==================== uart_rx_fifo_flat
uart_rx_fifo_flat/class_map.png
Drawn at 6 px/um.
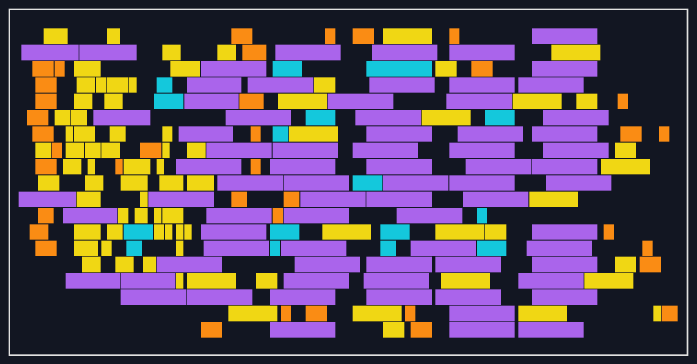

==> src/rtl/uart_rx_fifo_if.sv <==
// rtl/uart_rx_fifo_if.sv - UART receive FIFO handshake bundle with producer/consumer modports
interface uart_rx_fifo_if #(
    parameter int DEPTH = 8,
    parameter int WIDTH = 8
);
    logic [WIDTH-1:0]         InData;
    logic                     InValid;
    logic                     InReady;
    logic [WIDTH-1:0]         DataOut;
    logic                     DataOutValid;
    logic                     DataOutReady;
    logic [$clog2(DEPTH):0]   Count;
    logic                     OverrunClr;
    logic                     Overrun;

    // Receiver and datapath side: drives bytes in, strobes reads, clears overrun
    modport master (
        output InData,
        output InValid,
        output DataOutReady,
        output OverrunClr,
        input  InReady,
        input  DataOut,
        input  DataOutValid,
        input  Count,
        input  Overrun
    );

    // FIFO side
    modport slave (
        input  InData,
        input  InValid,
        input  DataOutReady,
        input  OverrunClr,
        output InReady,
        output DataOut,
        output DataOutValid,
        output Count,
        output Overrun
    );
endinterface

==> src/rtl/uart_rx_fifo.sv <==
// rtl/uart_rx_fifo.sv - first-word-fall-through UART receive FIFO; optional sticky overrun via UART_RX_FIFO_OVERRUN_EN
module uart_rx_fifo #(
    parameter int DEPTH = 8,
    parameter int WIDTH = 8
) (
    input  logic          CLK,
    input  logic          reset_n,
    uart_rx_fifo_if.slave bus
);

    localparam int AW = $clog2(DEPTH);
    localparam int CW = AW + 1;

    logic [WIDTH-1:0] mem [DEPTH];
    logic [AW-1:0]    wr_ptr;
    logic [AW-1:0]    rd_ptr;
    logic [CW-1:0]    count_q;

    logic full;
    logic empty;
    logic push;
    logic pop;

    // Status and handshake qualifiers, all from pre-edge registered state
    always_comb begin
        full  = (count_q == CW'(DEPTH));
        empty = (count_q == '0);
        push  = bus.InValid & ~full;
        pop   = bus.DataOutReady & ~empty;
    end

    // Storage array: written on push only, deliberately left unreset
    always_ff @(posedge CLK) begin
        if (push) begin
            mem[wr_ptr] <= bus.InData;
        end
    end

    // Pointers and occupancy; pointer width makes wrap modulo DEPTH implicit
    always_ff @(posedge CLK or negedge reset_n) begin
        if (!reset_n) begin
            wr_ptr  <= '0;
            rd_ptr  <= '0;
            count_q <= '0;
        end else begin
            if (push) begin
                wr_ptr <= wr_ptr + AW'(1);
            end
            if (pop) begin
                rd_ptr <= rd_ptr + AW'(1);
            end
            case ({push, pop})
                2'b10:   count_q <= count_q + CW'(1);
                2'b01:   count_q <= count_q - CW'(1);
                default: count_q <= count_q;
            endcase
        end
    end

`ifdef UART_RX_FIFO_OVERRUN_EN
    logic overrun_q;

    // Sticky overrun: any byte offered while full sets it; set beats clear
    always_ff @(posedge CLK or negedge reset_n) begin
        if (!reset_n) begin
            overrun_q <= 1'b0;
        end else if (bus.InValid & full) begin
            overrun_q <= 1'b1;
        end else if (bus.OverrunClr) begin
            overrun_q <= 1'b0;
        end
    end

    assign bus.Overrun = overrun_q;
`else
    logic unused_overrun_clr;

    // Without the overrun feature the clear input has no effect
    assign unused_overrun_clr = bus.OverrunClr;
    assign bus.Overrun        = 1'b0;
`endif

    // Head entry falls through; zero when nothing is stored so stale storage never leaks
    assign bus.DataOut      = empty ? '0 : mem[rd_ptr];
    assign bus.DataOutValid = ~empty;
    assign bus.InReady      = ~full;
    assign bus.Count        = count_q;

endmodule

==> src/flat_wrapper.sv <==
// flat-port wrapper written by rule: the top's interface ports become plain ports
module uart_rx_fifo_flat 
#(
    parameter int DEPTH = 8,
    parameter int WIDTH = 8
)
  (CLK, reset_n, bus_InData, bus_InValid, bus_DataOutReady, bus_OverrunClr, bus_InReady, bus_DataOut, bus_DataOutValid, bus_Count, bus_Overrun);
  uart_rx_fifo_if #(.DEPTH(DEPTH), .WIDTH(WIDTH)) bus_i ();
  input  logic CLK;
  input  logic reset_n;
  input wire logic [$bits(bus_i.InData)-1:0] bus_InData;
  input wire logic [$bits(bus_i.InValid)-1:0] bus_InValid;
  input wire logic [$bits(bus_i.DataOutReady)-1:0] bus_DataOutReady;
  input wire logic [$bits(bus_i.OverrunClr)-1:0] bus_OverrunClr;
  output wire logic [$bits(bus_i.InReady)-1:0] bus_InReady;
  output wire logic [$bits(bus_i.DataOut)-1:0] bus_DataOut;
  output wire logic [$bits(bus_i.DataOutValid)-1:0] bus_DataOutValid;
  output wire logic [$bits(bus_i.Count)-1:0] bus_Count;
  output wire logic [$bits(bus_i.Overrun)-1:0] bus_Overrun;
  assign bus_i.InData = bus_InData;
  assign bus_i.InValid = bus_InValid;
  assign bus_i.DataOutReady = bus_DataOutReady;
  assign bus_i.OverrunClr = bus_OverrunClr;
  assign bus_InReady = bus_i.InReady;
  assign bus_DataOut = bus_i.DataOut;
  assign bus_DataOutValid = bus_i.DataOutValid;
  assign bus_Count = bus_i.Count;
  assign bus_Overrun = bus_i.Overrun;
  uart_rx_fifo #(.DEPTH(DEPTH), .WIDTH(WIDTH)) u_core (.CLK(CLK), .reset_n(reset_n), .bus(bus_i));
endmodule
==> config.mk <==
export PLATFORM = sky130hd
export DESIGN_NAME = uart_rx_fifo_flat
export DESIGN_NICKNAME = d
export VERILOG_FILES = /design/src/rtl/uart_rx_fifo_if.sv /design/src/rtl/uart_rx_fifo.sv /design/src/flat_wrapper.sv
export SDC_FILE = /design/constraint.sdc
export NUM_CORES = 1
export LEC_CHECK = 0
export CORE_ASPECT_RATIO = 0.5
export CORE_UTILIZATION = 50
export CTS_BUF_LIST = sky130_fd_sc_hd__clkbuf_8
export DETAILED_ROUTE_END_ITERATION = 8
export GPL_TIMING_DRIVEN = 0
export PLACE_DENSITY = 0.7
export SYNTH_ARGS = -nofsm -noshare
export SYNTH_HDL_FRONTEND = slang
export SYNTH_SLANG_ARGS = --single-unit
==> constraint.sdc <==
create_clock -name CLK -period 3.2 [get_ports CLK]
set_input_delay 0.64 -clock CLK [delete_from_list [all_inputs] [get_ports CLK]]
set_output_delay 0.64 -clock CLK [all_outputs]
set_load 0.1 [all_outputs]
==================== alu_share_arbiter
File: config.mk
export PLATFORM = sky130hd
export DESIGN_NAME = alu_share_arbiter
export DESIGN_NICKNAME = d
export VERILOG_FILES = /design/src/rtl/alu_share_arbiter.sv
export SDC_FILE = /design/constraint.sdc
export NUM_CORES = 1
export LEC_CHECK = 0
export CAP_MARGIN = 10
export CORE_MARGIN = 2
export CORE_UTILIZATION = 42
export CTS_BUF_LIST = sky130_fd_sc_hd__clkbuf_2
export DETAILED_ROUTE_END_ITERATION = 16
export PLACE_DENSITY_LB_ADDON = 0.05
export SYNTH_ARGS = -nofsm -noshare
export SYNTH_HDL_FRONTEND = slang
export SYNTH_SLANG_ARGS = --single-unit
File: constraint.sdc
create_clock -name clk -period 2 [get_ports clk]
set_input_delay 0.3 -clock clk [delete_from_list [all_inputs] [get_ports clk]]
set_output_delay 0.3 -clock clk [all_outputs]
set_load 0.005 [all_outputs]
File: src/rtl/alu_share_arbiter.sv
// Round-robin share of one 32-bit combinational ALU between two requesters; invalid ops bypass the ALU.
// Latency: request accepted at edge T, ALU sampled in the EXEC cycle, response held from edge T+1.
// Backpressure: no new request is accepted until the held response is consumed by its owner.
module alu_share_arbiter #(
  parameter bit RR_INIT = 1'b0
) (
  input  logic        clk,
  input  logic        reset,        // asynchronous, active-low
  input  logic        req0_valid,
  output logic        req0_ready,
  input  logic [2:0]  req0_op,
  input  logic [31:0] req0_a,
  input  logic [31:0] req0_b,
  input  logic        req1_valid,
  output logic        req1_ready,
  input  logic [2:0]  req1_op,
  input  logic [31:0] req1_a,
  input  logic [31:0] req1_b,
  output logic        rsp0_valid,
  input  logic        rsp0_ready,
  output logic [31:0] rsp0_result,
  output logic        rsp0_zero,
  output logic        rsp0_gtz,
  output logic        rsp0_err,
  output logic        rsp1_valid,
  input  logic        rsp1_ready,
  output logic [31:0] rsp1_result,
  output logic        rsp1_zero,
  output logic        rsp1_gtz,
  output logic        rsp1_err,
  output logic [31:0] alu_a,
  output logic [31:0] alu_b,
  output logic [2:0]  alu_ctrl,
  input  logic [31:0] alu_result,
  input  logic        alu_zero,
  input  logic        alu_gtz
);

  typedef enum logic [1:0] {IDLE = 2'd0, EXEC = 2'd1, RESP = 2'd2} state_t;

  // Idle ALU drive; also the safe code substituted for invalid ops.
  localparam logic [2:0] OP_ADD = 3'b010;
  // Highest defined opcode (shift-left); anything above is rejected.
  localparam logic [2:0] OP_MAX = 3'b101;

  state_t           state_q, state_d;
  logic             prio_q, prio_d;
  logic [2:0]       iss_op_q, iss_op_d;
  logic [31:0]      iss_a_q, iss_a_d;
  logic [31:0]      iss_b_q, iss_b_d;
  logic             iss_id_q, iss_id_d;
  logic [1:0]       rsp_vld_q, rsp_vld_d;
  logic [1:0][31:0] rsp_res_q, rsp_res_d;
  logic [1:0]       rsp_zero_q, rsp_zero_d;
  logic [1:0]       rsp_gtz_q, rsp_gtz_d;
  logic [1:0]       rsp_err_q, rsp_err_d;

  logic grant_vld;
  logic grant_id;
  logic iss_op_ok;
  logic rsp_hs;

  // Arbitration choice and response-handshake decode
  always_comb begin
    grant_vld = req0_valid | req1_valid;
    grant_id  = (req0_valid & req1_valid) ? prio_q : req1_valid;
    iss_op_ok = (iss_op_q <= OP_MAX);
    rsp_hs    = (state_q == RESP) && (iss_id_q ? rsp1_ready : rsp0_ready);
  end

  // FSM state register
  always_ff @(posedge clk or negedge reset) begin
    if (!reset) begin
      state_q <= IDLE;
    end else begin
      state_q <= state_d;
    end
  end

  // FSM next state: one op in flight, sequenced IDLE -> EXEC -> RESP
  always_comb begin
    state_d = state_q;
    case (state_q)
      IDLE:    if (grant_vld) state_d = EXEC;
      EXEC:    state_d = RESP;
      RESP:    if (rsp_hs) state_d = IDLE;
      default: state_d = IDLE;
    endcase
  end

  // Issue/response/priority next values
  always_comb begin
    prio_d     = prio_q;
    iss_op_d   = iss_op_q;
    iss_a_d    = iss_a_q;
    iss_b_d    = iss_b_q;
    iss_id_d   = iss_id_q;
    rsp_vld_d  = rsp_vld_q;
    rsp_res_d  = rsp_res_q;
    rsp_zero_d = rsp_zero_q;
    rsp_gtz_d  = rsp_gtz_q;
    rsp_err_d  = rsp_err_q;
    case (state_q)
      IDLE: begin
        if (grant_vld) begin
          iss_id_d = grant_id;
          iss_op_d = grant_id ? req1_op : req0_op;
          iss_a_d  = grant_id ? req1_a  : req0_a;
          iss_b_d  = grant_id ? req1_b  : req0_b;
        end
      end
      EXEC: begin
        rsp_vld_d[iss_id_d] = 1'b1;
        if (iss_op_ok) begin
          rsp_res_d[iss_id_q]  = alu_result;
          rsp_zero_d[iss_id_q] = alu_zero;
          rsp_gtz_d[iss_id_q]  = alu_gtz;
          rsp_err_d[iss_id_q]  = 1'b0;
        end else begin
          rsp_res_d[iss_id_q]  = 32'd0;
          rsp_zero_d[iss_id_q] = 1'b0;
          rsp_gtz_d[iss_id_q]  = 1'b0;
          rsp_err_d[iss_id_q]  = 1'b1;
        end
      end
      RESP: begin
        if (rsp_hs) begin
          rsp_vld_d[iss_id_q] = 1'b0;
          prio_d              = ~iss_id_q;
        end
      end
      default: ;
    endcase
  end

  // Issue/response/priority registers
  always_ff @(posedge clk or negedge reset) begin
    if (!reset) begin
      prio_q     <= RR_INIT;
      iss_op_q   <= OP_ADD;
      iss_a_q    <= 32'd0;
      iss_b_q    <= 32'd0;
      iss_id_q   <= 1'b0;
      rsp_vld_q  <= 2'b00;
      rsp_res_q  <= '0;
      rsp_zero_q <= 2'b00;
      rsp_gtz_q  <= 2'b00;
      rsp_err_q  <= 2'b00;
    end else begin
      prio_q     <= prio_d;
      iss_op_q   <= iss_op_d;
      iss_a_q    <= iss_a_d;
      iss_b_q    <= iss_b_d;
      iss_id_q   <= iss_id_d;
      rsp_vld_q  <= rsp_vld_d;
      rsp_res_q  <= rsp_res_d;
      rsp_zero_q <= rsp_zero_d;
      rsp_gtz_q  <= rsp_gtz_d;
      rsp_err_q  <= rsp_err_d;
    end
  end

  // Outputs: readys only in IDLE out of reset, ALU parked on add 0+0 unless executing a legal op
  always_comb begin
    req0_ready  = reset && (state_q == IDLE) && grant_vld && !grant_id;
    req1_ready  = reset && (state_q == IDLE) && grant_vld &&  grant_id;
    alu_ctrl    = OP_ADD;
    alu_a       = 32'd0;
    alu_b       = 32'd0;
    if ((state_q == EXEC) && iss_op_ok) begin
      alu_ctrl = iss_op_q;
      alu_a    = iss_a_q;
      alu_b    = iss_b_q;
    end
    rsp0_valid  = rsp_vld_q[0];
    rsp0_result = rsp_res_q[0];
    rsp0_zero   = rsp_zero_q[0];
    rsp0_gtz    = rsp_gtz_q[0];
    rsp0_err    = rsp_err_q[0];
    rsp1_valid  = rsp_vld_q[1];
    rsp1_result = rsp_res_q[1];
    rsp1_zero   = rsp_zero_q[1];
    rsp1_gtz    = rsp_gtz_q[1];
    rsp1_err    = rsp_err_q[1];
  end

endmodule

==================== sprite_layer
--- config.mk ---
export PLATFORM = sky130hd
export DESIGN_NAME = sprite_layer
export DESIGN_NICKNAME = d
export VERILOG_FILES = /design/src/rtl/sprite_layer.sv
export SDC_FILE = /design/constraint.sdc
export NUM_CORES = 1
export LEC_CHECK = 0
export ABC_AREA = 1
export CELL_PAD_IN_SITES_DETAIL_PLACEMENT = 1
export CELL_PAD_IN_SITES_GLOBAL_PLACEMENT = 2
export CORE_UTILIZATION = 32
export DETAILED_ROUTE_END_ITERATION = 7
export PLACE_DENSITY_LB_ADDON = 0.1
export REMOVE_ABC_BUFFERS = 1
export SYNTH_ARGS = -nofsm -noshare
export SYNTH_HDL_FRONTEND = slang
export SYNTH_SLANG_ARGS = --single-unit
export TNS_END_PERCENT = 10
--- constraint.sdc ---
create_clock -name clk -period 4.95 [get_ports clk]
set_input_delay 1.485 -clock clk [delete_from_list [all_inputs] [get_ports clk]]
set_output_delay 1.485 -clock clk [all_outputs]
set_load 0.02 [all_outputs]
--- src/rtl/sprite_layer.sv ---
// Sprite layer: pixel responder that draws a 16x16 1-bit plane sprite over a flat background.
// Latency: 2 cycles from request (h, v, disp) to registered RGB; the position path commits once per frame.
// Backpressure: pos_ready_o drops while a position is pending and returns the cycle after the frame commit.
//
// Ports:
//   clk, rst                     pixel clock, synchronous active-high reset
//   req_h_addr_i/req_v_addr_i    requested column/row, disp_i marks the active area
//   v_sync_i                     vertical sync (active low); its registered falling edge is the commit event
//   pos_valid_i/pos_ready_o      handshake for a new sprite position pos_x_i/pos_y_i
//   hit_i                        one-cycle hit pulse (used only with SPRITE_HIT_FLASH_EN)
//   vga_r_o/vga_g_o/vga_b_o      registered colour, frame_o pulses on every commit event
// Optional feature: define SPRITE_HIT_FLASH_EN to blink the sprite for FLASH_FRAMES frames after a hit.

`ifndef H_DISP_LEN
`define H_DISP_LEN 10
`endif
`ifndef V_DISP_LEN
`define V_DISP_LEN 10
`endif
`ifndef COLOR_R_DEPTH
`define COLOR_R_DEPTH 4
`endif
`ifndef COLOR_G_DEPTH
`define COLOR_G_DEPTH 4
`endif
`ifndef COLOR_B_DEPTH
`define COLOR_B_DEPTH 4
`endif
`ifndef BG_COLOR_R
`define BG_COLOR_R 4'h1
`endif
`ifndef BG_COLOR_G
`define BG_COLOR_G 4'h2
`endif
`ifndef BG_COLOR_B
`define BG_COLOR_B 4'h6
`endif

module sprite_layer #(
   parameter int unsigned SPR_W        = 16,
   parameter int unsigned SPR_H        = 16,
   parameter int unsigned H_ACTIVE     = 640,
   parameter int unsigned V_ACTIVE     = 480,
   parameter int unsigned INIT_X       = 312,
   parameter int unsigned INIT_Y       = 440,
   parameter int unsigned FLASH_FRAMES = 8
) (
   input  logic                      clk,
   input  logic                      rst,
   input  logic [`H_DISP_LEN-1:0]    req_h_addr_i,
   input  logic [`V_DISP_LEN-1:0]    req_v_addr_i,
   input  logic                      disp_i,
   input  logic                      v_sync_i,
   input  logic                      pos_valid_i,
   output logic                      pos_ready_o,
   input  logic [`H_DISP_LEN-1:0]    pos_x_i,
   input  logic [`V_DISP_LEN-1:0]    pos_y_i,
   input  logic                      hit_i,
   output logic [`COLOR_R_DEPTH-1:0] vga_r_o,
   output logic [`COLOR_G_DEPTH-1:0] vga_g_o,
   output logic [`COLOR_B_DEPTH-1:0] vga_b_o,
   output logic                      frame_o
);

   localparam int HW = `H_DISP_LEN;
   localparam int VW = `V_DISP_LEN;
   localparam logic [HW-1:0] X_MAX = HW'(H_ACTIVE - SPR_W);
   localparam logic [VW-1:0] Y_MAX = VW'(V_ACTIVE - SPR_H);

   // ------------------------------------------------------------------
   // Position handshake and frame commit
   // ------------------------------------------------------------------
   logic          vs_q, commit_q;
   logic          pending_q, pending_d;
   logic [HW-1:0] sx_q, sx_d, x_q, x_d;
   logic [VW-1:0] sy_q, sy_d, y_q, y_d;
   logic          xfer;

   assign pos_ready_o = !pending_q;
   assign frame_o     = commit_q;
   assign xfer        = pos_valid_i && !pending_q;

   always_comb begin
      pending_d = pending_q;
      sx_d      = sx_q;
      sy_d      = sy_q;
      x_d       = x_q;
      y_d       = y_q;
      // Commit consumes only what was pending before this edge; a position
      // transferred on the commit cycle waits for the next frame.
      if (commit_q && pending_q) begin
         x_d       = sx_q;
         y_d       = sy_q;
         pending_d = 1'b0;
      end
      if (xfer) begin
         sx_d      = (pos_x_i > X_MAX) ? X_MAX : pos_x_i;
         sy_d      = (pos_y_i > Y_MAX) ? Y_MAX : pos_y_i;
         pending_d = 1'b1;
      end
   end

   always_ff @(posedge clk) begin
      if (rst) begin
         vs_q      <= 1'b1;
         commit_q  <= 1'b0;
         pending_q <= 1'b0;
         sx_q      <= HW'(INIT_X);
         sy_q      <= VW'(INIT_Y);
         x_q       <= HW'(INIT_X);
         y_q       <= VW'(INIT_Y);
      end else begin
         vs_q      <= v_sync_i;
         commit_q  <= vs_q && !v_sync_i;
         pending_q <= pending_d;
         sx_q      <= sx_d;
         sy_q      <= sy_d;
         x_q       <= x_d;
         y_q       <= y_d;
      end
   end

   // ------------------------------------------------------------------
   // Hit flash
   // ------------------------------------------------------------------
   logic visible;

`ifdef SPRITE_HIT_FLASH_EN
   localparam int CW = $clog2(FLASH_FRAMES + 1);
   logic [CW-1:0] flash_q;

   always_ff @(posedge clk) begin
      if (rst) begin
         flash_q <= '0;
      end else if (hit_i) begin
         flash_q <= CW'(FLASH_FRAMES);
      end else if (commit_q && (flash_q != '0)) begin
         flash_q <= flash_q - 1'b1;
      end
   end

   // Blank on odd counts so the sprite toggles once per frame.
   assign visible = (flash_q == '0) || !flash_q[0];
`else
   logic unused_flash;
   assign unused_flash = ^{hit_i, 32'(FLASH_FRAMES)};
   assign visible      = 1'b1;
`endif

   // ------------------------------------------------------------------
   // Pixel pipeline, stage 1: box test and sprite-local coordinates
   // ------------------------------------------------------------------
   // One extra bit keeps x+SPR_W from wrapping back to column 0.
   logic [HW:0] h_ext, x_lo, x_hi;
   logic [VW:0] v_ext, y_lo, y_hi;
   logic        in_box_d;
   logic [3:0]  dx_d, dy_d;

   assign h_ext    = {1'b0, req_h_addr_i};
   assign x_lo     = {1'b0, x_q};
   assign x_hi     = x_lo + (HW+1)'(SPR_W);
   assign v_ext    = {1'b0, req_v_addr_i};
   assign y_lo     = {1'b0, y_q};
   assign y_hi     = y_lo + (VW+1)'(SPR_H);
   assign in_box_d = (h_ext >= x_lo) && (h_ext < x_hi) && (v_ext >= y_lo) && (v_ext < y_hi);
   assign dx_d     = req_h_addr_i[3:0] - x_q[3:0];
   assign dy_d     = req_v_addr_i[3:0] - y_q[3:0];

   logic       disp_q, in_box_q;
   logic [3:0] dx_q, dy_q;

   always_ff @(posedge clk) begin
      if (rst) begin
         disp_q   <= 1'b0;
         in_box_q <= 1'b0;
         dx_q     <= '0;
         dy_q     <= '0;
      end else begin
         disp_q   <= disp_i;
         in_box_q <= in_box_d;
         dx_q     <= dx_d;
         dy_q     <= dy_d;
      end
   end

   // ------------------------------------------------------------------
   // Pixel pipeline, stage 2: shape ROM and colour select
   // ------------------------------------------------------------------
   // Row bit 15 is the leftmost column of the sprite.
   function automatic logic [15:0] rom_row(input logic [3:0] r);
      case (r)
         4'd0:    rom_row = 16'h0180;
         4'd1:    rom_row = 16'h0180;
         4'd2:    rom_row = 16'h03C0;
         4'd3:    rom_row = 16'h03C0;
         4'd4:    rom_row = 16'h07E0;
         4'd5:    rom_row = 16'h0FF0;
         4'd6:    rom_row = 16'h3FFC;
         4'd7:    rom_row = 16'hFFFF;
         4'd8:    rom_row = 16'hFFFF;
         4'd9:    rom_row = 16'h07E0;
         4'd10:   rom_row = 16'h03C0;
         4'd11:   rom_row = 16'h03C0;
         4'd12:   rom_row = 16'h0FF0;
         4'd13:   rom_row = 16'h1FF8;
         4'd14:   rom_row = 16'h1998;
         default: rom_row = 16'h0000;
      endcase
   endfunction

   logic [15:0] row_bits;
   logic        pix_bit;

   assign row_bits = rom_row(dy_q);
   assign pix_bit  = row_bits[4'd15 - dx_q];

   always_ff @(posedge clk) begin
      if (rst || !disp_q) begin
         vga_r_o <= '0;
         vga_g_o <= '0;
         vga_b_o <= '0;
      end else if (in_box_q && pix_bit && visible) begin
         vga_r_o <= '1;
         vga_g_o <= '0;
         vga_b_o <= '0;
      end else begin
         vga_r_o <= `BG_COLOR_R;
         vga_g_o <= `BG_COLOR_G;
         vga_b_o <= `BG_COLOR_B;
      end
   end

endmodule

==================== memoria_datos_p_flat
`src/rtl/memoria_datos_p_if.sv`:
```
// Bus bundle for memoria_datos_p: write port, dual read port, status flags.
interface memoria_datos_p_if #(
  parameter int unsigned DATA_W = 32,
  parameter int unsigned ADDR_W = 3
);
  logic              init_i;
  logic              we_i;
  logic [ADDR_W-1:0] waddr_i;
  logic [DATA_W-1:0] wdata_i;
  logic              re_i;
  logic [ADDR_W-1:0] raddr_a_i;
  logic [ADDR_W-1:0] raddr_b_i;
  logic [DATA_W-1:0] dato_a_o;
  logic [DATA_W-1:0] dato_b_o;
  logic              valid_o;
  logic              busy_o;

  modport master (
    output init_i, we_i, waddr_i, wdata_i, re_i, raddr_a_i, raddr_b_i,
    input  dato_a_o, dato_b_o, valid_o, busy_o
  );

  modport slave (
    input  init_i, we_i, waddr_i, wdata_i, re_i, raddr_a_i, raddr_b_i,
    output dato_a_o, dato_b_o, valid_o, busy_o
  );
endinterface

```
`src/rtl/memoria_datos_p.sv`:
```
// Parametrised data memory: one write port, two registered read ports,
// and a fill sequencer that (re)initialises the array after reset or init_i.
module memoria_datos_p #(
  parameter int unsigned DATA_W    = 32,
  parameter int unsigned ADDR_W    = 3,
  parameter int unsigned DEPTH     = 8,
  parameter int unsigned INIT_MODE = 1
) (
  input  logic              clk_i,
  input  logic              rst_i,
  memoria_datos_p_if.slave  bus
);
  typedef enum logic {ST_INIT, ST_READY} state_e;

  localparam int unsigned     CNT_W   = ADDR_W + 1;
  localparam logic [ADDR_W:0] DEPTH_L = CNT_W'(DEPTH);
  localparam logic [ADDR_W:0] LAST_L  = CNT_W'(DEPTH - 1);

  state_e            state_q, state_d;
  logic [ADDR_W:0]   cnt_q, cnt_d;
  logic [DATA_W-1:0] mem_q [DEPTH];
  logic [DATA_W-1:0] dato_a_q, dato_a_d;
  logic [DATA_W-1:0] dato_b_q, dato_b_d;
  logic              valid_q, valid_d;

  logic              rd_en, wr_en;
  logic              mem_we;
  logic [ADDR_W-1:0] mem_waddr;
  logic [DATA_W-1:0] mem_wdata;
  logic [DATA_W-1:0] fill_val;

  function automatic logic in_range(input logic [ADDR_W-1:0] addr);
    return {1'b0, addr} < DEPTH_L;
  endfunction

  // Write-first: a same-cycle write to the read address bypasses the array.
  function automatic logic [DATA_W-1:0] read_word(input logic [ADDR_W-1:0] addr);
    if (wr_en && (bus.waddr_i == addr)) return bus.wdata_i;
    else if (in_range(addr))            return mem_q[addr];
    else                                return '0;
  endfunction

  assign fill_val = (INIT_MODE == 1) ? DATA_W'(cnt_q) : '0;

  always_comb begin
    state_d   = state_q;
    cnt_d     = cnt_q;
    rd_en     = 1'b0;
    wr_en     = 1'b0;
    mem_we    = 1'b0;
    mem_waddr = bus.waddr_i;
    mem_wdata = bus.wdata_i;
    unique case (state_q)
      ST_INIT: begin
        mem_we    = 1'b1;
        mem_waddr = cnt_q[ADDR_W-1:0];
        mem_wdata = fill_val;
        if (cnt_q == LAST_L) begin
          state_d = ST_READY;
          cnt_d   = '0;
        end else begin
          cnt_d = cnt_q + 1'b1;
        end
      end
      ST_READY: begin
        if (bus.init_i) begin
          state_d = ST_INIT;
          cnt_d   = '0;
        end else begin
          rd_en  = bus.re_i;
          wr_en  = bus.we_i && in_range(bus.waddr_i);
          mem_we = wr_en;
        end
      end
      default: ;
    endcase
  end

  always_comb begin
    valid_d  = rd_en;
    dato_a_d = dato_a_q;
    dato_b_d = dato_b_q;
    if (rd_en) begin
      dato_a_d = read_word(bus.raddr_a_i);
      dato_b_d = read_word(bus.raddr_b_i);
    end
  end

  always_ff @(posedge clk_i) begin
    if (rst_i) begin
      state_q  <= ST_INIT;
      cnt_q    <= '0;
      dato_a_q <= '0;
      dato_b_q <= '0;
      valid_q  <= 1'b0;
    end else begin
      state_q  <= state_d;
      cnt_q    <= cnt_d;
      dato_a_q <= dato_a_d;
      dato_b_q <= dato_b_d;
      valid_q  <= valid_d;
    end
  end

  // Array has no reset: the fill sequence establishes its contents.
  always_ff @(posedge clk_i) begin
    if (!rst_i && mem_we) mem_q[mem_waddr] <= mem_wdata;
  end

  assign bus.dato_a_o = dato_a_q;
  assign bus.dato_b_o = dato_b_q;
  assign bus.valid_o  = valid_q;
  assign bus.busy_o   = rst_i || (state_q == ST_INIT);
endmodule

```
`src/flat_wrapper.sv`:
```
// flat-port wrapper written by rule: the top's interface ports become plain ports
module memoria_datos_p_flat 
#(
  parameter int unsigned DATA_W    = 32,
  parameter int unsigned ADDR_W    = 3,
  parameter int unsigned DEPTH     = 8,
  parameter int unsigned INIT_MODE = 1
)
  (clk_i, rst_i, bus_init_i, bus_we_i, bus_waddr_i, bus_wdata_i, bus_re_i, bus_raddr_a_i, bus_raddr_b_i, bus_dato_a_o, bus_dato_b_o, bus_valid_o, bus_busy_o);
  memoria_datos_p_if #(.DATA_W(DATA_W), .ADDR_W(ADDR_W)) bus_i ();
  input  logic clk_i;
  input  logic rst_i;
  input wire logic [$bits(bus_i.init_i)-1:0] bus_init_i;
  input wire logic [$bits(bus_i.we_i)-1:0] bus_we_i;
  input wire logic [$bits(bus_i.waddr_i)-1:0] bus_waddr_i;
  input wire logic [$bits(bus_i.wdata_i)-1:0] bus_wdata_i;
  input wire logic [$bits(bus_i.re_i)-1:0] bus_re_i;
  input wire logic [$bits(bus_i.raddr_a_i)-1:0] bus_raddr_a_i;
  input wire logic [$bits(bus_i.raddr_b_i)-1:0] bus_raddr_b_i;
  output wire logic [$bits(bus_i.dato_a_o)-1:0] bus_dato_a_o;
  output wire logic [$bits(bus_i.dato_b_o)-1:0] bus_dato_b_o;
  output wire logic [$bits(bus_i.valid_o)-1:0] bus_valid_o;
  output wire logic [$bits(bus_i.busy_o)-1:0] bus_busy_o;
  assign bus_i.init_i = bus_init_i;
  assign bus_i.we_i = bus_we_i;
  assign bus_i.waddr_i = bus_waddr_i;
  assign bus_i.wdata_i = bus_wdata_i;
  assign bus_i.re_i = bus_re_i;
  assign bus_i.raddr_a_i = bus_raddr_a_i;
  assign bus_i.raddr_b_i = bus_raddr_b_i;
  assign bus_dato_a_o = bus_i.dato_a_o;
  assign bus_dato_b_o = bus_i.dato_b_o;
  assign bus_valid_o = bus_i.valid_o;
  assign bus_busy_o = bus_i.busy_o;
  memoria_datos_p #(.DATA_W(DATA_W), .ADDR_W(ADDR_W), .DEPTH(DEPTH), .INIT_MODE(INIT_MODE)) u_core (.clk_i(clk_i), .rst_i(rst_i), .bus(bus_i));
endmodule
```
`config.mk`:
```
export PLATFORM = sky130hd
export DESIGN_NAME = memoria_datos_p_flat
export DESIGN_NICKNAME = d
export VERILOG_FILES = /design/src/rtl/memoria_datos_p_if.sv /design/src/rtl/memoria_datos_p.sv /design/src/flat_wrapper.sv
export SDC_FILE = /design/constraint.sdc
export NUM_CORES = 1
export LEC_CHECK = 0
export CAP_MARGIN = 10
export CORE_ASPECT_RATIO = 1.75
export CORE_MARGIN = 5
export CORE_UTILIZATION = 50
export CTS_CLUSTER_DIAMETER = 150
export DETAILED_ROUTE_END_ITERATION = 8
export PLACE_DENSITY = 0.72
export SLEW_MARGIN = 20
export SYNTH_ARGS = -nofsm -noshare
export SYNTH_HDL_FRONTEND = slang
export SYNTH_SLANG_ARGS = --single-unit
export TNS_END_PERCENT = 20
```
`constraint.sdc`:
```
create_clock -name clk_i -period 6.5 [get_ports clk_i]
set_clock_uncertainty 0.05 [all_clocks]
set_input_delay 1.3 -clock clk_i [delete_from_list [all_inputs] [get_ports clk_i]]
set_output_delay 1.3 -clock clk_i [all_outputs]
set_load 0.005 [all_outputs]
```
memoria_datos_p_flat/placed.png
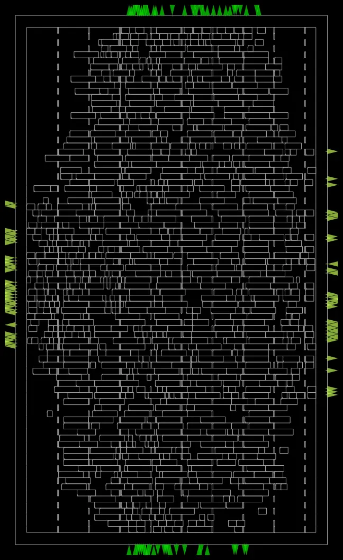
row count: 83
sequential share of cell area: 53.01%
non-filler cells in the finished layout: 1392

memoria_datos_p_flat/m3.png
Drawn at 1.5 px/um. Cells faint in the background.
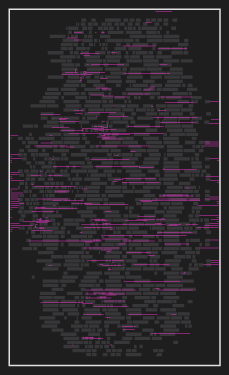
longest straight run: 63.0 um
share of all routed wire: 6.2%

==> summary.txt, memoria_datos_p_flat <==
Results of an implementation run.

The iteration count recorded for the first detailed-route pass is 5.

The top layer used by detailed routing is met5. The final layout contains routed wiring with a total length of around 39000 um. The worst setup path startpoint is u_core.state_q$_SDFF_PP0_. The longest clock path from root to sink contains 3 buffers. The least setup slack across all paths after layout is 2833 ps. The number of global-route vias before repair is 9552.

The final timing summary puts the cycle share of the worst path at around 56%. The critical path class is reg2reg. From left edge to right edge, the die measures around 140 um. After Yosys synthesis, AND-OR and OR-AND compound gates account for between 7 and 8% of the synthesized area. The area fraction in and, or, nand and nor cells is 4.530%. The number of well taps is around 380. STA classifies the critical path startpoint as a flip-flop. The run finished with clean final reports.

Summed over all failing endpoints, the final setup total negative slack is 0 ps. The worst slack at placement is 2333 ps.

The synthesized netlist devotes less than 1% of its cell area to adder and majority cells. The main logic family after synthesis is multiplexers.

Setup repair after global routing left no endpoint under its margin. Per the final timing report, the hold violations number 0. In this run the number of cells on the critical path is 6. The routed via count divided by cell count is between 6 and 7.

Per the run summary, max-cap violations total 0.
sprite_layer/sizing.png
Drawn at 4 px/um.
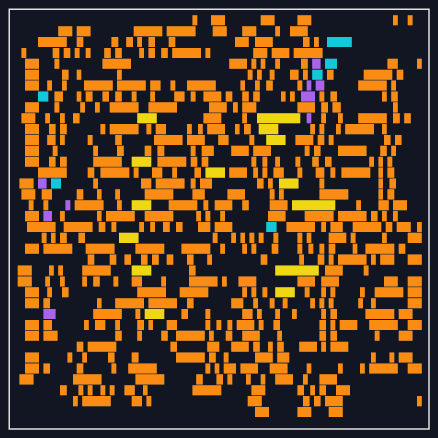
legend:
  x6 and larger:
    color: yellow
    cells: 14
    share: 2.7%
  x2:
    color: purple
    cells: 9
    share: 1.8%
  x3 and x4:
    color: cyan
    cells: 6
    share: 1.2%
  x1 and smaller:
    color: orange
    cells: 485
    share: 94%

sprite_layer/m3.png
Drawn at 3 px/um. Cells faint in the background.
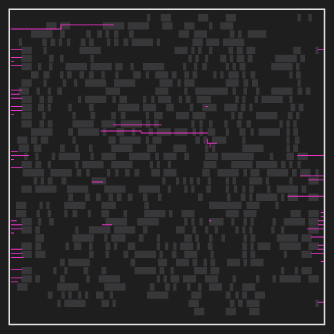
nets with wire on the layer: 42
main direction: horizontal

==> summary.txt, sprite_layer <==
Results of an implementation run.

The fraction of the mapped netlist area in compound gates is roughly 14%. The length of routed wiring on met1 is 3961 um. The flow ran to the end, and the final reports show no timing, DRC or antenna violations.

The TritonCTS buffer count is 9. The sum of met3 wire segment lengths after detailed routing is 226 um. The post-synthesis area per instance is 7.320 um2. The detailed router used layers up to and including met4. The number of distinct standard cells referenced by the synthesized netlist is 35. The amount of wire on met2 after detailed routing is about 3400 um. In this run the critical register-to-register path is captured at in_box_q$_SDFF_PP0_. The final-report hold violation count is 0.

The slowest cell on the critical path is clkdlybuf4s50_1. Per STA, the highest per-stage delay on the worst path measures around 450 ps. The HPWL after detailed placement is around 6200 um. Relative to the synthesized area, the layout overhead comes to 25.75%. The critical path's top delay family is adder cells. The routed wire length per instance is ~12 um. Counting cells, the worst reg-to-reg path comes to 10. The post-detailed-placement cell area is 3985 um2. The setup path with the least slack is of type in2reg. The number of warnings issued by yosys is 0.

The main flop type after synthesis is dfxtp_1. The STA report counts the stages on the worst setup path as 11.
alu_share_arbiter/placed.png
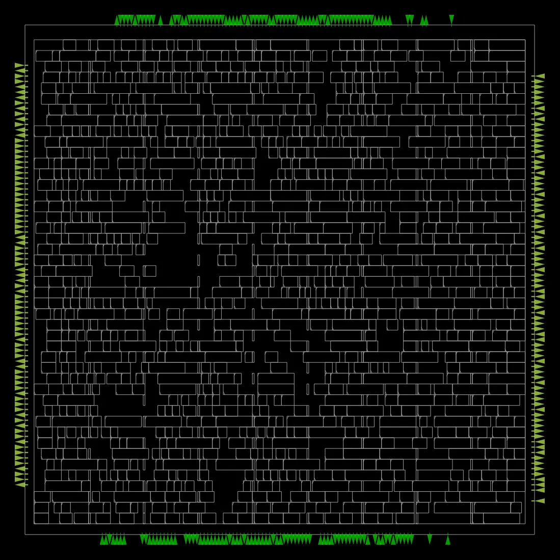
flip-flops: 143
sequential share of cell area: 32.36%
number of filler instances in the final layout: 1083

==> summary.txt, alu_share_arbiter <==
Results of an implementation run.

The number of well taps is approximately 190. Synthesis produced a netlist whose cell count is roughly 660. Of the total synthesized cell area, the portion taken by AND-OR and OR-AND cells is between 20% and 30%. The clock tree from TritonCTS is done. The number of placed instances, taps included, is 1115.

The cell area after layout is between 10000 and 15000 um2. The flow ran to the end, but the final reports show violations. In this run, the synthesized area fraction spent on xor and xnor cells is recorded as 0%. Yosys mapped the design onto 28 distinct sky130hd cell types. After synthesis, the cell types taking the most area are dfrtp_1 54%, a22o_1 9.1%, a31oi_1 6.5%. The first-pass iteration count of the detailed router is 5. The slowest cell on the critical path is dfrtp_1. Cells with a size suffix above 1 make up 23.66% of the layout. In this run the worst setup path terminates at alu_a[13]. The total via count in the routed design is 6882.

The sum of buffers and inverters on the critical path is 5. The least setup slack across all paths after layout is -396.9 ps. The fraction of final cell area spent on non-clock buffers in this run is a little under two fifths.

The final wirelength is 24140 um. The layout has 17 clock buffers. The number of inverters outside the clock class in the layout is 8.

The critical path data required time is around 1700 ps. The most critical hold endpoint after final layout shows a slack of between 100 and 150 ps.

The checks that failed: negative setup slack. The routed via count divided by cell count is between 5 and 6. The post-synthesis area per instance is a little under 10 um2. The final-layout setup total negative slack is -21350 ps. The hold-critical path depth is 4. After layout, the buffer instance count without clock buffers stands at 391. The main logic family after synthesis is AND-OR/OR-AND gates. After detailed routing, the average wire length per cell comes to between 20 and 25 um. The largest clock skew in the final design is between 20 and 30 ps. The delay of the slowest cell on the worst path is roughly 430 ps.

The number of cell instances on the worst register-to-register path is 5. Detailed-route iteration 0 reported a violation count of between 400 and 500. The global routing met2 resource utilization is 45.66%. After layout the clock buffers and inverters come to under 10% of cell area. The longest clock path from root to sink contains 2 buffers. The number of standard-cell rows in the floorplan is ~45. Counting flops with a built-in enable in the synthesized netlist gives 0. Endpoints with negative setup slack in the final report add up to a little under 70.

The critical path goes through nand2b_4 -> a21oi_4 -> buf_12 -> buf_8 -> buf_12 -> buf_6 -> and2_4 -> buf_6.
uart_rx_fifo_flat/ff_map.png
Drawn at 4 px/um.
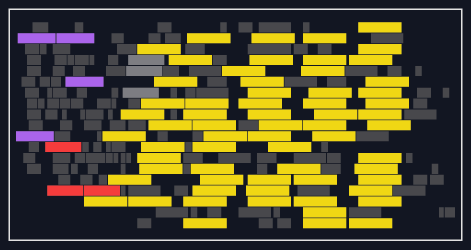
legend:
  u_core.wr_ptr:
    color: red
    placed_flops: 3
  u_core.mem:
    color: yellow
    placed_flops: 64
  u_core.bus.Count:
    color: purple
    placed_flops: 4
    where: top left
not colored: 3
final core utilization: 63.05%
area taken by flip-flops and latches: 2177 um2

uart_rx_fifo_flat/placed.png
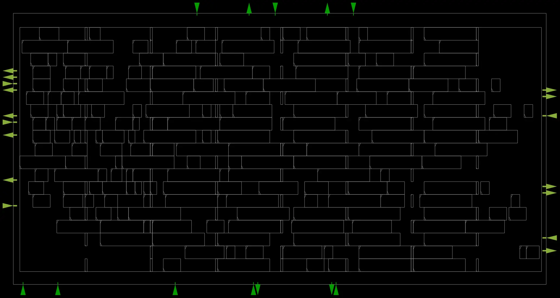
flip-flops: 74
number of filler instances in the final layout: 421
non-filler cells in the finished layout: 277

Notes on uart_rx_fifo_flat/class_map.png above:
legend:
  clock drivers and dummy loads:
    color: cyan
    cells: 16
    share_of_their_area: 5.5%
  remaining buffers and delay cells:
    color: orange
    cells: 37
    share_of_their_area: 8.3%
  sequential cells:
    color: purple
    cells: 74
    share_of_their_area: 62%
  remaining logic cells:
    color: yellow
    cells: 77
    share_of_their_area: 24%

==> summary.txt, uart_rx_fifo_flat <==
Results of an implementation run.

The proportion of synthesized area in mux cells is 13.17%. The minimum hold slack is approximately 530 ps. Per the STA report, the cell with the highest stage delay on the worst path is clkdlybuf4s50_1. The post-synth area from yosys stat is 3068 um2. The global-route met3 utilization is 7.864%. The cell area after technology mapping is ~3000 um2. The worst-case hold path end point is u_core.wr_ptr[0]$_DFFE_PN0P_.

The detailed router put a total of around 2600 um of wire on met1. The relative slew slack is 35.30%. The final timing report gives a worst setup slack of 114.9 ps. The main flop type after synthesis is edfxtp_1. The number of gates resized after CTS was roughly 42.

The largest clock skew in the final design is ~5.6 ps. The fraction of the cycle the final worst path needs is a little over nine tenths. The top layer used by detailed routing is met4.

The clock tree buffer depth is 2. The top-level port count is 28. The number of remaining DRC errors is 0. Per the cell usage report, the commonest logic cells after layout are 64 x edfxtp_1, 16 x mux4_2, 16 x clkdlybuf4s50_1, 12 x buf_2, 9 x clkbuf_8. The number of cell instances on the worst register-to-register path is 8. The worst slack at placement is -496.7 ps. The estimated wirelength of the detail-placed design is around 3600 um.

Summing all multi-input logic gate instances after layout gives around 830 um2. The peak fanout along the critical path is 8. The first global-routing pass estimated 8783 um of wire. The number of levels in the clock H-tree is 3. The delay of the slowest cell on the worst path is 970 ps. The clock tree from TritonCTS is done. Per the timing report, the most critical flop-to-flop path finishes at u_core.bus.Count[3]$_DFFE_PN0P_.

Counting pins that exceed their max-slew limit in the final report gives 0. The number of global-route vias before repair is roughly 1700. After synthesis, the cell types taking the most area are edfxtp_1 63%, mux4_2 12%, dfrtp_1 8.2%. The vertical die dimension reported for this design is 57.39 um. The fraction of cell area in sequential cells is reported as between 60% and 70%. The clock-pin slew on the worst setup and hold paths is about 70 ps. The number of warnings issued by yosys is 0.

The worst hold path startpoint is u_core.wr_ptr[0]$_DFFE_PN0P_. The flow ran to the end, and the final reports show no timing, DRC or antenna violations. The finished design was reported to have a net count of between 200 and 250. The congestion estimate from routability-driven global placement came to roughly 0.67. The hold-critical path depth is 1. The number of antenna violations at the first check in global routing was 0. The class of the tightest hold or removal check is reg2reg. The detailed router's first-iteration violation count is around 77. As logged by OpenROAD, the buffers inserted on ports number 25. For reference, the critical path cell chain is or4_1 -> buf_2 -> clkdlybuf4s50_1. The endpoint of the worst setup timing path is bus_DataOutValid.

The worst-skew pair later-pin latency is 340 ps. The cell type with the largest total area is edfxtp_1. Setup repair after global routing left no endpoint under its margin. The cell area after layout is between 3000 and 4000 um2. Summed over all routing layers, the global router reports a total usage of roughly 20%. The number of nets in the synthesized netlist is 180. Derived from the worst setup path, the maximum achievable clock frequency is about 320 MHz. The xor-xnor portion of the synthesized cell area is between 1.5 and 2%.

==================== pc_fetch_ctrl_flat
pc_fetch_ctrl_flat/ff_map.png
Drawn at 4 px/um.
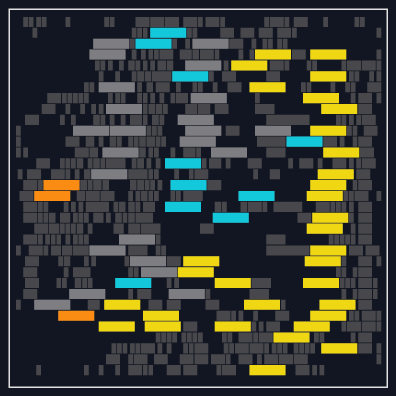

## config.mk

```make
export PLATFORM = sky130hd
export DESIGN_NAME = pc_fetch_ctrl_flat
export DESIGN_NICKNAME = d
export VERILOG_FILES = /design/src/rtl/pc_fetch_ctrl_pkg.sv /design/src/rtl/pc_fetch_ctrl_if.sv /design/src/rtl/pc_fetch_ctrl_fetch_out_reg.sv /design/src/rtl/pc_fetch_ctrl.sv /design/src/flat_wrapper.sv
export SDC_FILE = /design/constraint.sdc
export NUM_CORES = 1
export LEC_CHECK = 0
export ABC_AREA = 1
export CORE_MARGIN = 1
export CORE_UTILIZATION = 40
export DETAILED_ROUTE_END_ITERATION = 12
export HOLD_SLACK_MARGIN = 0.08
export PLACE_DENSITY = 0.89
export SLEW_MARGIN = 30
export SYNTH_ARGS = -nofsm -noshare
export SYNTH_HDL_FRONTEND = slang
export SYNTH_SLANG_ARGS = --single-unit
```

## constraint.sdc

```tcl
create_clock -name clk -period 3 [get_ports clk]
set_clock_uncertainty 0.15 [all_clocks]
set_input_delay 0.45 -clock clk [delete_from_list [all_inputs] [get_ports clk]]
set_output_delay 0.45 -clock clk [all_outputs]
set_load 0.005 [all_outputs]
```

## src/rtl/pc_fetch_ctrl_pkg.sv

```systemverilog
// Shared definitions for the CPU front-end fetch controller: state encoding,
// instruction width and the default reset PC.
package pc_fetch_ctrl_pkg;

  localparam int unsigned INSTR_WIDTH      = 32;
  localparam int unsigned RESET_PC_DEFAULT = 0;

  typedef enum logic [2:0] {
    ST_RST_HOLD,
    ST_FETCH,
    ST_WAIT,
    ST_DISCARD,
    ST_HOLD
  } fetch_state_e;

endpackage

```

## src/rtl/pc_fetch_ctrl_if.sv

```systemverilog
// Fetch controller bus: redirect input, instruction-memory request/response and
// the valid/ready hand-off to decode, plus the busy status.
interface pc_fetch_ctrl_if #(
  parameter int unsigned OPD_WIDTH = 32,
  parameter int unsigned PC_WIDTH  = 12
);
  import pc_fetch_ctrl_pkg::*;

  logic                   redirect_valid;
  logic [OPD_WIDTH-1:0]   redirect_pc;
  logic                   imem_req_valid;
  logic                   imem_req_ready;
  logic [PC_WIDTH-1:0]    imem_req_addr;
  logic                   imem_rsp_valid;
  logic [INSTR_WIDTH-1:0] imem_rsp_data;
  logic                   if_valid;
  logic                   if_ready;
  logic [INSTR_WIDTH-1:0] if_instr;
  logic [OPD_WIDTH-1:0]   if_pc;
  logic [OPD_WIDTH-1:0]   if_pc_plus4;
  logic                   busy;

  modport master (
    input  redirect_valid, redirect_pc, imem_req_ready, imem_rsp_valid,
           imem_rsp_data, if_ready,
    output imem_req_valid, imem_req_addr, if_valid, if_instr, if_pc,
           if_pc_plus4, busy
  );

  modport slave (
    output redirect_valid, redirect_pc, imem_req_ready, imem_rsp_valid,
           imem_rsp_data, if_ready,
    input  imem_req_valid, imem_req_addr, if_valid, if_instr, if_pc,
           if_pc_plus4, busy
  );

endinterface

```

## src/rtl/pc_fetch_ctrl_fetch_out_reg.sv

```systemverilog
// Holding register for the instruction presented to decode; load captures a
// fetched instruction and its PCs, clear only drops the valid flag.
module fetch_out_reg
  import pc_fetch_ctrl_pkg::*;
#(
  parameter int unsigned PC_WIDTH = 12
) (
  input  logic                   clk,
  input  logic                   rst,
  input  logic                   load_i,
  input  logic                   clear_i,
  input  logic [INSTR_WIDTH-1:0] instr_i,
  input  logic [PC_WIDTH-1:0]    pc_i,
  input  logic [PC_WIDTH-1:0]    pc_plus4_i,
  output logic                   valid_o,
  output logic [INSTR_WIDTH-1:0] instr_o,
  output logic [PC_WIDTH-1:0]    pc_o,
  output logic [PC_WIDTH-1:0]    pc_plus4_o
);

  logic                   valid_q, valid_d;
  logic [INSTR_WIDTH-1:0] instr_q, instr_d;
  logic [PC_WIDTH-1:0]    pc_q, pc_d;
  logic [PC_WIDTH-1:0]    pc_plus4_q, pc_plus4_d;

  always_comb begin
    valid_d    = valid_q;
    instr_d    = instr_q;
    pc_d       = pc_q;
    pc_plus4_d = pc_plus4_q;
    if (load_i) begin
      valid_d    = 1'b1;
      instr_d    = instr_i;
      pc_d       = pc_i;
      pc_plus4_d = pc_plus4_i;
    end else if (clear_i) begin
      valid_d    = 1'b0;
    end
  end

  always_ff @(posedge clk or posedge rst) begin
    if (rst) begin
      valid_q    <= 1'b0;
      instr_q    <= '0;
      pc_q       <= '0;
      pc_plus4_q <= '0;
    end else begin
      valid_q    <= valid_d;
      instr_q    <= instr_d;
      pc_q       <= pc_d;
      pc_plus4_q <= pc_plus4_d;
    end
  end

  assign valid_o    = valid_q;
  assign instr_o    = instr_q;
  assign pc_o       = pc_q;
  assign pc_plus4_o = pc_plus4_q;

endmodule

```

## src/rtl/pc_fetch_ctrl.sv

```systemverilog
// Front-end PC sequencer: owns the PC, issues one instruction fetch at a time,
// hands instructions to decode and squashes fetches made stale by redirects.
module pc_fetch_ctrl
  import pc_fetch_ctrl_pkg::*;
#(
  parameter int unsigned          OPD_WIDTH       = 32,
  parameter int unsigned          PC_WIDTH        = 12,
  parameter logic [OPD_WIDTH-1:0] RESET_PC        = OPD_WIDTH'(RESET_PC_DEFAULT),
  parameter int unsigned          RST_HOLD_CYCLES = 2
) (
  input  logic            clk,
  input  logic            rst,
  pc_fetch_ctrl_if.master bus
);

  localparam int unsigned CNT_W = $clog2(RST_HOLD_CYCLES + 1);
  localparam logic [CNT_W-1:0] CNT_LAST = CNT_W'(RST_HOLD_CYCLES - 1);

  fetch_state_e          state_q, state_d;
  logic [PC_WIDTH-1:0]   pc_q, pc_d;
  logic [CNT_W-1:0]      hold_cnt_q, hold_cnt_d;

  logic [PC_WIDTH-1:0]   pc_plus4;
  logic [PC_WIDTH-1:0]   redirect_tgt;
  logic                  out_load;
  logic                  out_clear;
  logic                  req_valid;
  logic                  busy;
  logic [PC_WIDTH-1:0]   out_pc;
  logic [PC_WIDTH-1:0]   out_pc_plus4;
  logic                  unused_redirect_bits;

  assign pc_plus4     = pc_q + PC_WIDTH'(4);
  assign redirect_tgt = {bus.redirect_pc[PC_WIDTH-1:2], 2'b00};
  assign unused_redirect_bits = ^{bus.redirect_pc[OPD_WIDTH-1:PC_WIDTH],
                                  bus.redirect_pc[1:0]};

  always_comb begin
    state_d    = state_q;
    pc_d       = pc_q;
    hold_cnt_d = hold_cnt_q;
    out_load   = 1'b0;
    out_clear  = 1'b0;
    req_valid  = 1'b0;
    busy       = 1'b0;
    unique case (state_q)
      ST_RST_HOLD: begin
        if (hold_cnt_q == CNT_LAST) state_d = ST_FETCH;
        else                        hold_cnt_d = hold_cnt_q + CNT_W'(1);
      end
      ST_FETCH: begin
        req_valid = 1'b1;
        if (bus.redirect_valid) begin
          pc_d = redirect_tgt;
          if (bus.imem_req_ready) state_d = ST_DISCARD;
        end else if (bus.imem_req_ready) begin
          state_d = ST_WAIT;
        end
      end
      ST_WAIT: begin
        busy = 1'b1;
        if (bus.redirect_valid) begin
          // A response landing together with the redirect is simply dropped.
          pc_d    = redirect_tgt;
          state_d = bus.imem_rsp_valid ? ST_FETCH : ST_DISCARD;
        end else if (bus.imem_rsp_valid) begin
          out_load = 1'b1;
          state_d  = ST_HOLD;
        end
      end
      ST_DISCARD: begin
        busy = 1'b1;
        if (bus.redirect_valid) pc_d = redirect_tgt;
        if (bus.imem_rsp_valid) state_d = ST_FETCH;
      end
      ST_HOLD: begin
        if (bus.redirect_valid) begin
          pc_d      = redirect_tgt;
          out_clear = 1'b1;
          state_d   = ST_FETCH;
        end else if (bus.if_ready) begin
          pc_d      = pc_plus4;
          out_clear = 1'b1;
          state_d   = ST_FETCH;
        end
      end
      default: state_d = ST_RST_HOLD;
    endcase
  end

  always_ff @(posedge clk or posedge rst) begin
    if (rst) begin
      state_q    <= ST_RST_HOLD;
      pc_q       <= RESET_PC[PC_WIDTH-1:0];
      hold_cnt_q <= '0;
    end else begin
      state_q    <= state_d;
      pc_q       <= pc_d;
      hold_cnt_q <= hold_cnt_d;
    end
  end

  fetch_out_reg #(
    .PC_WIDTH(PC_WIDTH)
  ) u_out_reg (
    .clk        (clk),
    .rst        (rst),
    .load_i     (out_load),
    .clear_i    (out_clear),
    .instr_i    (bus.imem_rsp_data),
    .pc_i       (pc_q),
    .pc_plus4_i (pc_plus4),
    .valid_o    (bus.if_valid),
    .instr_o    (bus.if_instr),
    .pc_o       (out_pc),
    .pc_plus4_o (out_pc_plus4)
  );

  assign bus.imem_req_valid = req_valid;
  assign bus.imem_req_addr  = pc_q;
  assign bus.busy           = busy;
  assign bus.if_pc          = OPD_WIDTH'(out_pc);
  assign bus.if_pc_plus4    = OPD_WIDTH'(out_pc_plus4);

endmodule

```

## src/flat_wrapper.sv

```systemverilog
// flat-port wrapper written by rule: the top's interface ports become plain ports
module pc_fetch_ctrl_flat import pc_fetch_ctrl_pkg::*;
#(
  parameter int unsigned          OPD_WIDTH       = 32,
  parameter int unsigned          PC_WIDTH        = 12,
  parameter logic [OPD_WIDTH-1:0] RESET_PC        = OPD_WIDTH'(RESET_PC_DEFAULT),
  parameter int unsigned          RST_HOLD_CYCLES = 2
)
  (clk, rst, bus_redirect_valid, bus_redirect_pc, bus_imem_req_ready, bus_imem_rsp_valid, bus_imem_rsp_data, bus_if_ready, bus_imem_req_valid, bus_imem_req_addr, bus_if_valid, bus_if_instr, bus_if_pc, bus_if_pc_plus4, bus_busy);
  pc_fetch_ctrl_if #(.OPD_WIDTH(OPD_WIDTH), .PC_WIDTH(PC_WIDTH)) bus_i ();
  input  logic clk;
  input  logic rst;
  input wire logic [$bits(bus_i.redirect_valid)-1:0] bus_redirect_valid;
  input wire logic [$bits(bus_i.redirect_pc)-1:0] bus_redirect_pc;
  input wire logic [$bits(bus_i.imem_req_ready)-1:0] bus_imem_req_ready;
  input wire logic [$bits(bus_i.imem_rsp_valid)-1:0] bus_imem_rsp_valid;
  input wire logic [$bits(bus_i.imem_rsp_data)-1:0] bus_imem_rsp_data;
  input wire logic [$bits(bus_i.if_ready)-1:0] bus_if_ready;
  output wire logic [$bits(bus_i.imem_req_valid)-1:0] bus_imem_req_valid;
  output wire logic [$bits(bus_i.imem_req_addr)-1:0] bus_imem_req_addr;
  output wire logic [$bits(bus_i.if_valid)-1:0] bus_if_valid;
  output wire logic [$bits(bus_i.if_instr)-1:0] bus_if_instr;
  output wire logic [$bits(bus_i.if_pc)-1:0] bus_if_pc;
  output wire logic [$bits(bus_i.if_pc_plus4)-1:0] bus_if_pc_plus4;
  output wire logic [$bits(bus_i.busy)-1:0] bus_busy;
  assign bus_i.redirect_valid = bus_redirect_valid;
  assign bus_i.redirect_pc = bus_redirect_pc;
  assign bus_i.imem_req_ready = bus_imem_req_ready;
  assign bus_i.imem_rsp_valid = bus_imem_rsp_valid;
  assign bus_i.imem_rsp_data = bus_imem_rsp_data;
  assign bus_i.if_ready = bus_if_ready;
  assign bus_imem_req_valid = bus_i.imem_req_valid;
  assign bus_imem_req_addr = bus_i.imem_req_addr;
  assign bus_if_valid = bus_i.if_valid;
  assign bus_if_instr = bus_i.if_instr;
  assign bus_if_pc = bus_i.if_pc;
  assign bus_if_pc_plus4 = bus_i.if_pc_plus4;
  assign bus_busy = bus_i.busy;
  pc_fetch_ctrl #(.OPD_WIDTH(OPD_WIDTH), .PC_WIDTH(PC_WIDTH), .RESET_PC(RESET_PC), .RST_HOLD_CYCLES(RST_HOLD_CYCLES)) u_core (.clk(clk), .rst(rst), .bus(bus_i));
endmodule
```

==================== mem_wb_stage
==> src/rtl/mem_wb_stage.sv <==
// MEM/WB pipeline register: formats load data, selects the writeback value,
// suppresses r0 writes, flags reserved load encodings and keeps bring-up
// retire/load counters. Every output comes straight from a flop.
module mem_wb_stage #(
  parameter int DATA_W = 16,
  parameter int RD_W   = 4,
  parameter int CNT_W  = 16
) (
  input  logic              clk,
  input  logic              rst,
  input  logic              stall,
  input  logic              flush,
  input  logic              in_valid,
  input  logic [1:0]        memRead,
  input  logic              in_regWrite,
  input  logic [RD_W-1:0]   in_rd,
  input  logic [DATA_W-1:0] in_aluResult,
  input  logic [DATA_W-1:0] readData,
  output logic              wb_valid,
  output logic              wb_regWrite,
  output logic [RD_W-1:0]   wb_rd,
  output logic [DATA_W-1:0] wb_data,
  output logic              bad_op,
  output logic [CNT_W-1:0]  retired_cnt,
  output logic [CNT_W-1:0]  load_cnt
);

  localparam logic [1:0] LoadNone = 2'b00;
  localparam logic [1:0] LoadWord = 2'b01;
  localparam logic [1:0] LoadByte = 2'b10;
  localparam logic [1:0] LoadRsvd = 2'b11;

  logic [7:0]        loadByte;
  logic [DATA_W-1:0] nextData;
  logic              nextRegWrite;
  logic              isLoad;
  logic              isRsvd;

  // Select the writeback value and decode the load type for the MEM instruction.
  always_comb begin
    loadByte     = in_aluResult[0] ? readData[15:8] : readData[7:0];
    nextData     = in_aluResult;
    isLoad       = 1'b0;
    isRsvd       = 1'b0;
    case (memRead)
      LoadWord: begin
        nextData = readData;
        isLoad   = 1'b1;
      end
      LoadByte: begin
        nextData = {{(DATA_W-8){loadByte[7]}}, loadByte};
        isLoad   = 1'b1;
      end
      LoadRsvd: isRsvd = 1'b1;
      LoadNone: nextData = in_aluResult;
      default:  nextData = in_aluResult;
    endcase
    // r0 is hardwired: never issue a write to it.
    nextRegWrite = in_valid & in_regWrite & (in_rd != '0);
  end

  // Pipeline register with reset > flush > stall > capture priority.
  always_ff @(posedge clk) begin
    if (rst) begin
      wb_valid    <= 1'b0;
      wb_regWrite <= 1'b0;
      wb_rd       <= '0;
      wb_data     <= '0;
      bad_op      <= 1'b0;
      retired_cnt <= '0;
      load_cnt    <= '0;
    end else if (flush) begin
      wb_valid    <= 1'b0;
      wb_regWrite <= 1'b0;
      wb_rd       <= '0;
      wb_data     <= '0;
    end else if (!stall) begin
      wb_valid    <= in_valid;
      wb_regWrite <= nextRegWrite;
      wb_rd       <= in_rd;
      wb_data     <= nextData;
      if (in_valid) begin
        retired_cnt <= retired_cnt + 1'b1;
        if (isLoad) load_cnt <= load_cnt + 1'b1;
        if (isRsvd) bad_op <= 1'b1;
      end
    end
  end

endmodule

==> config.mk <==
export PLATFORM = sky130hd
export DESIGN_NAME = mem_wb_stage
export DESIGN_NICKNAME = d
export VERILOG_FILES = /design/src/rtl/mem_wb_stage.sv
export SDC_FILE = /design/constraint.sdc
export NUM_CORES = 1
export LEC_CHECK = 0
export ABC_AREA = 1
export CAP_MARGIN = 5
export CORE_ASPECT_RATIO = 1.4
export CORE_MARGIN = 2
export CORE_UTILIZATION = 40
export CTS_CLUSTER_SIZE = 10
export DETAILED_ROUTE_END_ITERATION = 12
export PLACE_DENSITY = 0.72
export SETUP_SLACK_MARGIN = 0.5
export SYNTH_ARGS = -nofsm -noshare
export SYNTH_HDL_FRONTEND = slang
export SYNTH_SLANG_ARGS = --single-unit
==> constraint.sdc <==
create_clock -name clk -period 2 [get_ports clk]
set_input_delay 0.2 -clock clk [delete_from_list [all_inputs] [get_ports clk]]
set_output_delay 0.2 -clock clk [all_outputs]
set_load 0.05 [all_outputs]
mem_wb_stage/m3.png
Drawn at 3 px/um. Cells faint in the background.
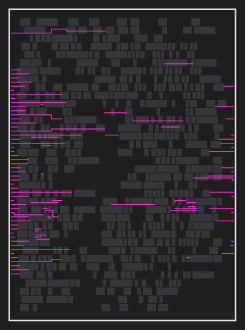
wire length on this layer: 578 um
share of all routed wire: 7.6%
main direction: horizontal

==> summary.txt, mem_wb_stage <==
Results of an implementation run.

The proportion of cell area occupied by registers is approximately 28%. The pre-antenna-repair detailed-routing pass consisted of 4 iterations. Setup slack on the critical path of the routed design comes to 536.7 ps. The flow reports power dissipated in sequential cells as between 1000 and 1500 uW. The startpoint type of the worst setup path is a flip-flop. Combinational logic is responsible for about a fifth of the overall power.

The post-CTS resize count is 60. The TritonCTS buffer count is 5. By startpoint and endpoint, the worst setup path is classified as reg2out. For this run, the register share of the synthesized area comes to around 40%. The final-layout setup total negative slack is 0 ps. In this run the static leakage power is roughly 0.0018 uW. The horizontal die dimension is between 70 and 80 um.

The synthesized netlist devotes between 2 and 2.5% of its cell area to adder and majority cells. The H-tree was split into 2 levels. The count of nets left with antenna violations after detail routing is 0. The cell area after layout is around 4000 um2. During tapcell insertion the tool placed roughly 95 well taps. The count of library flops with an enable pin is 0. In this run the worst path has a maximum fanout of 5. The total of clock buffers placed in the layout is 6. The cell count in the Yosys report is between 400 and 500.

Counting only logic cells after layout, the most numerous master is nand2_1. The flip-flop and latch count after synthesis is between 50 and 60. The diode insertion count for antenna repair is 0. The length of routed wiring on met1 is 3208 um. After synthesis, the cell types taking the most area are dfxtp_1 39%, nand2_1 11%, o21ai_0 10%. The total grt overflow is 0. The timing report notes that buffer and inverter cells on the critical path total 1.

The pin closest to its max-slew limit shows a slew of ~530 ps. Summed over all layers, the routed wires come to about 7600 um. The class of the tightest hold or removal check is in2reg. The global routing stage identified its most utilized layer as met2. Per the synthesis report, the AND-OR/OR-AND share of the synthesized area is a little over a fifth. The flow ran to the end, and the final reports show no timing, DRC or antenna violations. The worst hold path startpoint is stall. The number of hold buffers added after CTS was 0.

The endpoint type of the worst setup path is an output pin. The synthesis log from Yosys contains 0 warnings. Per the detail_route log, the uppermost layer with routed signals is met4. Including well taps, the total number of placed cells is a little over 600. The layout overhead on the synthesized area is 42.31%. The number of flip-flops and latches is between 50 and 60. dfxtp_1 takes more of the synthesized area than any other cell. The number of pins with negative max-slew slack in the final report is 0. The sum of met3 wire segment lengths after detailed routing is 577 um.

The non-filler instance count after layout is roughly 620. The number of buffers inserted by post-CTS setup repair is 1. The most used flip-flop cell after synthesis is dfxtp_1. For this configuration, the core starts out at a cell density of just over 40%.

The number of standard-cell rows in the floorplan is 36. Counting along the longest clock path gives a buffer depth of 2. Of all power groups, the one with the highest power is registers.

The number of remaining DRC errors is 0.
pc_fetch_ctrl_flat/sizing.png
Drawn at 4 px/um.
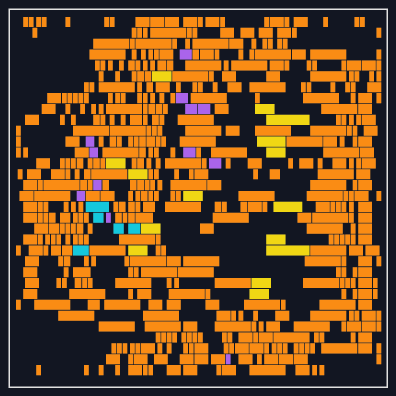
legend:
  x1 and smaller:
    color: orange
    cells: 514
    share: 94%
  x6 and larger:
    color: yellow
    cells: 15
    share: 2.7%
  x2:
    color: purple
    cells: 12
    share: 2.2%
  x3 and x4:
    color: cyan
    cells: 5
    share: 0.92%
Layout area overhead: 38.27%
Non-Clock Buffer Count: 116

Notes on pc_fetch_ctrl_flat/ff_map.png above:
legend:
  u_core.u_out_reg.pc_plus4_o:
    color: cyan
    placed_flops: 10
  u_core.u_out_reg.instr_o:
    color: yellow
    placed_flops: 32
  u_core.state_q:
    color: orange
    placed_flops: 3
not colored: 23

==> summary.txt, pc_fetch_ctrl_flat <==
Results of an implementation run.

The estimated wirelength of the detail-placed design is 5771 um. The register with the most flip-flops in the layout has 32 of them. The leakage power is between 0.002 and 0.0025 uW.

The number of nets in the final layout is roughly 610. The minimum hold slack is 323.7 ps. The number of global-route vias before repair was between 2000 and 3000. The relative slew slack is 63.53%. The flow ran to the end, and the final reports show no timing, DRC or antenna violations.

STA reports the tightest min-delay check as being of type reg2reg. Routing resource usage on met1 recorded by global route was between 20% and 30%. The clock reaches the later pin of the worst-skew pair after approximately 330 ps. Data on the critical path arrives at its endpoint at 1630 ps.

The floorplan report lists the tap cell count as approximately 110. The main logic family after synthesis is simple AND/OR/NAND/NOR gates. The total grt overflow is 0.

The cell area after technology mapping is about 3400 um2. The largest power group is combinational logic. The last timing report of the flow puts the setup violation total at 0. Dividing the detail-routed wire length by the instance count gives 11.80 um. The critical path class is reg2out. The fraction of the cycle the final worst path needs is 74.44%. The area fraction in and, or, nand and nor cells is between 20 and 30%.

The most common logic cells in the final layout are 200 x nand2_1, 112 x clkdlybuf4s50_1, 68 x dfrtp_1, 46 x conb_1, 30 x inv_1. The top cell type in the final layout, fill and taps aside, is nand2_1. After layout, the inverter instance count without clock inverters stands at 32. In this run the horizontal extent of the chip is roughly 94 um. The endpoint of the worst setup timing path is bus_imem_req_valid. Combinational power for this build is 1870 uW. The highest supply drop recorded on VDD is about 0.46 mV. The flip-flop and latch area is approximately 1700 um2. Detailed routing inserted a total of between 2000 and 3000 vias.

The logs give a warning total of about 48. In the final report, the number of pins over their slew limit comes to 0. The synthesized netlist cell count is about 430.

The number of standard-cell rows in the floorplan is 33. The number of hold buffers added after cts is 0. The routed layout reports a DRC error count of 0. Global routing used between 10% and 20% of the available tracks.

The first-pass iteration count of the detailed router is 4. For this block, the routed nets add up to 7680 um of wire. The H-tree was split into 3 levels. TritonCTS built the clock tree. The die is 94.11 um tall. The signal on the critical path passes through inv_1 -> nand3_1 -> inv_1 -> clkdlybuf4s50_1.

Combinational logic is responsible for a little over two fifths of the overall power. The clock-pin slew on the worst setup and hold paths is around 70 ps. For the worst setup path, the data required time is ~2400 ps.

The worst-case hold path end point is u_core.u_out_reg.pc_plus4_o[2]$_DFFE_PP0P_. The cell sitting at the root of the clock tree is a clkbuf_8. The first-pass GRT wire length is approximately 12000 um. The cell type with the largest total area is dfrtp_1. The count of buffers added on input and output ports is between 100 and 150. Post-synth the commonest register cell is dfrtp_1.

The longest incremental delay of any stage on the critical path is reported as 490 ps. In the Yosys report, the sequential cells make up about half of the chip area. met2 track demand over resource after global routing is 33.03%.

==> screenshots <==
Placement view.
picture 1
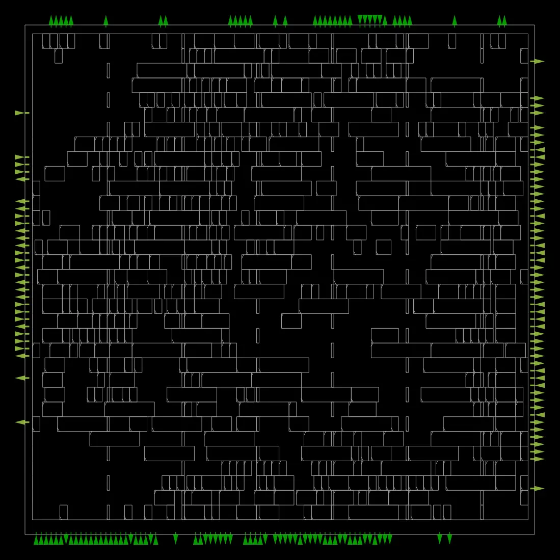
picture 2
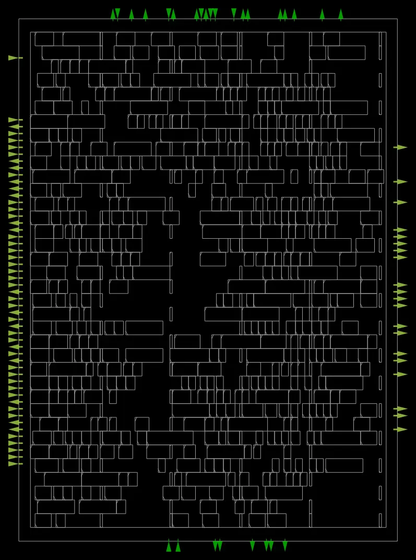
- most sequential cells: picture 1
- picture 2 = mem_wb_stage
- picture 1 = pc_fetch_ctrl_flat


==================== xorlfsr_stream_engine
xorlfsr_stream_engine/class_map.png
Drawn at 2 px/um.
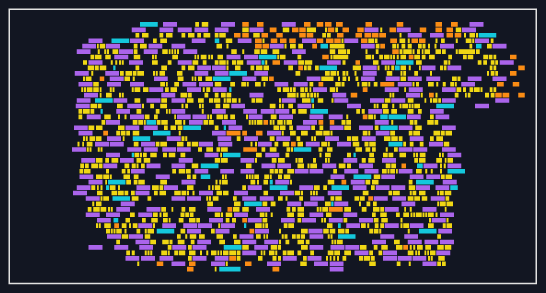

--- config.mk ---
export PLATFORM = sky130hd
export DESIGN_NAME = xorlfsr_stream_engine
export DESIGN_NICKNAME = d
export VERILOG_FILES = /design/src/rtl/xorlfsr_stream_engine.sv
export SDC_FILE = /design/constraint.sdc
export NUM_CORES = 1
export LEC_CHECK = 0
export CAP_MARGIN = 20
export CORE_ASPECT_RATIO = 0.5
export CORE_MARGIN = 5
export CORE_UTILIZATION = 40
export CTS_CLUSTER_DIAMETER = 40
export CTS_CLUSTER_SIZE = 16
export DETAILED_ROUTE_END_ITERATION = 7
export GPL_ROUTABILITY_DRIVEN = 0
export SYNTH_ARGS = -nofsm -noshare
export SYNTH_HDL_FRONTEND = slang
export SYNTH_SLANG_ARGS = --single-unit
--- constraint.sdc ---
create_clock -name i_dataclk -period 3.6 [get_ports i_dataclk]
set_clock_uncertainty 0.1 [all_clocks]
set_input_delay 0.9 -clock i_dataclk [delete_from_list [all_inputs] [get_ports i_dataclk]]
set_output_delay 0.9 -clock i_dataclk [all_outputs]
set_load 0.02 [all_outputs]
--- src/rtl/xorlfsr_stream_engine.sv ---
// XOR-LFSR stream cipher: DATA_WIDTH Fibonacci LFSR lanes each contribute one keystream
// bit per accepted word. The seed is staged word-serially and committed atomically.
module xorlfsr_stream_engine #(
    parameter int                    DATA_WIDTH = 8,
    parameter int                    LFSR_WIDTH = 16,
    parameter logic [LFSR_WIDTH-1:0] TAPS       = 16'hB400
) (
    input  logic                  i_dataclk,
    input  logic                  i_resetn,
    input  logic [DATA_WIDTH-1:0] i_datain,
    input  logic                  i_seeddata,
    input  logic                  i_setseed,
    input  logic                  i_invalid,
    output logic                  o_inready,
    output logic [DATA_WIDTH-1:0] o_dataout,
    output logic                  o_outvalid,
    input  logic                  i_outready,
    output logic                  o_seeded,
    output logic [DATA_WIDTH-1:0] o_seedzero,
    output logic                  o_seederr,
    output logic [31:0]           o_beatcount
);

    localparam int BUF_W = DATA_WIDTH * LFSR_WIDTH;
    localparam int CNT_W = $clog2(LFSR_WIDTH + 1);
    localparam logic [CNT_W-1:0] CNT_FULL = CNT_W'(LFSR_WIDTH);

    logic [BUF_W-1:0]                       r_buf;
    logic [CNT_W-1:0]                       r_seedcount;
    logic [DATA_WIDTH-1:0][LFSR_WIDTH-1:0]  r_lane;
    logic [DATA_WIDTH-1:0]                  r_dataout;
    logic                                   r_outvalid;
    logic                                   r_seeded;
    logic [DATA_WIDTH-1:0]                  r_seedzero;
    logic                                   r_seederr;
    logic [31:0]                            r_beatcount;

    logic                                   w_commit;
    logic                                   w_accept;
    logic                                   w_inready;
    logic [CNT_W-1:0]                       w_countNext;
    logic [DATA_WIDTH-1:0]                  w_keystream;
    logic [DATA_WIDTH-1:0]                  w_seedZero;
    logic [DATA_WIDTH-1:0][LFSR_WIDTH-1:0]  w_laneNext;
    logic [DATA_WIDTH-1:0][LFSR_WIDTH-1:0]  w_seedLoad;

    // setseed holds off acceptance, so commit and accept never share an edge
    assign w_commit  = i_setseed && (r_seedcount == CNT_FULL);
    assign w_inready = r_seeded & ~i_setseed & (~r_outvalid | i_outready);
    assign w_accept  = i_invalid & w_inready;

    always_comb begin
        w_keystream = '0;
        w_seedZero  = '0;
        w_laneNext  = '0;
        w_seedLoad  = '0;
        for (int k = 0; k < DATA_WIDTH; k++) begin
            w_keystream[k] = r_lane[k][LFSR_WIDTH-1];
            w_laneNext[k]  = {r_lane[k][LFSR_WIDTH-2:0], ^(r_lane[k] & TAPS)};
            w_seedZero[k]  = (r_buf[k*LFSR_WIDTH +: LFSR_WIDTH] == '0);
            w_seedLoad[k]  = w_seedZero[k] ? LFSR_WIDTH'(1)
                                           : r_buf[k*LFSR_WIDTH +: LFSR_WIDTH];
        end
    end

    // A commit empties the stage; a simultaneous shift then counts as the first new word
    always_comb begin
        w_countNext = r_seedcount;
        if (w_commit) begin
            w_countNext = i_seeddata ? CNT_W'(1) : '0;
        end else if (i_seeddata && (r_seedcount != CNT_FULL)) begin
            w_countNext = r_seedcount + CNT_W'(1);
        end
    end

    always_ff @(posedge i_dataclk) begin
        if (!i_resetn) begin
            r_buf       <= '0;
            r_seedcount <= '0;
        end else begin
            if (i_seeddata) begin
                r_buf <= {r_buf[BUF_W-DATA_WIDTH-1:0], i_datain};
            end
            r_seedcount <= w_countNext;
        end
    end

    always_ff @(posedge i_dataclk) begin
        if (!i_resetn) begin
            r_lane      <= '0;
            r_seeded    <= 1'b0;
            r_seedzero  <= '0;
            r_seederr   <= 1'b0;
            r_beatcount <= '0;
        end else begin
            r_seederr <= i_setseed & ~w_commit;
            if (w_commit) begin
                r_lane      <= w_seedLoad;
                r_seedzero  <= w_seedZero;
                r_seeded    <= 1'b1;
                r_beatcount <= '0;
            end else if (w_accept) begin
                r_lane      <= w_laneNext;
                r_beatcount <= r_beatcount + 32'd1;
            end
        end
    end

    always_ff @(posedge i_dataclk) begin
        if (!i_resetn) begin
            r_dataout  <= '0;
            r_outvalid <= 1'b0;
        end else if (w_accept) begin
            r_dataout  <= i_datain ^ w_keystream;
            r_outvalid <= 1'b1;
        end else if (r_outvalid && i_outready) begin
            r_outvalid <= 1'b0;
        end
    end

    assign o_inready   = w_inready;
    assign o_dataout   = r_dataout;
    assign o_outvalid  = r_outvalid;
    assign o_seeded    = r_seeded;
    assign o_seedzero  = r_seedzero;
    assign o_seederr   = r_seederr;
    assign o_beatcount = r_beatcount;

endmodule

==================== cigar_builder_flat
File: src/rtl/sw_pkg.sv
// Shared types for the traceback / CIGAR stage.
// Arrow and op encodings, walker states, cell addressing.
package sw_pkg;

  localparam int TILE_DIM = 16;

  typedef enum logic [1:0] {
    AR_STOP = 2'b00,
    AR_DIAG = 2'b01,
    AR_UP   = 2'b10,
    AR_LEFT = 2'b11
  } arrow_e;

  typedef enum logic [1:0] {
    OP_M = 2'd0,
    OP_I = 2'd1,
    OP_D = 2'd2
  } cigar_op_e;

  typedef enum logic [2:0] {
    S_IDLE,
    S_WALK,
    S_REQ,
    S_WAIT_TILE,
    S_FLUSH,
    S_DONE
  } state_e;

  // 2*(16r+c) is just {r,c,0}
  function automatic logic [8:0] cell_off(
    input logic [3:0] r,
    input logic [3:0] c
  );
    return {r, c, 1'b0};
  endfunction

endpackage

File: src/rtl/cigar_builder_if.sv
// CIGAR op stream: valid/ready handshake.
// master drives ops, slave consumes them.
interface cigar_builder_if #(
  parameter int LEN_W = 10
);
  logic [1:0]       cigar_op;
  logic [LEN_W-1:0] cigar_len;
  logic             cigar_valid;
  logic             cigar_ready;

  modport master (
    output cigar_op, cigar_len, cigar_valid,
    input  cigar_ready
  );

  modport slave (
    input  cigar_op, cigar_len, cigar_valid,
    output cigar_ready
  );
endinterface

File: src/rtl/cigar_run_encoder.sv
// Run-length accumulator plus the held output register.
// stall is high while an emitted op waits for ready.
module cigar_run_encoder
  import sw_pkg::*;
#(
  parameter int LEN_W = 10
) (
  input  logic             clk,
  input  logic             resetN,
  input  logic             clear,
  input  logic             step,
  input  cigar_op_e        step_op,
  input  logic             flush,
  input  logic             ready,
  output logic             valid,
  output logic [1:0]       op,
  output logic [LEN_W-1:0] len,
  output logic             stall,
  output logic             run_open
);

  cigar_op_e        run_op;
  logic [LEN_W-1:0] run_len;
  logic             change;

  assign stall    = valid && !ready;
  assign run_open = run_len != '0;
  assign change   = run_open && step_op != run_op;

  always_ff @(posedge clk or negedge resetN) begin
    if (!resetN) begin
      valid   <= 1'b0;
      op      <= '0;
      len     <= '0;
      run_op  <= OP_M;
      run_len <= '0;
    end else if (clear) begin
      valid   <= 1'b0;
      op      <= '0;
      len     <= '0;
      run_op  <= OP_M;
      run_len <= '0;
    end else begin
      if (valid && ready)
        valid <= 1'b0;
      if (step) begin
        run_op <= step_op;
        if (change) begin
          valid   <= 1'b1;
          op      <= run_op;
          len     <= run_len;
          run_len <= LEN_W'(1);
        end else begin
          run_len <= run_len + LEN_W'(1);
        end
      end else if (flush && run_open) begin
        valid   <= 1'b1;
        op      <= run_op;
        len     <= run_len;
        run_len <= '0;
      end
    end
  end

endmodule

File: src/rtl/cigar_builder.sv
// Traceback walker: follows arrows through 16x16 tiles,
// requests neighbour tiles, streams reverse CIGAR runs.
module cigar_builder
  import sw_pkg::*;
#(
  parameter int TILE_WAIT = 2,
  parameter int LEN_W     = 10
) (
  input  logic         clk,
  input  logic         resetN,
  input  logic [511:0] arrow_matrix,
  input  logic [7:0]   start_pos,
  input  logic [3:0]   current_tile_row,
  input  logic [3:0]   current_tile_col,
  input  logic         cigar_valid_in,
  output logic         request_next_tile,
  output logic [3:0]   next_tile_row,
  output logic [3:0]   next_tile_col,
  output logic         cigar_done,
  cigar_builder_if.master cig
);

  localparam logic [7:0] WAIT_LIM =
    8'(TILE_WAIT > 1 ? TILE_WAIT - 1 : 0);

  state_e       state;
  logic [511:0] tile;
  logic [3:0]   r, c, trow, tcol;
  logic [7:0]   wait_cnt;
  arrow_e       arrow;
  cigar_op_e    step_op;
  logic         dr, dc, wrap_r, wrap_c, off_grid;
  logic         abort, stall, run_open;
  logic         walk_go, enc_step, enc_flush, tile_ok;

  assign arrow = arrow_e'(tile[cell_off(r, c) +: 2]);

  assign abort = !cigar_valid_in &&
    state inside {S_WALK, S_REQ, S_WAIT_TILE, S_FLUSH};

  assign walk_go   = state == S_WALK && !stall && !abort;
  assign enc_step  = walk_go && arrow != AR_STOP;
  assign enc_flush = state == S_FLUSH && !stall && !abort;

  assign wrap_r   = dr && r == '0;
  assign wrap_c   = dc && c == '0;
  assign off_grid = (wrap_r && trow == '0) ||
                    (wrap_c && tcol == '0);

  assign tile_ok = cigar_valid_in && wait_cnt >= WAIT_LIM &&
                   current_tile_row == next_tile_row &&
                   current_tile_col == next_tile_col;

  always_comb begin
    step_op = OP_M;
    dr      = 1'b0;
    dc      = 1'b0;
    unique case (1'b1)
      arrow == AR_DIAG: begin
        step_op = OP_M;
        dr      = 1'b1;
        dc      = 1'b1;
      end
      arrow == AR_UP: begin
        step_op = OP_I;
        dr      = 1'b1;
      end
      arrow == AR_LEFT: begin
        step_op = OP_D;
        dc      = 1'b1;
      end
      default: ;
    endcase
  end

  cigar_run_encoder #(.LEN_W(LEN_W)) u_enc (
    .clk      (clk),
    .resetN   (resetN),
    .clear    (abort),
    .step     (enc_step),
    .step_op  (step_op),
    .flush    (enc_flush),
    .ready    (cig.cigar_ready),
    .valid    (cig.cigar_valid),
    .op       (cig.cigar_op),
    .len      (cig.cigar_len),
    .stall    (stall),
    .run_open (run_open)
  );

  always_ff @(posedge clk or negedge resetN) begin
    if (!resetN) begin
      state             <= S_IDLE;
      tile              <= '0;
      r                 <= '0;
      c                 <= '0;
      trow              <= '0;
      tcol              <= '0;
      wait_cnt          <= '0;
      request_next_tile <= 1'b0;
      next_tile_row     <= '0;
      next_tile_col     <= '0;
      cigar_done        <= 1'b0;
    end else begin
      request_next_tile <= 1'b0;
      cigar_done        <= 1'b0;
      if (abort) begin
        state         <= S_IDLE;
        next_tile_row <= '0;
        next_tile_col <= '0;
      end else begin
        unique case (state)
          S_IDLE: if (cigar_valid_in) begin
            tile  <= arrow_matrix;
            r     <= start_pos[7:4];
            c     <= start_pos[3:0];
            trow  <= current_tile_row;
            tcol  <= current_tile_col;
            state <= S_WALK;
          end
          S_WALK: if (walk_go) begin
            if (arrow == AR_STOP) begin
              state <= S_FLUSH;
            end else begin
              // 4-bit wrap lands on 15 in the neighbour tile
              r <= r - {3'b0, dr};
              c <= c - {3'b0, dc};
              if (off_grid) begin
                state <= S_FLUSH;
              end else if (wrap_r || wrap_c) begin
                next_tile_row     <= trow - {3'b0, wrap_r};
                next_tile_col     <= tcol - {3'b0, wrap_c};
                request_next_tile <= 1'b1;
                state             <= S_REQ;
              end
            end
          end
          S_REQ: begin
            wait_cnt <= '0;
            state    <= S_WAIT_TILE;
          end
          S_WAIT_TILE: begin
            if (wait_cnt != 8'hFF)
              wait_cnt <= wait_cnt + 8'd1;
            if (tile_ok) begin
              tile          <= arrow_matrix;
              trow          <= next_tile_row;
              tcol          <= next_tile_col;
              next_tile_row <= '0;
              next_tile_col <= '0;
              state         <= S_WALK;
            end
          end
          S_FLUSH: if (!stall && !run_open) begin
            state      <= S_DONE;
            cigar_done <= 1'b1;
          end
          S_DONE:  state <= S_IDLE;
          default: state <= S_IDLE;
        endcase
      end
    end
  end

endmodule
File: src/flat_wrapper.sv
// flat-port wrapper written by rule: the top's interface ports become plain ports
module cigar_builder_flat import sw_pkg::*;
#(
  parameter int TILE_WAIT = 2,
  parameter int LEN_W     = 10
)
  (clk, resetN, arrow_matrix, start_pos, current_tile_row, current_tile_col, cigar_valid_in, request_next_tile, next_tile_row, next_tile_col, cigar_done, cig_cigar_op, cig_cigar_len, cig_cigar_valid, cig_cigar_ready);
  cigar_builder_if #(.LEN_W(LEN_W)) cig_i ();
  input  logic clk;
  input  logic resetN;
  input  logic [511:0] arrow_matrix;
  input  logic [7:0] start_pos;
  input  logic [3:0] current_tile_row;
  input  logic [3:0] current_tile_col;
  input  logic cigar_valid_in;
  output logic request_next_tile;
  output logic [3:0] next_tile_row;
  output logic [3:0] next_tile_col;
  output logic cigar_done;
  output wire logic [$bits(cig_i.cigar_op)-1:0] cig_cigar_op;
  output wire logic [$bits(cig_i.cigar_len)-1:0] cig_cigar_len;
  output wire logic [$bits(cig_i.cigar_valid)-1:0] cig_cigar_valid;
  input wire logic [$bits(cig_i.cigar_ready)-1:0] cig_cigar_ready;
  assign cig_cigar_op = cig_i.cigar_op;
  assign cig_cigar_len = cig_i.cigar_len;
  assign cig_cigar_valid = cig_i.cigar_valid;
  assign cig_i.cigar_ready = cig_cigar_ready;
  cigar_builder #(.TILE_WAIT(TILE_WAIT), .LEN_W(LEN_W)) u_core (.clk(clk), .resetN(resetN), .arrow_matrix(arrow_matrix), .start_pos(start_pos), .current_tile_row(current_tile_row), .current_tile_col(current_tile_col), .cigar_valid_in(cigar_valid_in), .request_next_tile(request_next_tile), .next_tile_row(next_tile_row), .next_tile_col(next_tile_col), .cigar_done(cigar_done), .cig(cig_i));
endmodule
File: config.mk
export PLATFORM = sky130hd
export DESIGN_NAME = cigar_builder_flat
export DESIGN_NICKNAME = d
export VERILOG_FILES = /design/src/rtl/sw_pkg.sv /design/src/rtl/cigar_builder_if.sv /design/src/rtl/cigar_run_encoder.sv /design/src/rtl/cigar_builder.sv /design/src/flat_wrapper.sv
export SDC_FILE = /design/constraint.sdc
export NUM_CORES = 1
export LEC_CHECK = 0
export ABC_AREA = 1
export CAP_MARGIN = 20
export CORE_ASPECT_RATIO = 0.9
export CORE_UTILIZATION = 52
export DETAILED_ROUTE_END_ITERATION = 16
export PLACE_DENSITY = 0.81
export SYNTH_ARGS = -nofsm -noshare
export SYNTH_HDL_FRONTEND = slang
export SYNTH_SLANG_ARGS = --single-unit
File: constraint.sdc
create_clock -name clk -period 3.9 [get_ports clk]
set_input_delay 0.585 -clock clk [delete_from_list [all_inputs] [get_ports clk]]
set_output_delay 0.585 -clock clk [all_outputs]
set_load 0.01 [all_outputs]
==================== instr_fetch_unit
### src/rtl/instr_fetch_unit.sv
// Fetch stage: PC register, instruction field split and next-PC selection.
// Adds stall, sticky halt and a saturating retired-instruction counter.
module instr_fetch_unit #(
    parameter int              ADDR_W   = 8,
    parameter logic [ADDR_W-1:0] RESET_PC = '0,
    parameter logic [3:0]      HALT_OP  = 4'b1111
) (
    input  logic              clk,
    input  logic              rst_n,
    input  logic              stall,
    input  logic              branch,
    input  logic              bneq,
    input  logic              zero,
    input  logic [15:0]       imem_data,
    output logic [ADDR_W-1:0] imem_addr,
    output logic [ADDR_W-1:0] pc,
    output logic [3:0]        opcode,
    output logic [2:0]        rs,
    output logic [2:0]        rt,
    output logic [2:0]        rd,
    output logic [15:0]       imm_ext,
    output logic              valid,
    output logic              halted,
    output logic [15:0]       instr_count
);

    localparam logic [0:0] RUN  = 1'b0;
    localparam logic [0:0] HALT = 1'b1;

    logic [0:0]        state;
    logic              taken;
    logic              is_halt;
    logic              advance;
    logic [ADDR_W-1:0] pc_inc;
    logic [ADDR_W-1:0] next_pc;

    assign opcode  = imem_data[15:12];
    assign rs      = imem_data[11:9];
    assign rt      = imem_data[8:6];
    assign rd      = imem_data[5:3];
    assign imm_ext = {{10{imem_data[5]}}, imem_data[5:0]};

    // both branch flags set means one of the two conditions always holds
    assign taken   = (branch & zero) | (bneq & ~zero);
    assign pc_inc  = pc + ADDR_W'(1);
    assign next_pc = taken ? pc_inc + imm_ext[ADDR_W-1:0] : pc_inc;

    assign is_halt   = (opcode == HALT_OP);
    assign halted    = (state == HALT);
    assign valid     = ~halted & ~stall;
    assign advance   = (state == RUN) & ~stall;
    assign imem_addr = pc;

    always_ff @(posedge clk or negedge rst_n) begin
        if (!rst_n) begin
            pc          <= RESET_PC;
            state       <= RUN;
            instr_count <= '0;
        end else if (advance) begin
            unique case (1'b1)
                is_halt: state <= HALT;
                default: pc    <= next_pc;
            endcase
            if (instr_count != 16'hFFFF)
                instr_count <= instr_count + 16'd1;
        end
    end

endmodule
### config.mk
export PLATFORM = sky130hd
export DESIGN_NAME = instr_fetch_unit
export DESIGN_NICKNAME = d
export VERILOG_FILES = /design/src/rtl/instr_fetch_unit.sv
export SDC_FILE = /design/constraint.sdc
export NUM_CORES = 1
export LEC_CHECK = 0
export ABC_AREA = 1
export CORE_MARGIN = 10
export CORE_UTILIZATION = 32
export DETAILED_ROUTE_END_ITERATION = 8
export DONT_BUFFER_PORTS = 1
export GPL_TIMING_DRIVEN = 0
export PLACE_DENSITY = 0.47
export SLEW_MARGIN = 20
export SYNTH_ARGS = -nofsm -noshare
export SYNTH_HDL_FRONTEND = slang
export SYNTH_SLANG_ARGS = --single-unit
### constraint.sdc
create_clock -name clk -period 2.46 [get_ports clk]
set_clock_uncertainty 0.15 [all_clocks]
set_input_delay 0.492 -clock clk [delete_from_list [all_inputs] [get_ports clk]]
set_output_delay 0.492 -clock clk [all_outputs]
set_load 0.05 [all_outputs]
==================== branch_redirect_ctrl_flat
===== src/rtl/branch_redirect_if.sv =====
// Purpose: bundles the EX-side resolve inputs and fetch-side redirect
//          outputs of the branch redirect controller.
// Ports:   master = pipeline/fetch side driving EX results and fetch_ready;
//          slave  = redirect controller producing pc_sel/flush/busy/count.
interface branch_redirect_if #(
  parameter int PC_W = 16
);
  // EX stage resolve information
  logic            ex_valid;
  logic            stall_in;
  logic [2:0]      brchSig;
  logic            sf;
  logic            zf;
  logic            of;
  logic            cf;
  logic            ex_is_jump;
  logic [PC_W-1:0] ex_target;
  // fetch stage handshake and pipeline control
  logic            fetch_ready;
  logic            pc_sel;
  logic [PC_W-1:0] redirect_pc;
  logic            flush_ifid;
  logic            flush_idex;
  logic            redirect_busy;
  logic [15:0]     taken_cnt;

  modport master (
    output ex_valid, stall_in, brchSig, sf, zf, of, cf, ex_is_jump, ex_target,
           fetch_ready,
    input  pc_sel, redirect_pc, flush_ifid, flush_idex, redirect_busy, taken_cnt
  );

  modport slave (
    input  ex_valid, stall_in, brchSig, sf, zf, of, cf, ex_is_jump, ex_target,
           fetch_ready,
    output pc_sel, redirect_pc, flush_ifid, flush_idex, redirect_busy, taken_cnt
  );
endinterface


===== src/rtl/branch_redirect_ctrl.sv =====
// Purpose: resolves taken branches/jumps in EX, steers fetch to the target
//          and squashes IF/ID + ID/EX for FLUSH_CYC cycles.
// Latency: accept in cycle T -> pc_sel/flushes visible at T+1 (all outputs registered).
// Backpressure: REDIRECT holds until fetch_ready; EX is not accepted while busy.
// Ports:   clk, rst (sync, active-high), bus (branch_redirect_if.slave).
module branch_redirect_ctrl #(
  parameter int PC_W      = 16,
  parameter int FLUSH_CYC = 2    // 1..15
) (
  input  logic              clk,
  input  logic              rst,
  branch_redirect_if.slave  bus
);

  typedef enum logic [1:0] {
    IDLE     = 2'd0,
    REDIRECT = 2'd1,
    FLUSH    = 2'd2
  } state_t;

  // REDIRECT already accounts for one flush cycle, FLUSH covers the rest.
  localparam logic [3:0] FLUSH_LOAD = 4'(FLUSH_CYC - 1);

  state_t          state_q, state_d;
  logic [3:0]      fcnt_q, fcnt_d;
  logic [PC_W-1:0] redirect_pc_q, redirect_pc_d;
  logic [15:0]     taken_cnt_q, taken_cnt_d;
  logic            pc_sel_q, pc_sel_d;
  logic            flush_q, flush_d;
  logic            busy_q, busy_d;

  logic cond;
  logic take;
  logic accept;

  // overflow/carry are reserved for future condition codes
  logic unused_flags;
  assign unused_flags = &{1'b0, bus.of, bus.cf};

  always_comb begin
    cond = 1'b0;
    case (bus.brchSig)
      3'b010:  cond = bus.zf;    // BEQ
      3'b101:  cond = ~bus.zf;   // BNE
      3'b100:  cond = bus.sf;    // BLT
      3'b011:  cond = ~bus.sf;   // BGE
      default: cond = 1'b0;
    endcase
  end

  assign take   = bus.ex_is_jump | cond;
  assign accept = bus.ex_valid & ~bus.stall_in & (state_q == IDLE);

  always_comb begin
    state_d       = state_q;
    fcnt_d        = fcnt_q;
    redirect_pc_d = redirect_pc_q;
    taken_cnt_d   = taken_cnt_q;
    case (state_q)
      IDLE: begin
        if (accept && take) begin
          state_d       = REDIRECT;
          redirect_pc_d = bus.ex_target;
          if (taken_cnt_q != 16'hFFFF) begin
            taken_cnt_d = taken_cnt_q + 16'd1;
          end
        end
      end
      REDIRECT: begin
        if (bus.fetch_ready) begin
          if (FLUSH_CYC == 1) begin
            state_d = IDLE;
          end else begin
            state_d = FLUSH;
            fcnt_d  = FLUSH_LOAD;
          end
        end
      end
      FLUSH: begin
        if (fcnt_q <= 4'd1) begin
          state_d = IDLE;
        end else begin
          fcnt_d = fcnt_q - 4'd1;
        end
      end
      default: state_d = IDLE;
    endcase
  end

  // Outputs are registered off the next state so they line up with it.
  assign pc_sel_d = (state_d == REDIRECT);
  assign flush_d  = (state_d != IDLE);
  assign busy_d   = (state_d != IDLE);

  always_ff @(posedge clk) begin
    if (rst) begin
      state_q       <= IDLE;
      fcnt_q        <= 4'd0;
      redirect_pc_q <= '0;
      taken_cnt_q   <= 16'd0;
      pc_sel_q      <= 1'b0;
      flush_q       <= 1'b0;
      busy_q        <= 1'b0;
    end else begin
      state_q       <= state_d;
      fcnt_q        <= fcnt_d;
      redirect_pc_q <= redirect_pc_d;
      taken_cnt_q   <= taken_cnt_d;
      pc_sel_q      <= pc_sel_d;
      flush_q       <= flush_d;
      busy_q        <= busy_d;
    end
  end

  assign bus.pc_sel        = pc_sel_q;
  assign bus.redirect_pc   = redirect_pc_q;
  assign bus.flush_ifid    = flush_q;
  assign bus.flush_idex    = flush_q;
  assign bus.redirect_busy = busy_q;
  assign bus.taken_cnt     = taken_cnt_q;

endmodule


===== src/flat_wrapper.sv =====
// flat-port wrapper written by rule: the top's interface ports become plain ports
module branch_redirect_ctrl_flat 
#(
  parameter int PC_W      = 16,
  parameter int FLUSH_CYC = 2            
)
  (clk, rst, bus_ex_valid, bus_stall_in, bus_brchSig, bus_sf, bus_zf, bus_of, bus_cf, bus_ex_is_jump, bus_ex_target, bus_fetch_ready, bus_pc_sel, bus_redirect_pc, bus_flush_ifid, bus_flush_idex, bus_redirect_busy, bus_taken_cnt);
  branch_redirect_if #(.PC_W(PC_W)) bus_i ();
  input  logic clk;
  input  logic rst;
  input wire logic [$bits(bus_i.ex_valid)-1:0] bus_ex_valid;
  input wire logic [$bits(bus_i.stall_in)-1:0] bus_stall_in;
  input wire logic [$bits(bus_i.brchSig)-1:0] bus_brchSig;
  input wire logic [$bits(bus_i.sf)-1:0] bus_sf;
  input wire logic [$bits(bus_i.zf)-1:0] bus_zf;
  input wire logic [$bits(bus_i.of)-1:0] bus_of;
  input wire logic [$bits(bus_i.cf)-1:0] bus_cf;
  input wire logic [$bits(bus_i.ex_is_jump)-1:0] bus_ex_is_jump;
  input wire logic [$bits(bus_i.ex_target)-1:0] bus_ex_target;
  input wire logic [$bits(bus_i.fetch_ready)-1:0] bus_fetch_ready;
  output wire logic [$bits(bus_i.pc_sel)-1:0] bus_pc_sel;
  output wire logic [$bits(bus_i.redirect_pc)-1:0] bus_redirect_pc;
  output wire logic [$bits(bus_i.flush_ifid)-1:0] bus_flush_ifid;
  output wire logic [$bits(bus_i.flush_idex)-1:0] bus_flush_idex;
  output wire logic [$bits(bus_i.redirect_busy)-1:0] bus_redirect_busy;
  output wire logic [$bits(bus_i.taken_cnt)-1:0] bus_taken_cnt;
  assign bus_i.ex_valid = bus_ex_valid;
  assign bus_i.stall_in = bus_stall_in;
  assign bus_i.brchSig = bus_brchSig;
  assign bus_i.sf = bus_sf;
  assign bus_i.zf = bus_zf;
  assign bus_i.of = bus_of;
  assign bus_i.cf = bus_cf;
  assign bus_i.ex_is_jump = bus_ex_is_jump;
  assign bus_i.ex_target = bus_ex_target;
  assign bus_i.fetch_ready = bus_fetch_ready;
  assign bus_pc_sel = bus_i.pc_sel;
  assign bus_redirect_pc = bus_i.redirect_pc;
  assign bus_flush_ifid = bus_i.flush_ifid;
  assign bus_flush_idex = bus_i.flush_idex;
  assign bus_redirect_busy = bus_i.redirect_busy;
  assign bus_taken_cnt = bus_i.taken_cnt;
  branch_redirect_ctrl #(.PC_W(PC_W), .FLUSH_CYC(FLUSH_CYC)) u_core (.clk(clk), .rst(rst), .bus(bus_i));
endmodule

===== config.mk =====
export PLATFORM = sky130hd
export DESIGN_NAME = branch_redirect_ctrl_flat
export DESIGN_NICKNAME = d
export VERILOG_FILES = /design/src/rtl/branch_redirect_if.sv /design/src/rtl/branch_redirect_ctrl.sv /design/src/flat_wrapper.sv
export SDC_FILE = /design/constraint.sdc
export NUM_CORES = 1
export LEC_CHECK = 0
export CAP_MARGIN = 20
export CORE_MARGIN = 2
export CORE_UTILIZATION = 42
export CTS_CLUSTER_SIZE = 28
export DETAILED_ROUTE_END_ITERATION = 8
export GPL_TIMING_DRIVEN = 0
export PLACE_DENSITY_LB_ADDON = 0.08
export SYNTH_ARGS = -nofsm -noshare
export SYNTH_HDL_FRONTEND = slang
export SYNTH_SLANG_ARGS = --single-unit

===== constraint.sdc =====
create_clock -name clk -period 1.7 [get_ports clk]
set_input_delay 0.34 -clock clk [delete_from_list [all_inputs] [get_ports clk]]
set_output_delay 0.34 -clock clk [all_outputs]
set_load 0.02 [all_outputs]

instr_fetch_unit/placed.png
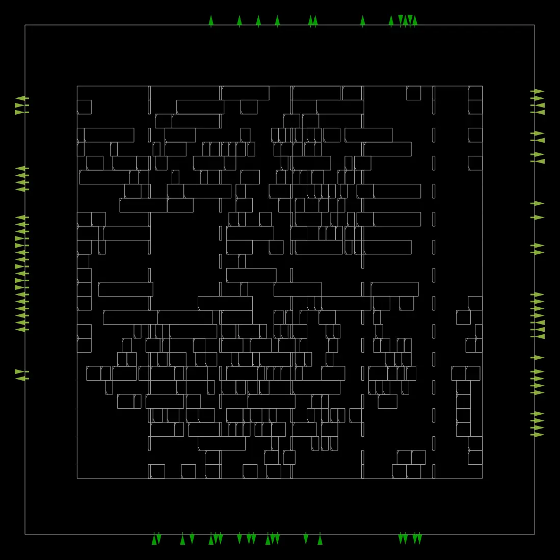
core footprint: 5991 um2
count of inserted tapcells: 75

==> summary.txt, instr_fetch_unit <==
Results of an implementation run.

CTS built an H-tree with a depth of 1. Of the total synthesized cell area, the portion taken by AND, OR, NAND and NOR gates is about a quarter. The run finished with clean final reports. The class of the tightest hold or removal check is in2reg. The number of standard-cell rows in the floorplan is 28. The diode insertion count for antenna repair is 0. The TritonCTS buffer count is 3. The length of routed wiring on met1 is 2231 um. The first TritonRoute pass finished after 4 iterations.

The proportion of synthesized area in mux cells is 0%. The largest single stage delay on the critical path is ~600 ps. Of all the cell area in the finished design, the clock network holds 1.949%. The count of endpoints failing setup in the final report is 0.

The internal cell power is 1291 uW. The combinational cell fraction of total power is 53.9%. The post-route minimum period is 2371 ps. The endpoint of the worst-slack reg-to-reg timing path is imem_addr[5]$_DFFE_PN0P_. The layout overhead on the synthesized area is 19.22%. The fraction of the cycle the final worst path needs is 96.38%.

The final-report hold violation count is 0. The least setup slack across all paths after layout is 89.06 ps. The critical path's slowest stage uses the library cell dfrtp_4.

The timing report lists the critical path depth as 10 cells. In the final timing run, aggregate negative setup slack is 0 ps. STA classifies the critical path endpoint as a flip-flop. The sum of met3 wire segment lengths after detailed routing is about 640 um.

With fillers left out, the area of the finished cells amounts to approximately 2400 um2. The number of global-route vias before repair came to approximately 1600. Non-clock buffering takes up between 10 and 15% of total cell area after layout. The minimum hold slack is 160.7 ps. The number of distinct standard cells referenced by the synthesized netlist is 27. For the worst setup path, the data arrival time is 2380 ps. Along the critical path, the tally of buffer and inverter instances is 0.

The post-detailed-placement cell area is between 2000 and 2500 um2. In this run the biggest area consumer among cell types represents between 30% and 40% of the synthesized area. The net count after synthesis is slightly below 300.

Headroom to the max-slew limit came out at about three fifths. Setup repair after global routing could not meet its margin everywhere. The post-CTS resize count is 11. The routed design uses between 2000 and 2500 um of met2 wire. The report lists the cells along the critical path as ha_4 -> xor2_1 -> ha_1 -> a21oi_1 -> nand2_2 -> a21oi_2 -> xor2_1 -> nand2_1 -> nand2_1 -> nand2_1. The register with the most flip-flops in the layout has 16 of them.

The worst hold path begins at stall. Counting the inverters off the clock network in the layout gives 31. The worst-skew pair later-pin latency is between 200 and 300 ps. Once the floorplan was initialized, standard cells occupied around 33% of the core. The global placement routability congestion is 0.8212. The pin slew with the least headroom to its limit is about 610 ps. The largest register by flop count is instr_count.
branch_redirect_ctrl_flat/class_map.png
Drawn at 6 px/um.
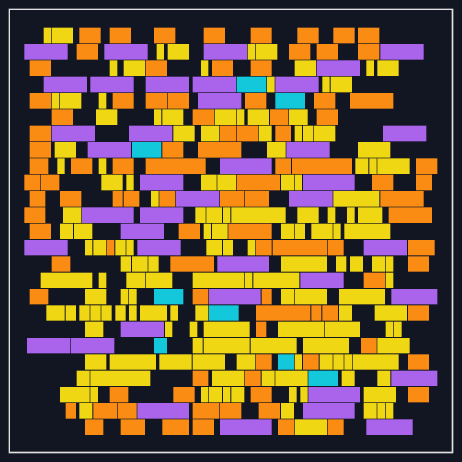
legend:
  remaining buffers and delay cells:
    color: orange
    cells: 98
    share_of_their_area: 32%
  sequential cells:
    color: purple
    cells: 40
    share_of_their_area: 26%
  clock drivers and dummy loads:
    color: cyan
    cells: 8
    share_of_their_area: 2.9%
  remaining logic cells:
    color: yellow
    cells: 151
    share_of_their_area: 40%

branch_redirect_ctrl_flat/placed.png
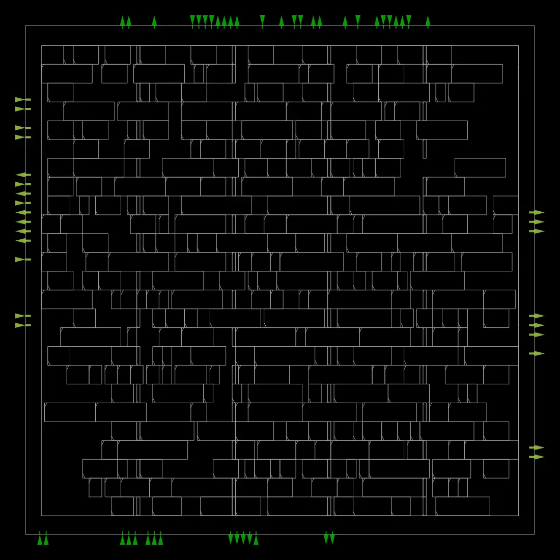
non-filler cells in the finished layout: 351
sequential share of cell area: 25.09%
flip-flops: 40
number of filler instances in the final layout: 341
final core utilization: 71.20%

==> summary.txt, branch_redirect_ctrl_flat <==
Results of an implementation run.

The worst hold path startpoint is u_core.bus.redirect_pc[5]$_SDFFE_PP0P_. The buffer share of cell area is 31.12%. The layout contains a multi-input combinational cell count of between 100 and 150. The vertical die dimension reported for this design is between 70 and 80 um. The post-CTS resize count is between 40 and 50. The proportion of synthesized area in mux cells is 15.43%. The TritonCTS buffer count is 5.

The worst setup path is of the reg2reg kind. The peak-usage layer in the global routing report is met2. According to the timing report, the critical path is captured at u_core.bus.taken_cnt[4]$_SDFFE_PP0P_. The cell with the most instances after synthesis is dfxtp_1. The endpoint of the worst-slack reg-to-reg timing path is u_core.bus.taken_cnt[4]$_SDFFE_PP0P_.

Once placement completed, the tool counted placed cells totaling ~320. The number of distinct standard cells referenced by the synthesized netlist is between 40 and 50. Yosys shows that the main logic family after synthesis is simple AND/OR/NAND/NOR gates. The estimated wirelength of the detail-placed design is about 3200 um.

The final power report lists total power as between 1500 and 2000 uW. The post-synth area from yosys stat is around 2000 um2. The worst slack at placement is -809.3 ps. The final reports fail on negative setup slack.

The area fraction of the dominant cell type after synthesis is 39.34%. The critical path's top delay family is simple AND/OR/NAND/NOR gates. The global-route track usage on met1 is a little over a quarter.

Per the area breakdown, the dominant cell category is multi-input combinational cells. The minimum hold slack is between 500 and 600 ps. The first global-routing pass estimated ~8100 um of wire.

The flow reports power dissipated in combinational cells as roughly 350 uW. The area fraction in and, or, nand and nor cells is approximately 28%. The DRC violation total left in the routed layout is recorded as 0. The largest power group is registers. Before any placement, the netlist area is recorded as between 2000 and 2500 um2.

According to the tapcell log, the count of inserted taps is between 50 and 60. Per the detail_route log, met2 wirelength is around 2600 um. Per the detail_route report, the via count comes to roughly 1800. For this design the ratio of total power to cell area is between 500 and 600 nW/um2. The buffer cell driving the clock tree root is clkbuf_8. The count of endpoints failing setup in the final report is 11.

TritonCTS built the clock tree. Per the skew report, the later register of the worst-skew pair sees a clock latency of 300 ps. The number of levels in the clock H-tree is 2. The least setup slack across all paths after layout is -98.21 ps. The routed wire length per instance is 14.97 um. The startpoint type of the worst setup path is a flip-flop.

The adder-cell share of the synthesized area is approximately 1.8%. The post-detailed-placement cell area is 2856 um2. The run finished, with violations left. The xor-xnor portion of the synthesized cell area is less than 1%.

Combinational logic burns 17.3% of the power. Signal routing reaches up to met4. The worst hold path terminates at u_core.bus.redirect_pc[5]$_SDFFE_PP0P_.
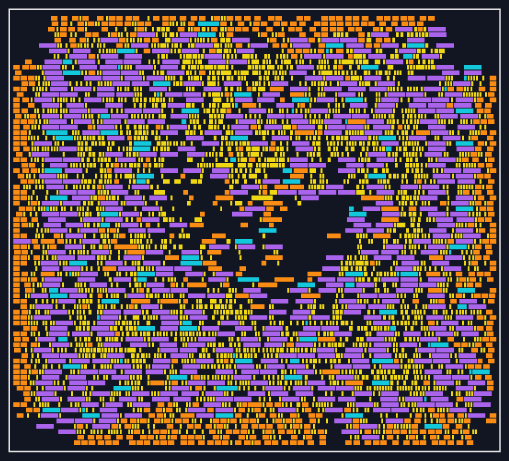
cigar_builder_flat/class_map.png
Drawn at 2 px/um.
legend:
  remaining buffers and delay cells:
    color: orange
    cells: 672
    share_of_their_area: 20%
  sequential cells:
    color: purple
    cells: 574
    share_of_their_area: 40%
  remaining logic cells:
    color: yellow
    cells: 2887
    share_of_their_area: 34%
  clock drivers and dummy loads:
    color: cyan
    cells: 101
    share_of_their_area: 5.3%
core footprint: 51990 um2
post-route design area: 36650 um2
sequential share of cell area: 39.22%

==> summary.txt, cigar_builder_flat <==
Results of an implementation run.

The critical path class is reg2reg. The cell that appears most often on the critical path is nand2_1. Tap insertion was completed with 688 tapcells. The proportion of synthesized area in mux cells is 0%. The tree is rooted in a clkbuf_16. The most common cell in the synthesized netlist is nand2_1. The total of clock buffers placed in the layout is ~80. The least setup slack across all paths after layout is around 140 ps.

Yosys reports that the leading cell type by area covers about 52% of the netlist area. The combinational cell fraction of total power is a little under half. After technology mapping, the gate count stands at approximately 3700.

The leakage power is ~0.018 uW. In the final design, more cell area goes to flip-flops and latches than to any other class. The worst flop-to-flop path startpoint is u_core.c[0]$_DFFE_PN0P_. The hold-critical path depth is 1. The horizontal die dimension is roughly 240 um. The main logic family after synthesis is simple AND/OR/NAND/NOR gates. Per the gpl log, the routability congestion estimate is between 0.9 and 1. The largest registers in the layout are u_core.tile x512, u_core.u_enc.len x10, u_core.u_enc.run_len x10. The count of endpoints failing setup in the final report is 0. The fraction of the cycle the final worst path needs is between 90% and 100%. The top cell types in the final layout, fill and taps aside, are 1969 x nand2_1, 570 x dfrtp_1, 553 x clkdlybuf4s50_1, 198 x o21ai_0, 192 x nor2_1. The clock network fraction of total power is approximately 18%. The post-route minimum period is between 3000 and 4000 ps. Sorting the Yosys area breakdown by cell type puts at the top dfrtp_1. The number of hold buffers added after cts is 1. Looking at the post-CTS report, the setup buffer insertion count equals 1.

The estimated wirelength of the detail-placed design is between 60000 and 70000 um. The sequential power reported by the tool is about 11000 uW. The flip-flop and latch area is approximately 14000 um2. The number of violations of the max-capacitance limit is 0. The die is between 200 and 250 um tall. For this run, combinational gates with multiple inputs come to 2801. The timing report lists the critical path depth as 22 cells. Global routing consumed, over all layers together, 34.64% of the routing resources. The skew report gives the latency at the later pin of the worst-skew pair as approximately 620 ps. In the global route stage, met2 resource usage came out at 54.74%. The filler cells instantiated in the layout total about 4100. The area fraction in and, or, nand and nor cells is around 34%.

The clock tree cell share of total cell area is under 10%. The highest-count logic cell in the final layout is nand2_1. Combinational power for this build is about 15000 uW. The number of warnings issued by yosys is 0.

The run finished with clean final reports. OpenROAD emitted warnings numbering 39. After synthesis, the chip area reported by Yosys is roughly 28000 um2.

The non-filler instance count after layout is between 4000 and 5000.
xorlfsr_stream_engine/ff_map.png
Drawn at 2 px/um.
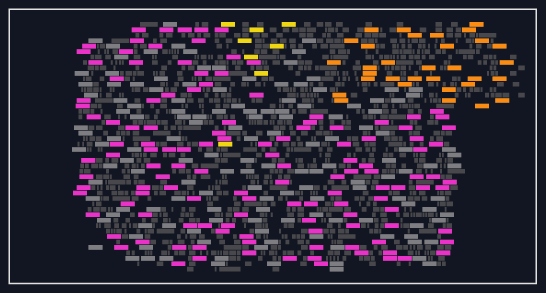
legend:
  o_beatcount:
    color: orange
    placed_flops: 32
    where: top right
  r_buf:
    color: magenta
    placed_flops: 128
  o_dataout:
    color: yellow
    placed_flops: 8
    where: top middle
not colored: 144

## Picture notes: xorlfsr_stream_engine/class_map.png
legend:
  remaining logic cells:
    color: yellow
    cells: 932
    share_of_their_area: 43%
  sequential cells:
    color: purple
    cells: 312
    share_of_their_area: 44%
  clock drivers and dummy loads:
    color: cyan
    cells: 56
    share_of_their_area: 6.9%
  remaining buffers and delay cells:
    color: orange
    cells: 94
    share_of_their_area: 6.4%

==> summary.txt, xorlfsr_stream_engine <==
Results of an implementation run.

The flow ran to the end, and the final reports show no timing, DRC or antenna violations. The path class of the tightest hold or removal check is reg2reg. The critical path data required time is roughly 2600 ps.

The final layout reports a setup TNS of 0 ps. The STA report counts the stages on the worst setup path as 4. The final timing summary puts the cycle share of the worst path at a little over nine tenths. The global-route track usage on met1 is 23.45%.

The number of cell instances on the worst register-to-register path is 8. The die is approximately 260 um wide. For this design the ratio of total power to cell area is ~460 nW/um2. The sum of met3 wire segment lengths after detailed routing is about 1000 um.

Once placement completed, the tool counted placed cells totaling ~1800. The slowest cell on the critical path is clkdlybuf4s50_1. The global-route usage over all layers is 16.89%. Per STA, the library cell used most along the worst path is clkdlybuf4s50_1. The fraction of cell area in sequential cells is reported as between 40% and 50%. In this run, power in combinational logic comes to between 200 and 250 uW. The proportion of synthesized area in mux cells is between 10% and 20%.

The largest part of the power goes to registers. The flip-flop and latch area is 6246 um2. The buffer cell driving the clock tree root is clkbuf_16. For reference, the top cells by area after synthesis are dfxtp_1 49%, mux2i_1 10%, nor2b_1 6.6%. For this run, the detailed router's first-pass iteration total came to 5. Per the synthesis report, the simple-gate share of the synthesized area is 20.89%. Clock latency on the worst-skew pair, taken at its later pin, is just under 600 ps. Global routing consumed, on the met2 layer, ~28% of the routing resources. Per the Yosys statistics, synthesis produced roughly 1300 cells. The top cell type by area accounts for 48.87% of the synthesized area. The net switching fraction of the power is ~23%. The clock group total power is about 3200 uW. After detailed routing, the met2 layer carries roughly 14000 um of wire. For this design, the CTS-stage hold fixing added 0 buffers.

In this run, the synthesized area fraction spent on xor and xnor cells is recorded as 3.837%. Setup repair after global routing left no endpoint under its margin. The buffer share of cell area is 6.191%. Per the detail_route log, the uppermost layer with routed signals is met4.

Per the timing report, the most critical flop-to-flop path originates at r_seedcount[0]$_SDFFE_PN0P_. In the final report, the number of pins over their slew limit comes to 0. Clock-pin slew was measured on the worst setup and hold paths at 60 ps.

The worst-case hold path end point is r_lane[120]$_SDFFE_PN0P_.

==> gallery <==
Met3 routing.
shot_01.png
Drawn at 3 px/um. Cells faint in the background.
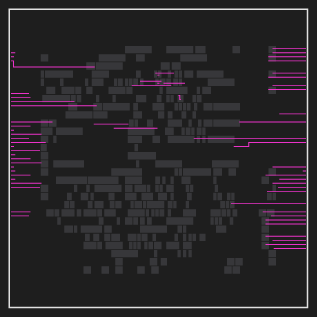
shot_02.png
Drawn at 1.5 px/um. Cells faint in the background.
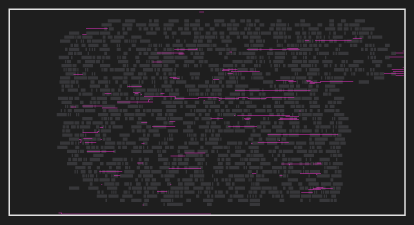
shot_03.png
Drawn at 4 px/um. Cells faint in the background.
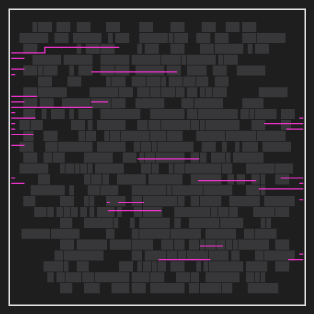
shot_04.png
Drawn at 1 px/um. Cells faint in the background.
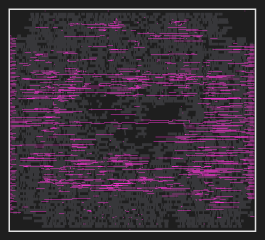
instr_fetch_unit is shot_01.png.
xorlfsr_stream_engine is shot_02.png.
cigar_builder_flat is shot_04.png.
branch_redirect_ctrl_flat is shot_03.png.
The one with the smallest die is shot_03.png.
The one with the largest die is shot_04.png.

Key to shot_03.png:
share of all routed wire: 4.0%
main direction: horizontal
nets with wire on the layer: 27
longest straight run: 21.2 um


==================== p_reg_n
<file path="src/rtl/p_reg_n_pkg.sv">
`default_nettype none
// ============================================================================
// Module   : p_reg_n_pkg
// Brief    : Pipeline register constants: bubble encoding and stage widths.
// Revision : 1.0
// ============================================================================
package p_reg_n_pkg;

    typedef enum logic [1:0] {
        STAGE_IF_ID  = 2'd0,
        STAGE_ID_EX  = 2'd1,
        STAGE_EX_MEM = 2'd2,
        STAGE_MEM_WB = 2'd3
    } stageSel_e;

    localparam int IF_ID_W  = 64;
    localparam int ID_EX_W  = 150;
    localparam int EX_MEM_W = 107;
    localparam int MEM_WB_W = 71;

    // Bubble is all-zeros; downstream control decodes zero as a NOP.
    localparam logic BUBBLE_BIT = 1'b0;

endpackage : p_reg_n_pkg
`default_nettype wire

</file>
<file path="src/rtl/p_reg_n.sv">
`default_nettype none
// ============================================================================
// Module   : p_reg_n
// Brief    : Width-parameterised pipeline stage register with stall and flush.
// Revision : 1.0
// ============================================================================
module p_reg_n
    import p_reg_n_pkg::*;
#(
    parameter int n = 32
) (
    input  logic         clk,
    input  logic         hold,
    input  logic         kill,
    input  logic         rst,
    input  logic [n-1:0] dataIn,
    output logic [n-1:0] dataOut
);

    // Flush outranks stall so a killed slot never survives a hold.
    always_ff @(posedge clk or negedge rst) begin
        if (!rst) begin
            dataOut <= {n{BUBBLE_BIT}};
        end else if (kill) begin
            dataOut <= {n{BUBBLE_BIT}};
        end else if (!hold) begin
            dataOut <= dataIn;
        end
    end

endmodule : p_reg_n
`default_nettype wire

</file>
<file path="config.mk">
export PLATFORM = sky130hd
export DESIGN_NAME = p_reg_n
export DESIGN_NICKNAME = d
export VERILOG_FILES = /design/src/rtl/p_reg_n_pkg.sv /design/src/rtl/p_reg_n.sv
export SDC_FILE = /design/constraint.sdc
export NUM_CORES = 1
export LEC_CHECK = 0
export CORE_MARGIN = 2
export CORE_UTILIZATION = 37
export DETAILED_ROUTE_END_ITERATION = 7
export PLACE_DENSITY = 0.79
export REMOVE_ABC_BUFFERS = 1
export SLEW_MARGIN = 20
export SYNTH_ARGS = -nofsm -noshare
export SYNTH_HDL_FRONTEND = slang
export SYNTH_SLANG_ARGS = --single-unit
</file>
<file path="constraint.sdc">
create_clock -name clk -period 0.9 [get_ports clk]
set_input_delay 0.18 -clock clk [delete_from_list [all_inputs] [get_ports clk]]
set_output_delay 0.18 -clock clk [all_outputs]
set_load 0.1 [all_outputs]
</file>
p_reg_n/m3.png
Drawn at 4 px/um. Cells faint in the background.
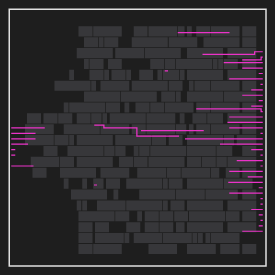
share of all routed wire: 6.7%
wire length on this layer: 255 um
longest straight run: 19.1 um
vias post-DR: 1042
met3 track demand over resource in global routing: 7.218%
final WL: 3805 um

p_reg_n/class_map.png
Drawn at 8 px/um.
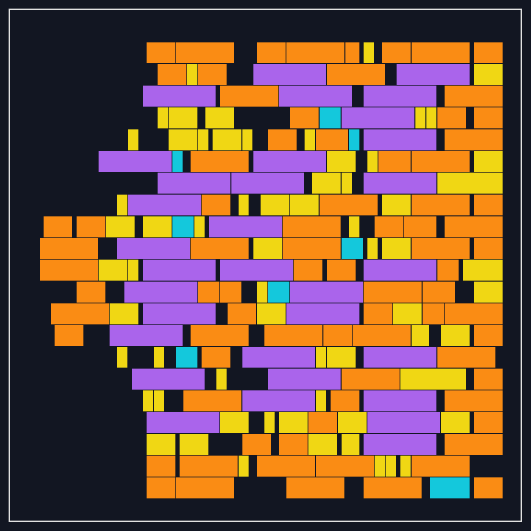
legend:
  remaining buffers and delay cells:
    color: orange
    cells: 79
    share_of_their_area: 46%
  sequential cells:
    color: purple
    cells: 32
    share_of_their_area: 32%
  remaining logic cells:
    color: yellow
    cells: 64
    share_of_their_area: 19%
  clock drivers and dummy loads:
    color: cyan
    cells: 8
    share_of_their_area: 2.4%

==> summary.txt <==
Results of an implementation run.

The first-pass GRT wire length is between 5000 and 6000 um. The share of final-layout standard cells stronger than drive strength 1 is a little under a third. The proportion of cell area occupied by registers is 31.62%. The library cells used most frequently in the layout, excluding fill and tap cells, are 36 x buf_12, 34 x clkdlybuf4s50_1, 32 x dfrtp_1, 30 x nor2_1, 29 x mux2i_1. The pin slew with the least headroom to its limit is 205.9 ps. The post-synthesis area per instance is between 10 and 15 um2. Non-clock buffers in the final layout number around 79. The number of global-route vias before repair is 1113. Counting the inverters off the clock network in the layout gives 0.

The finished cells cover around 2500 um2. Dividing total power by cell area gives a power density of between 1500 and 2000 nW/um2. The power report lists cell-internal power as approximately 2500 uW. The count of endpoints failing setup in the final report is 34. The number of levels in the clock H-tree is 2. The global placement routability congestion is approximately 0.7. The fraction of the mapped netlist area in compound gates is 0%.

The area fraction in and, or, nand and nor cells is roughly 9.1%. In the placement report, post-DP HPWL is listed as between 2000 and 3000 um. The buffer cell driving the clock tree root is clkbuf_4. On the critical path, the stage with the largest delay is an instance of dfrtp_1. The final reports fail on negative setup slack.

Overall power consumption after layout is estimated at 3888 uW. The net switching fraction of the power is between 30% and 40%. The dominant power group in this design is registers.

The flow ran to the end, but the final reports show violations. STA classifies the critical path endpoint as an output pin. Looking at the clock tree report, the maximum root-to-sink buffer count equals 2. The worst flop-to-flop path startpoint is dataOut[20]$_DFFE_PN0P_. The overall die size recorded for this design is between 4000 and 5000 um2. The combinational cell fraction of total power is approximately 37%. Per the post-route antenna check, the number of violating nets is 0. The count of library flops with an enable pin is 0. The final-layout setup total negative slack is -6526 ps.

The delay of the slowest cell on the worst path is 440 ps. The largest cell class by area is non-clock buffers. According to the timing report, the arrival time at the worst endpoint equals between 900 and 1000 ps. The critical path in the final layout is reported with a setup slack of -235.6 ps.

The worst-case reg-to-reg setup slack stands at -30 ps. The switching component of the power was reported as between 1000 and 1500 uW. The cell sequence reported for the critical path is buf_12.


==> screenshots <==
Met3 routing.
(a)
Drawn at 3 px/um. Cells faint in the background.
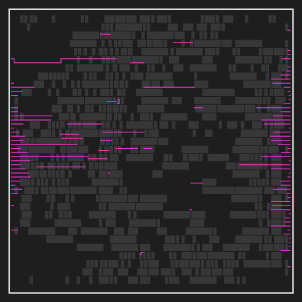
(b)
Drawn at 2 px/um. Cells faint in the background.
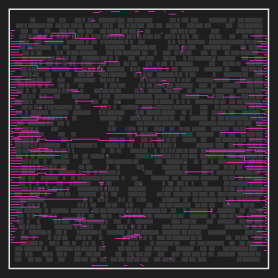
(c)
Drawn at 3 px/um. Cells faint in the background.
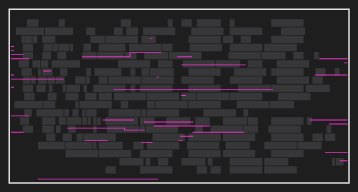
| picture | from |
|---|---|
| (b) | alu_share_arbiter |
| (a) | pc_fetch_ctrl_flat |
| (c) | uart_rx_fifo_flat |

Key to (b):
wire length on this layer: 1900 um
share of all routed wire: 7.9%
main direction: horizontal


## Gallery

Register map, names as in the netlist.
Plate I
Drawn at 4 px/um.
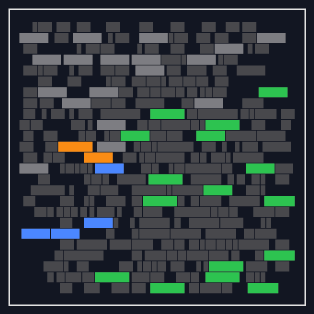
Plate II
Drawn at 4 px/um.
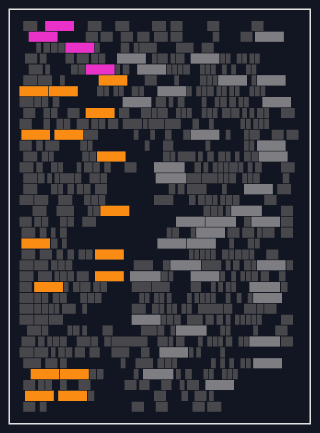
Plate III
Drawn at 1.5 px/um.
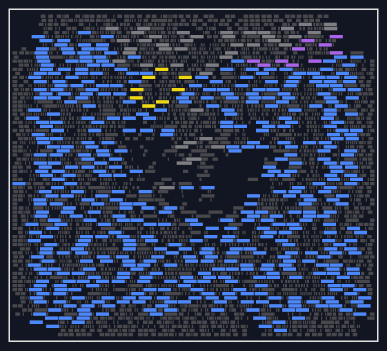
Plate IV
Drawn at 3 px/um.
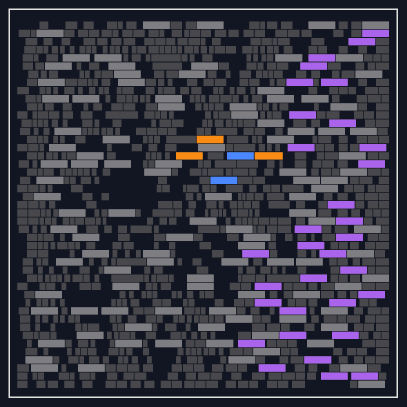
Plate V
Drawn at 4 px/um.
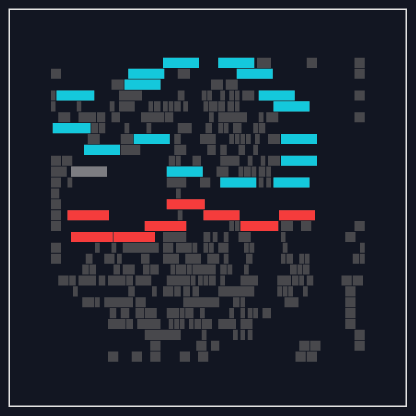
Plate VI
Drawn at 4 px/um.
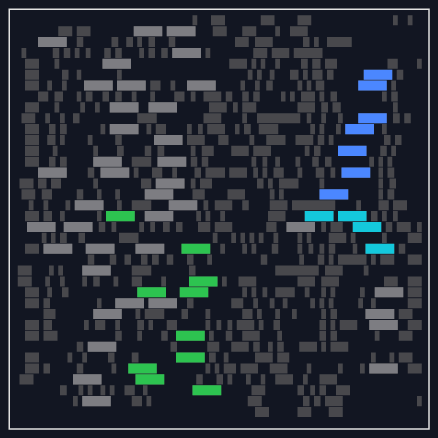
| picture | from |
|---|---|
| Plate VI | sprite_layer |
| Plate V | instr_fetch_unit |
| Plate I | branch_redirect_ctrl_flat |
| Plate II | mem_wb_stage |
| Plate III | cigar_builder_flat |
| Plate IV | alu_share_arbiter |
- largest die: Plate III

Power and IR drop assume default switching activity.
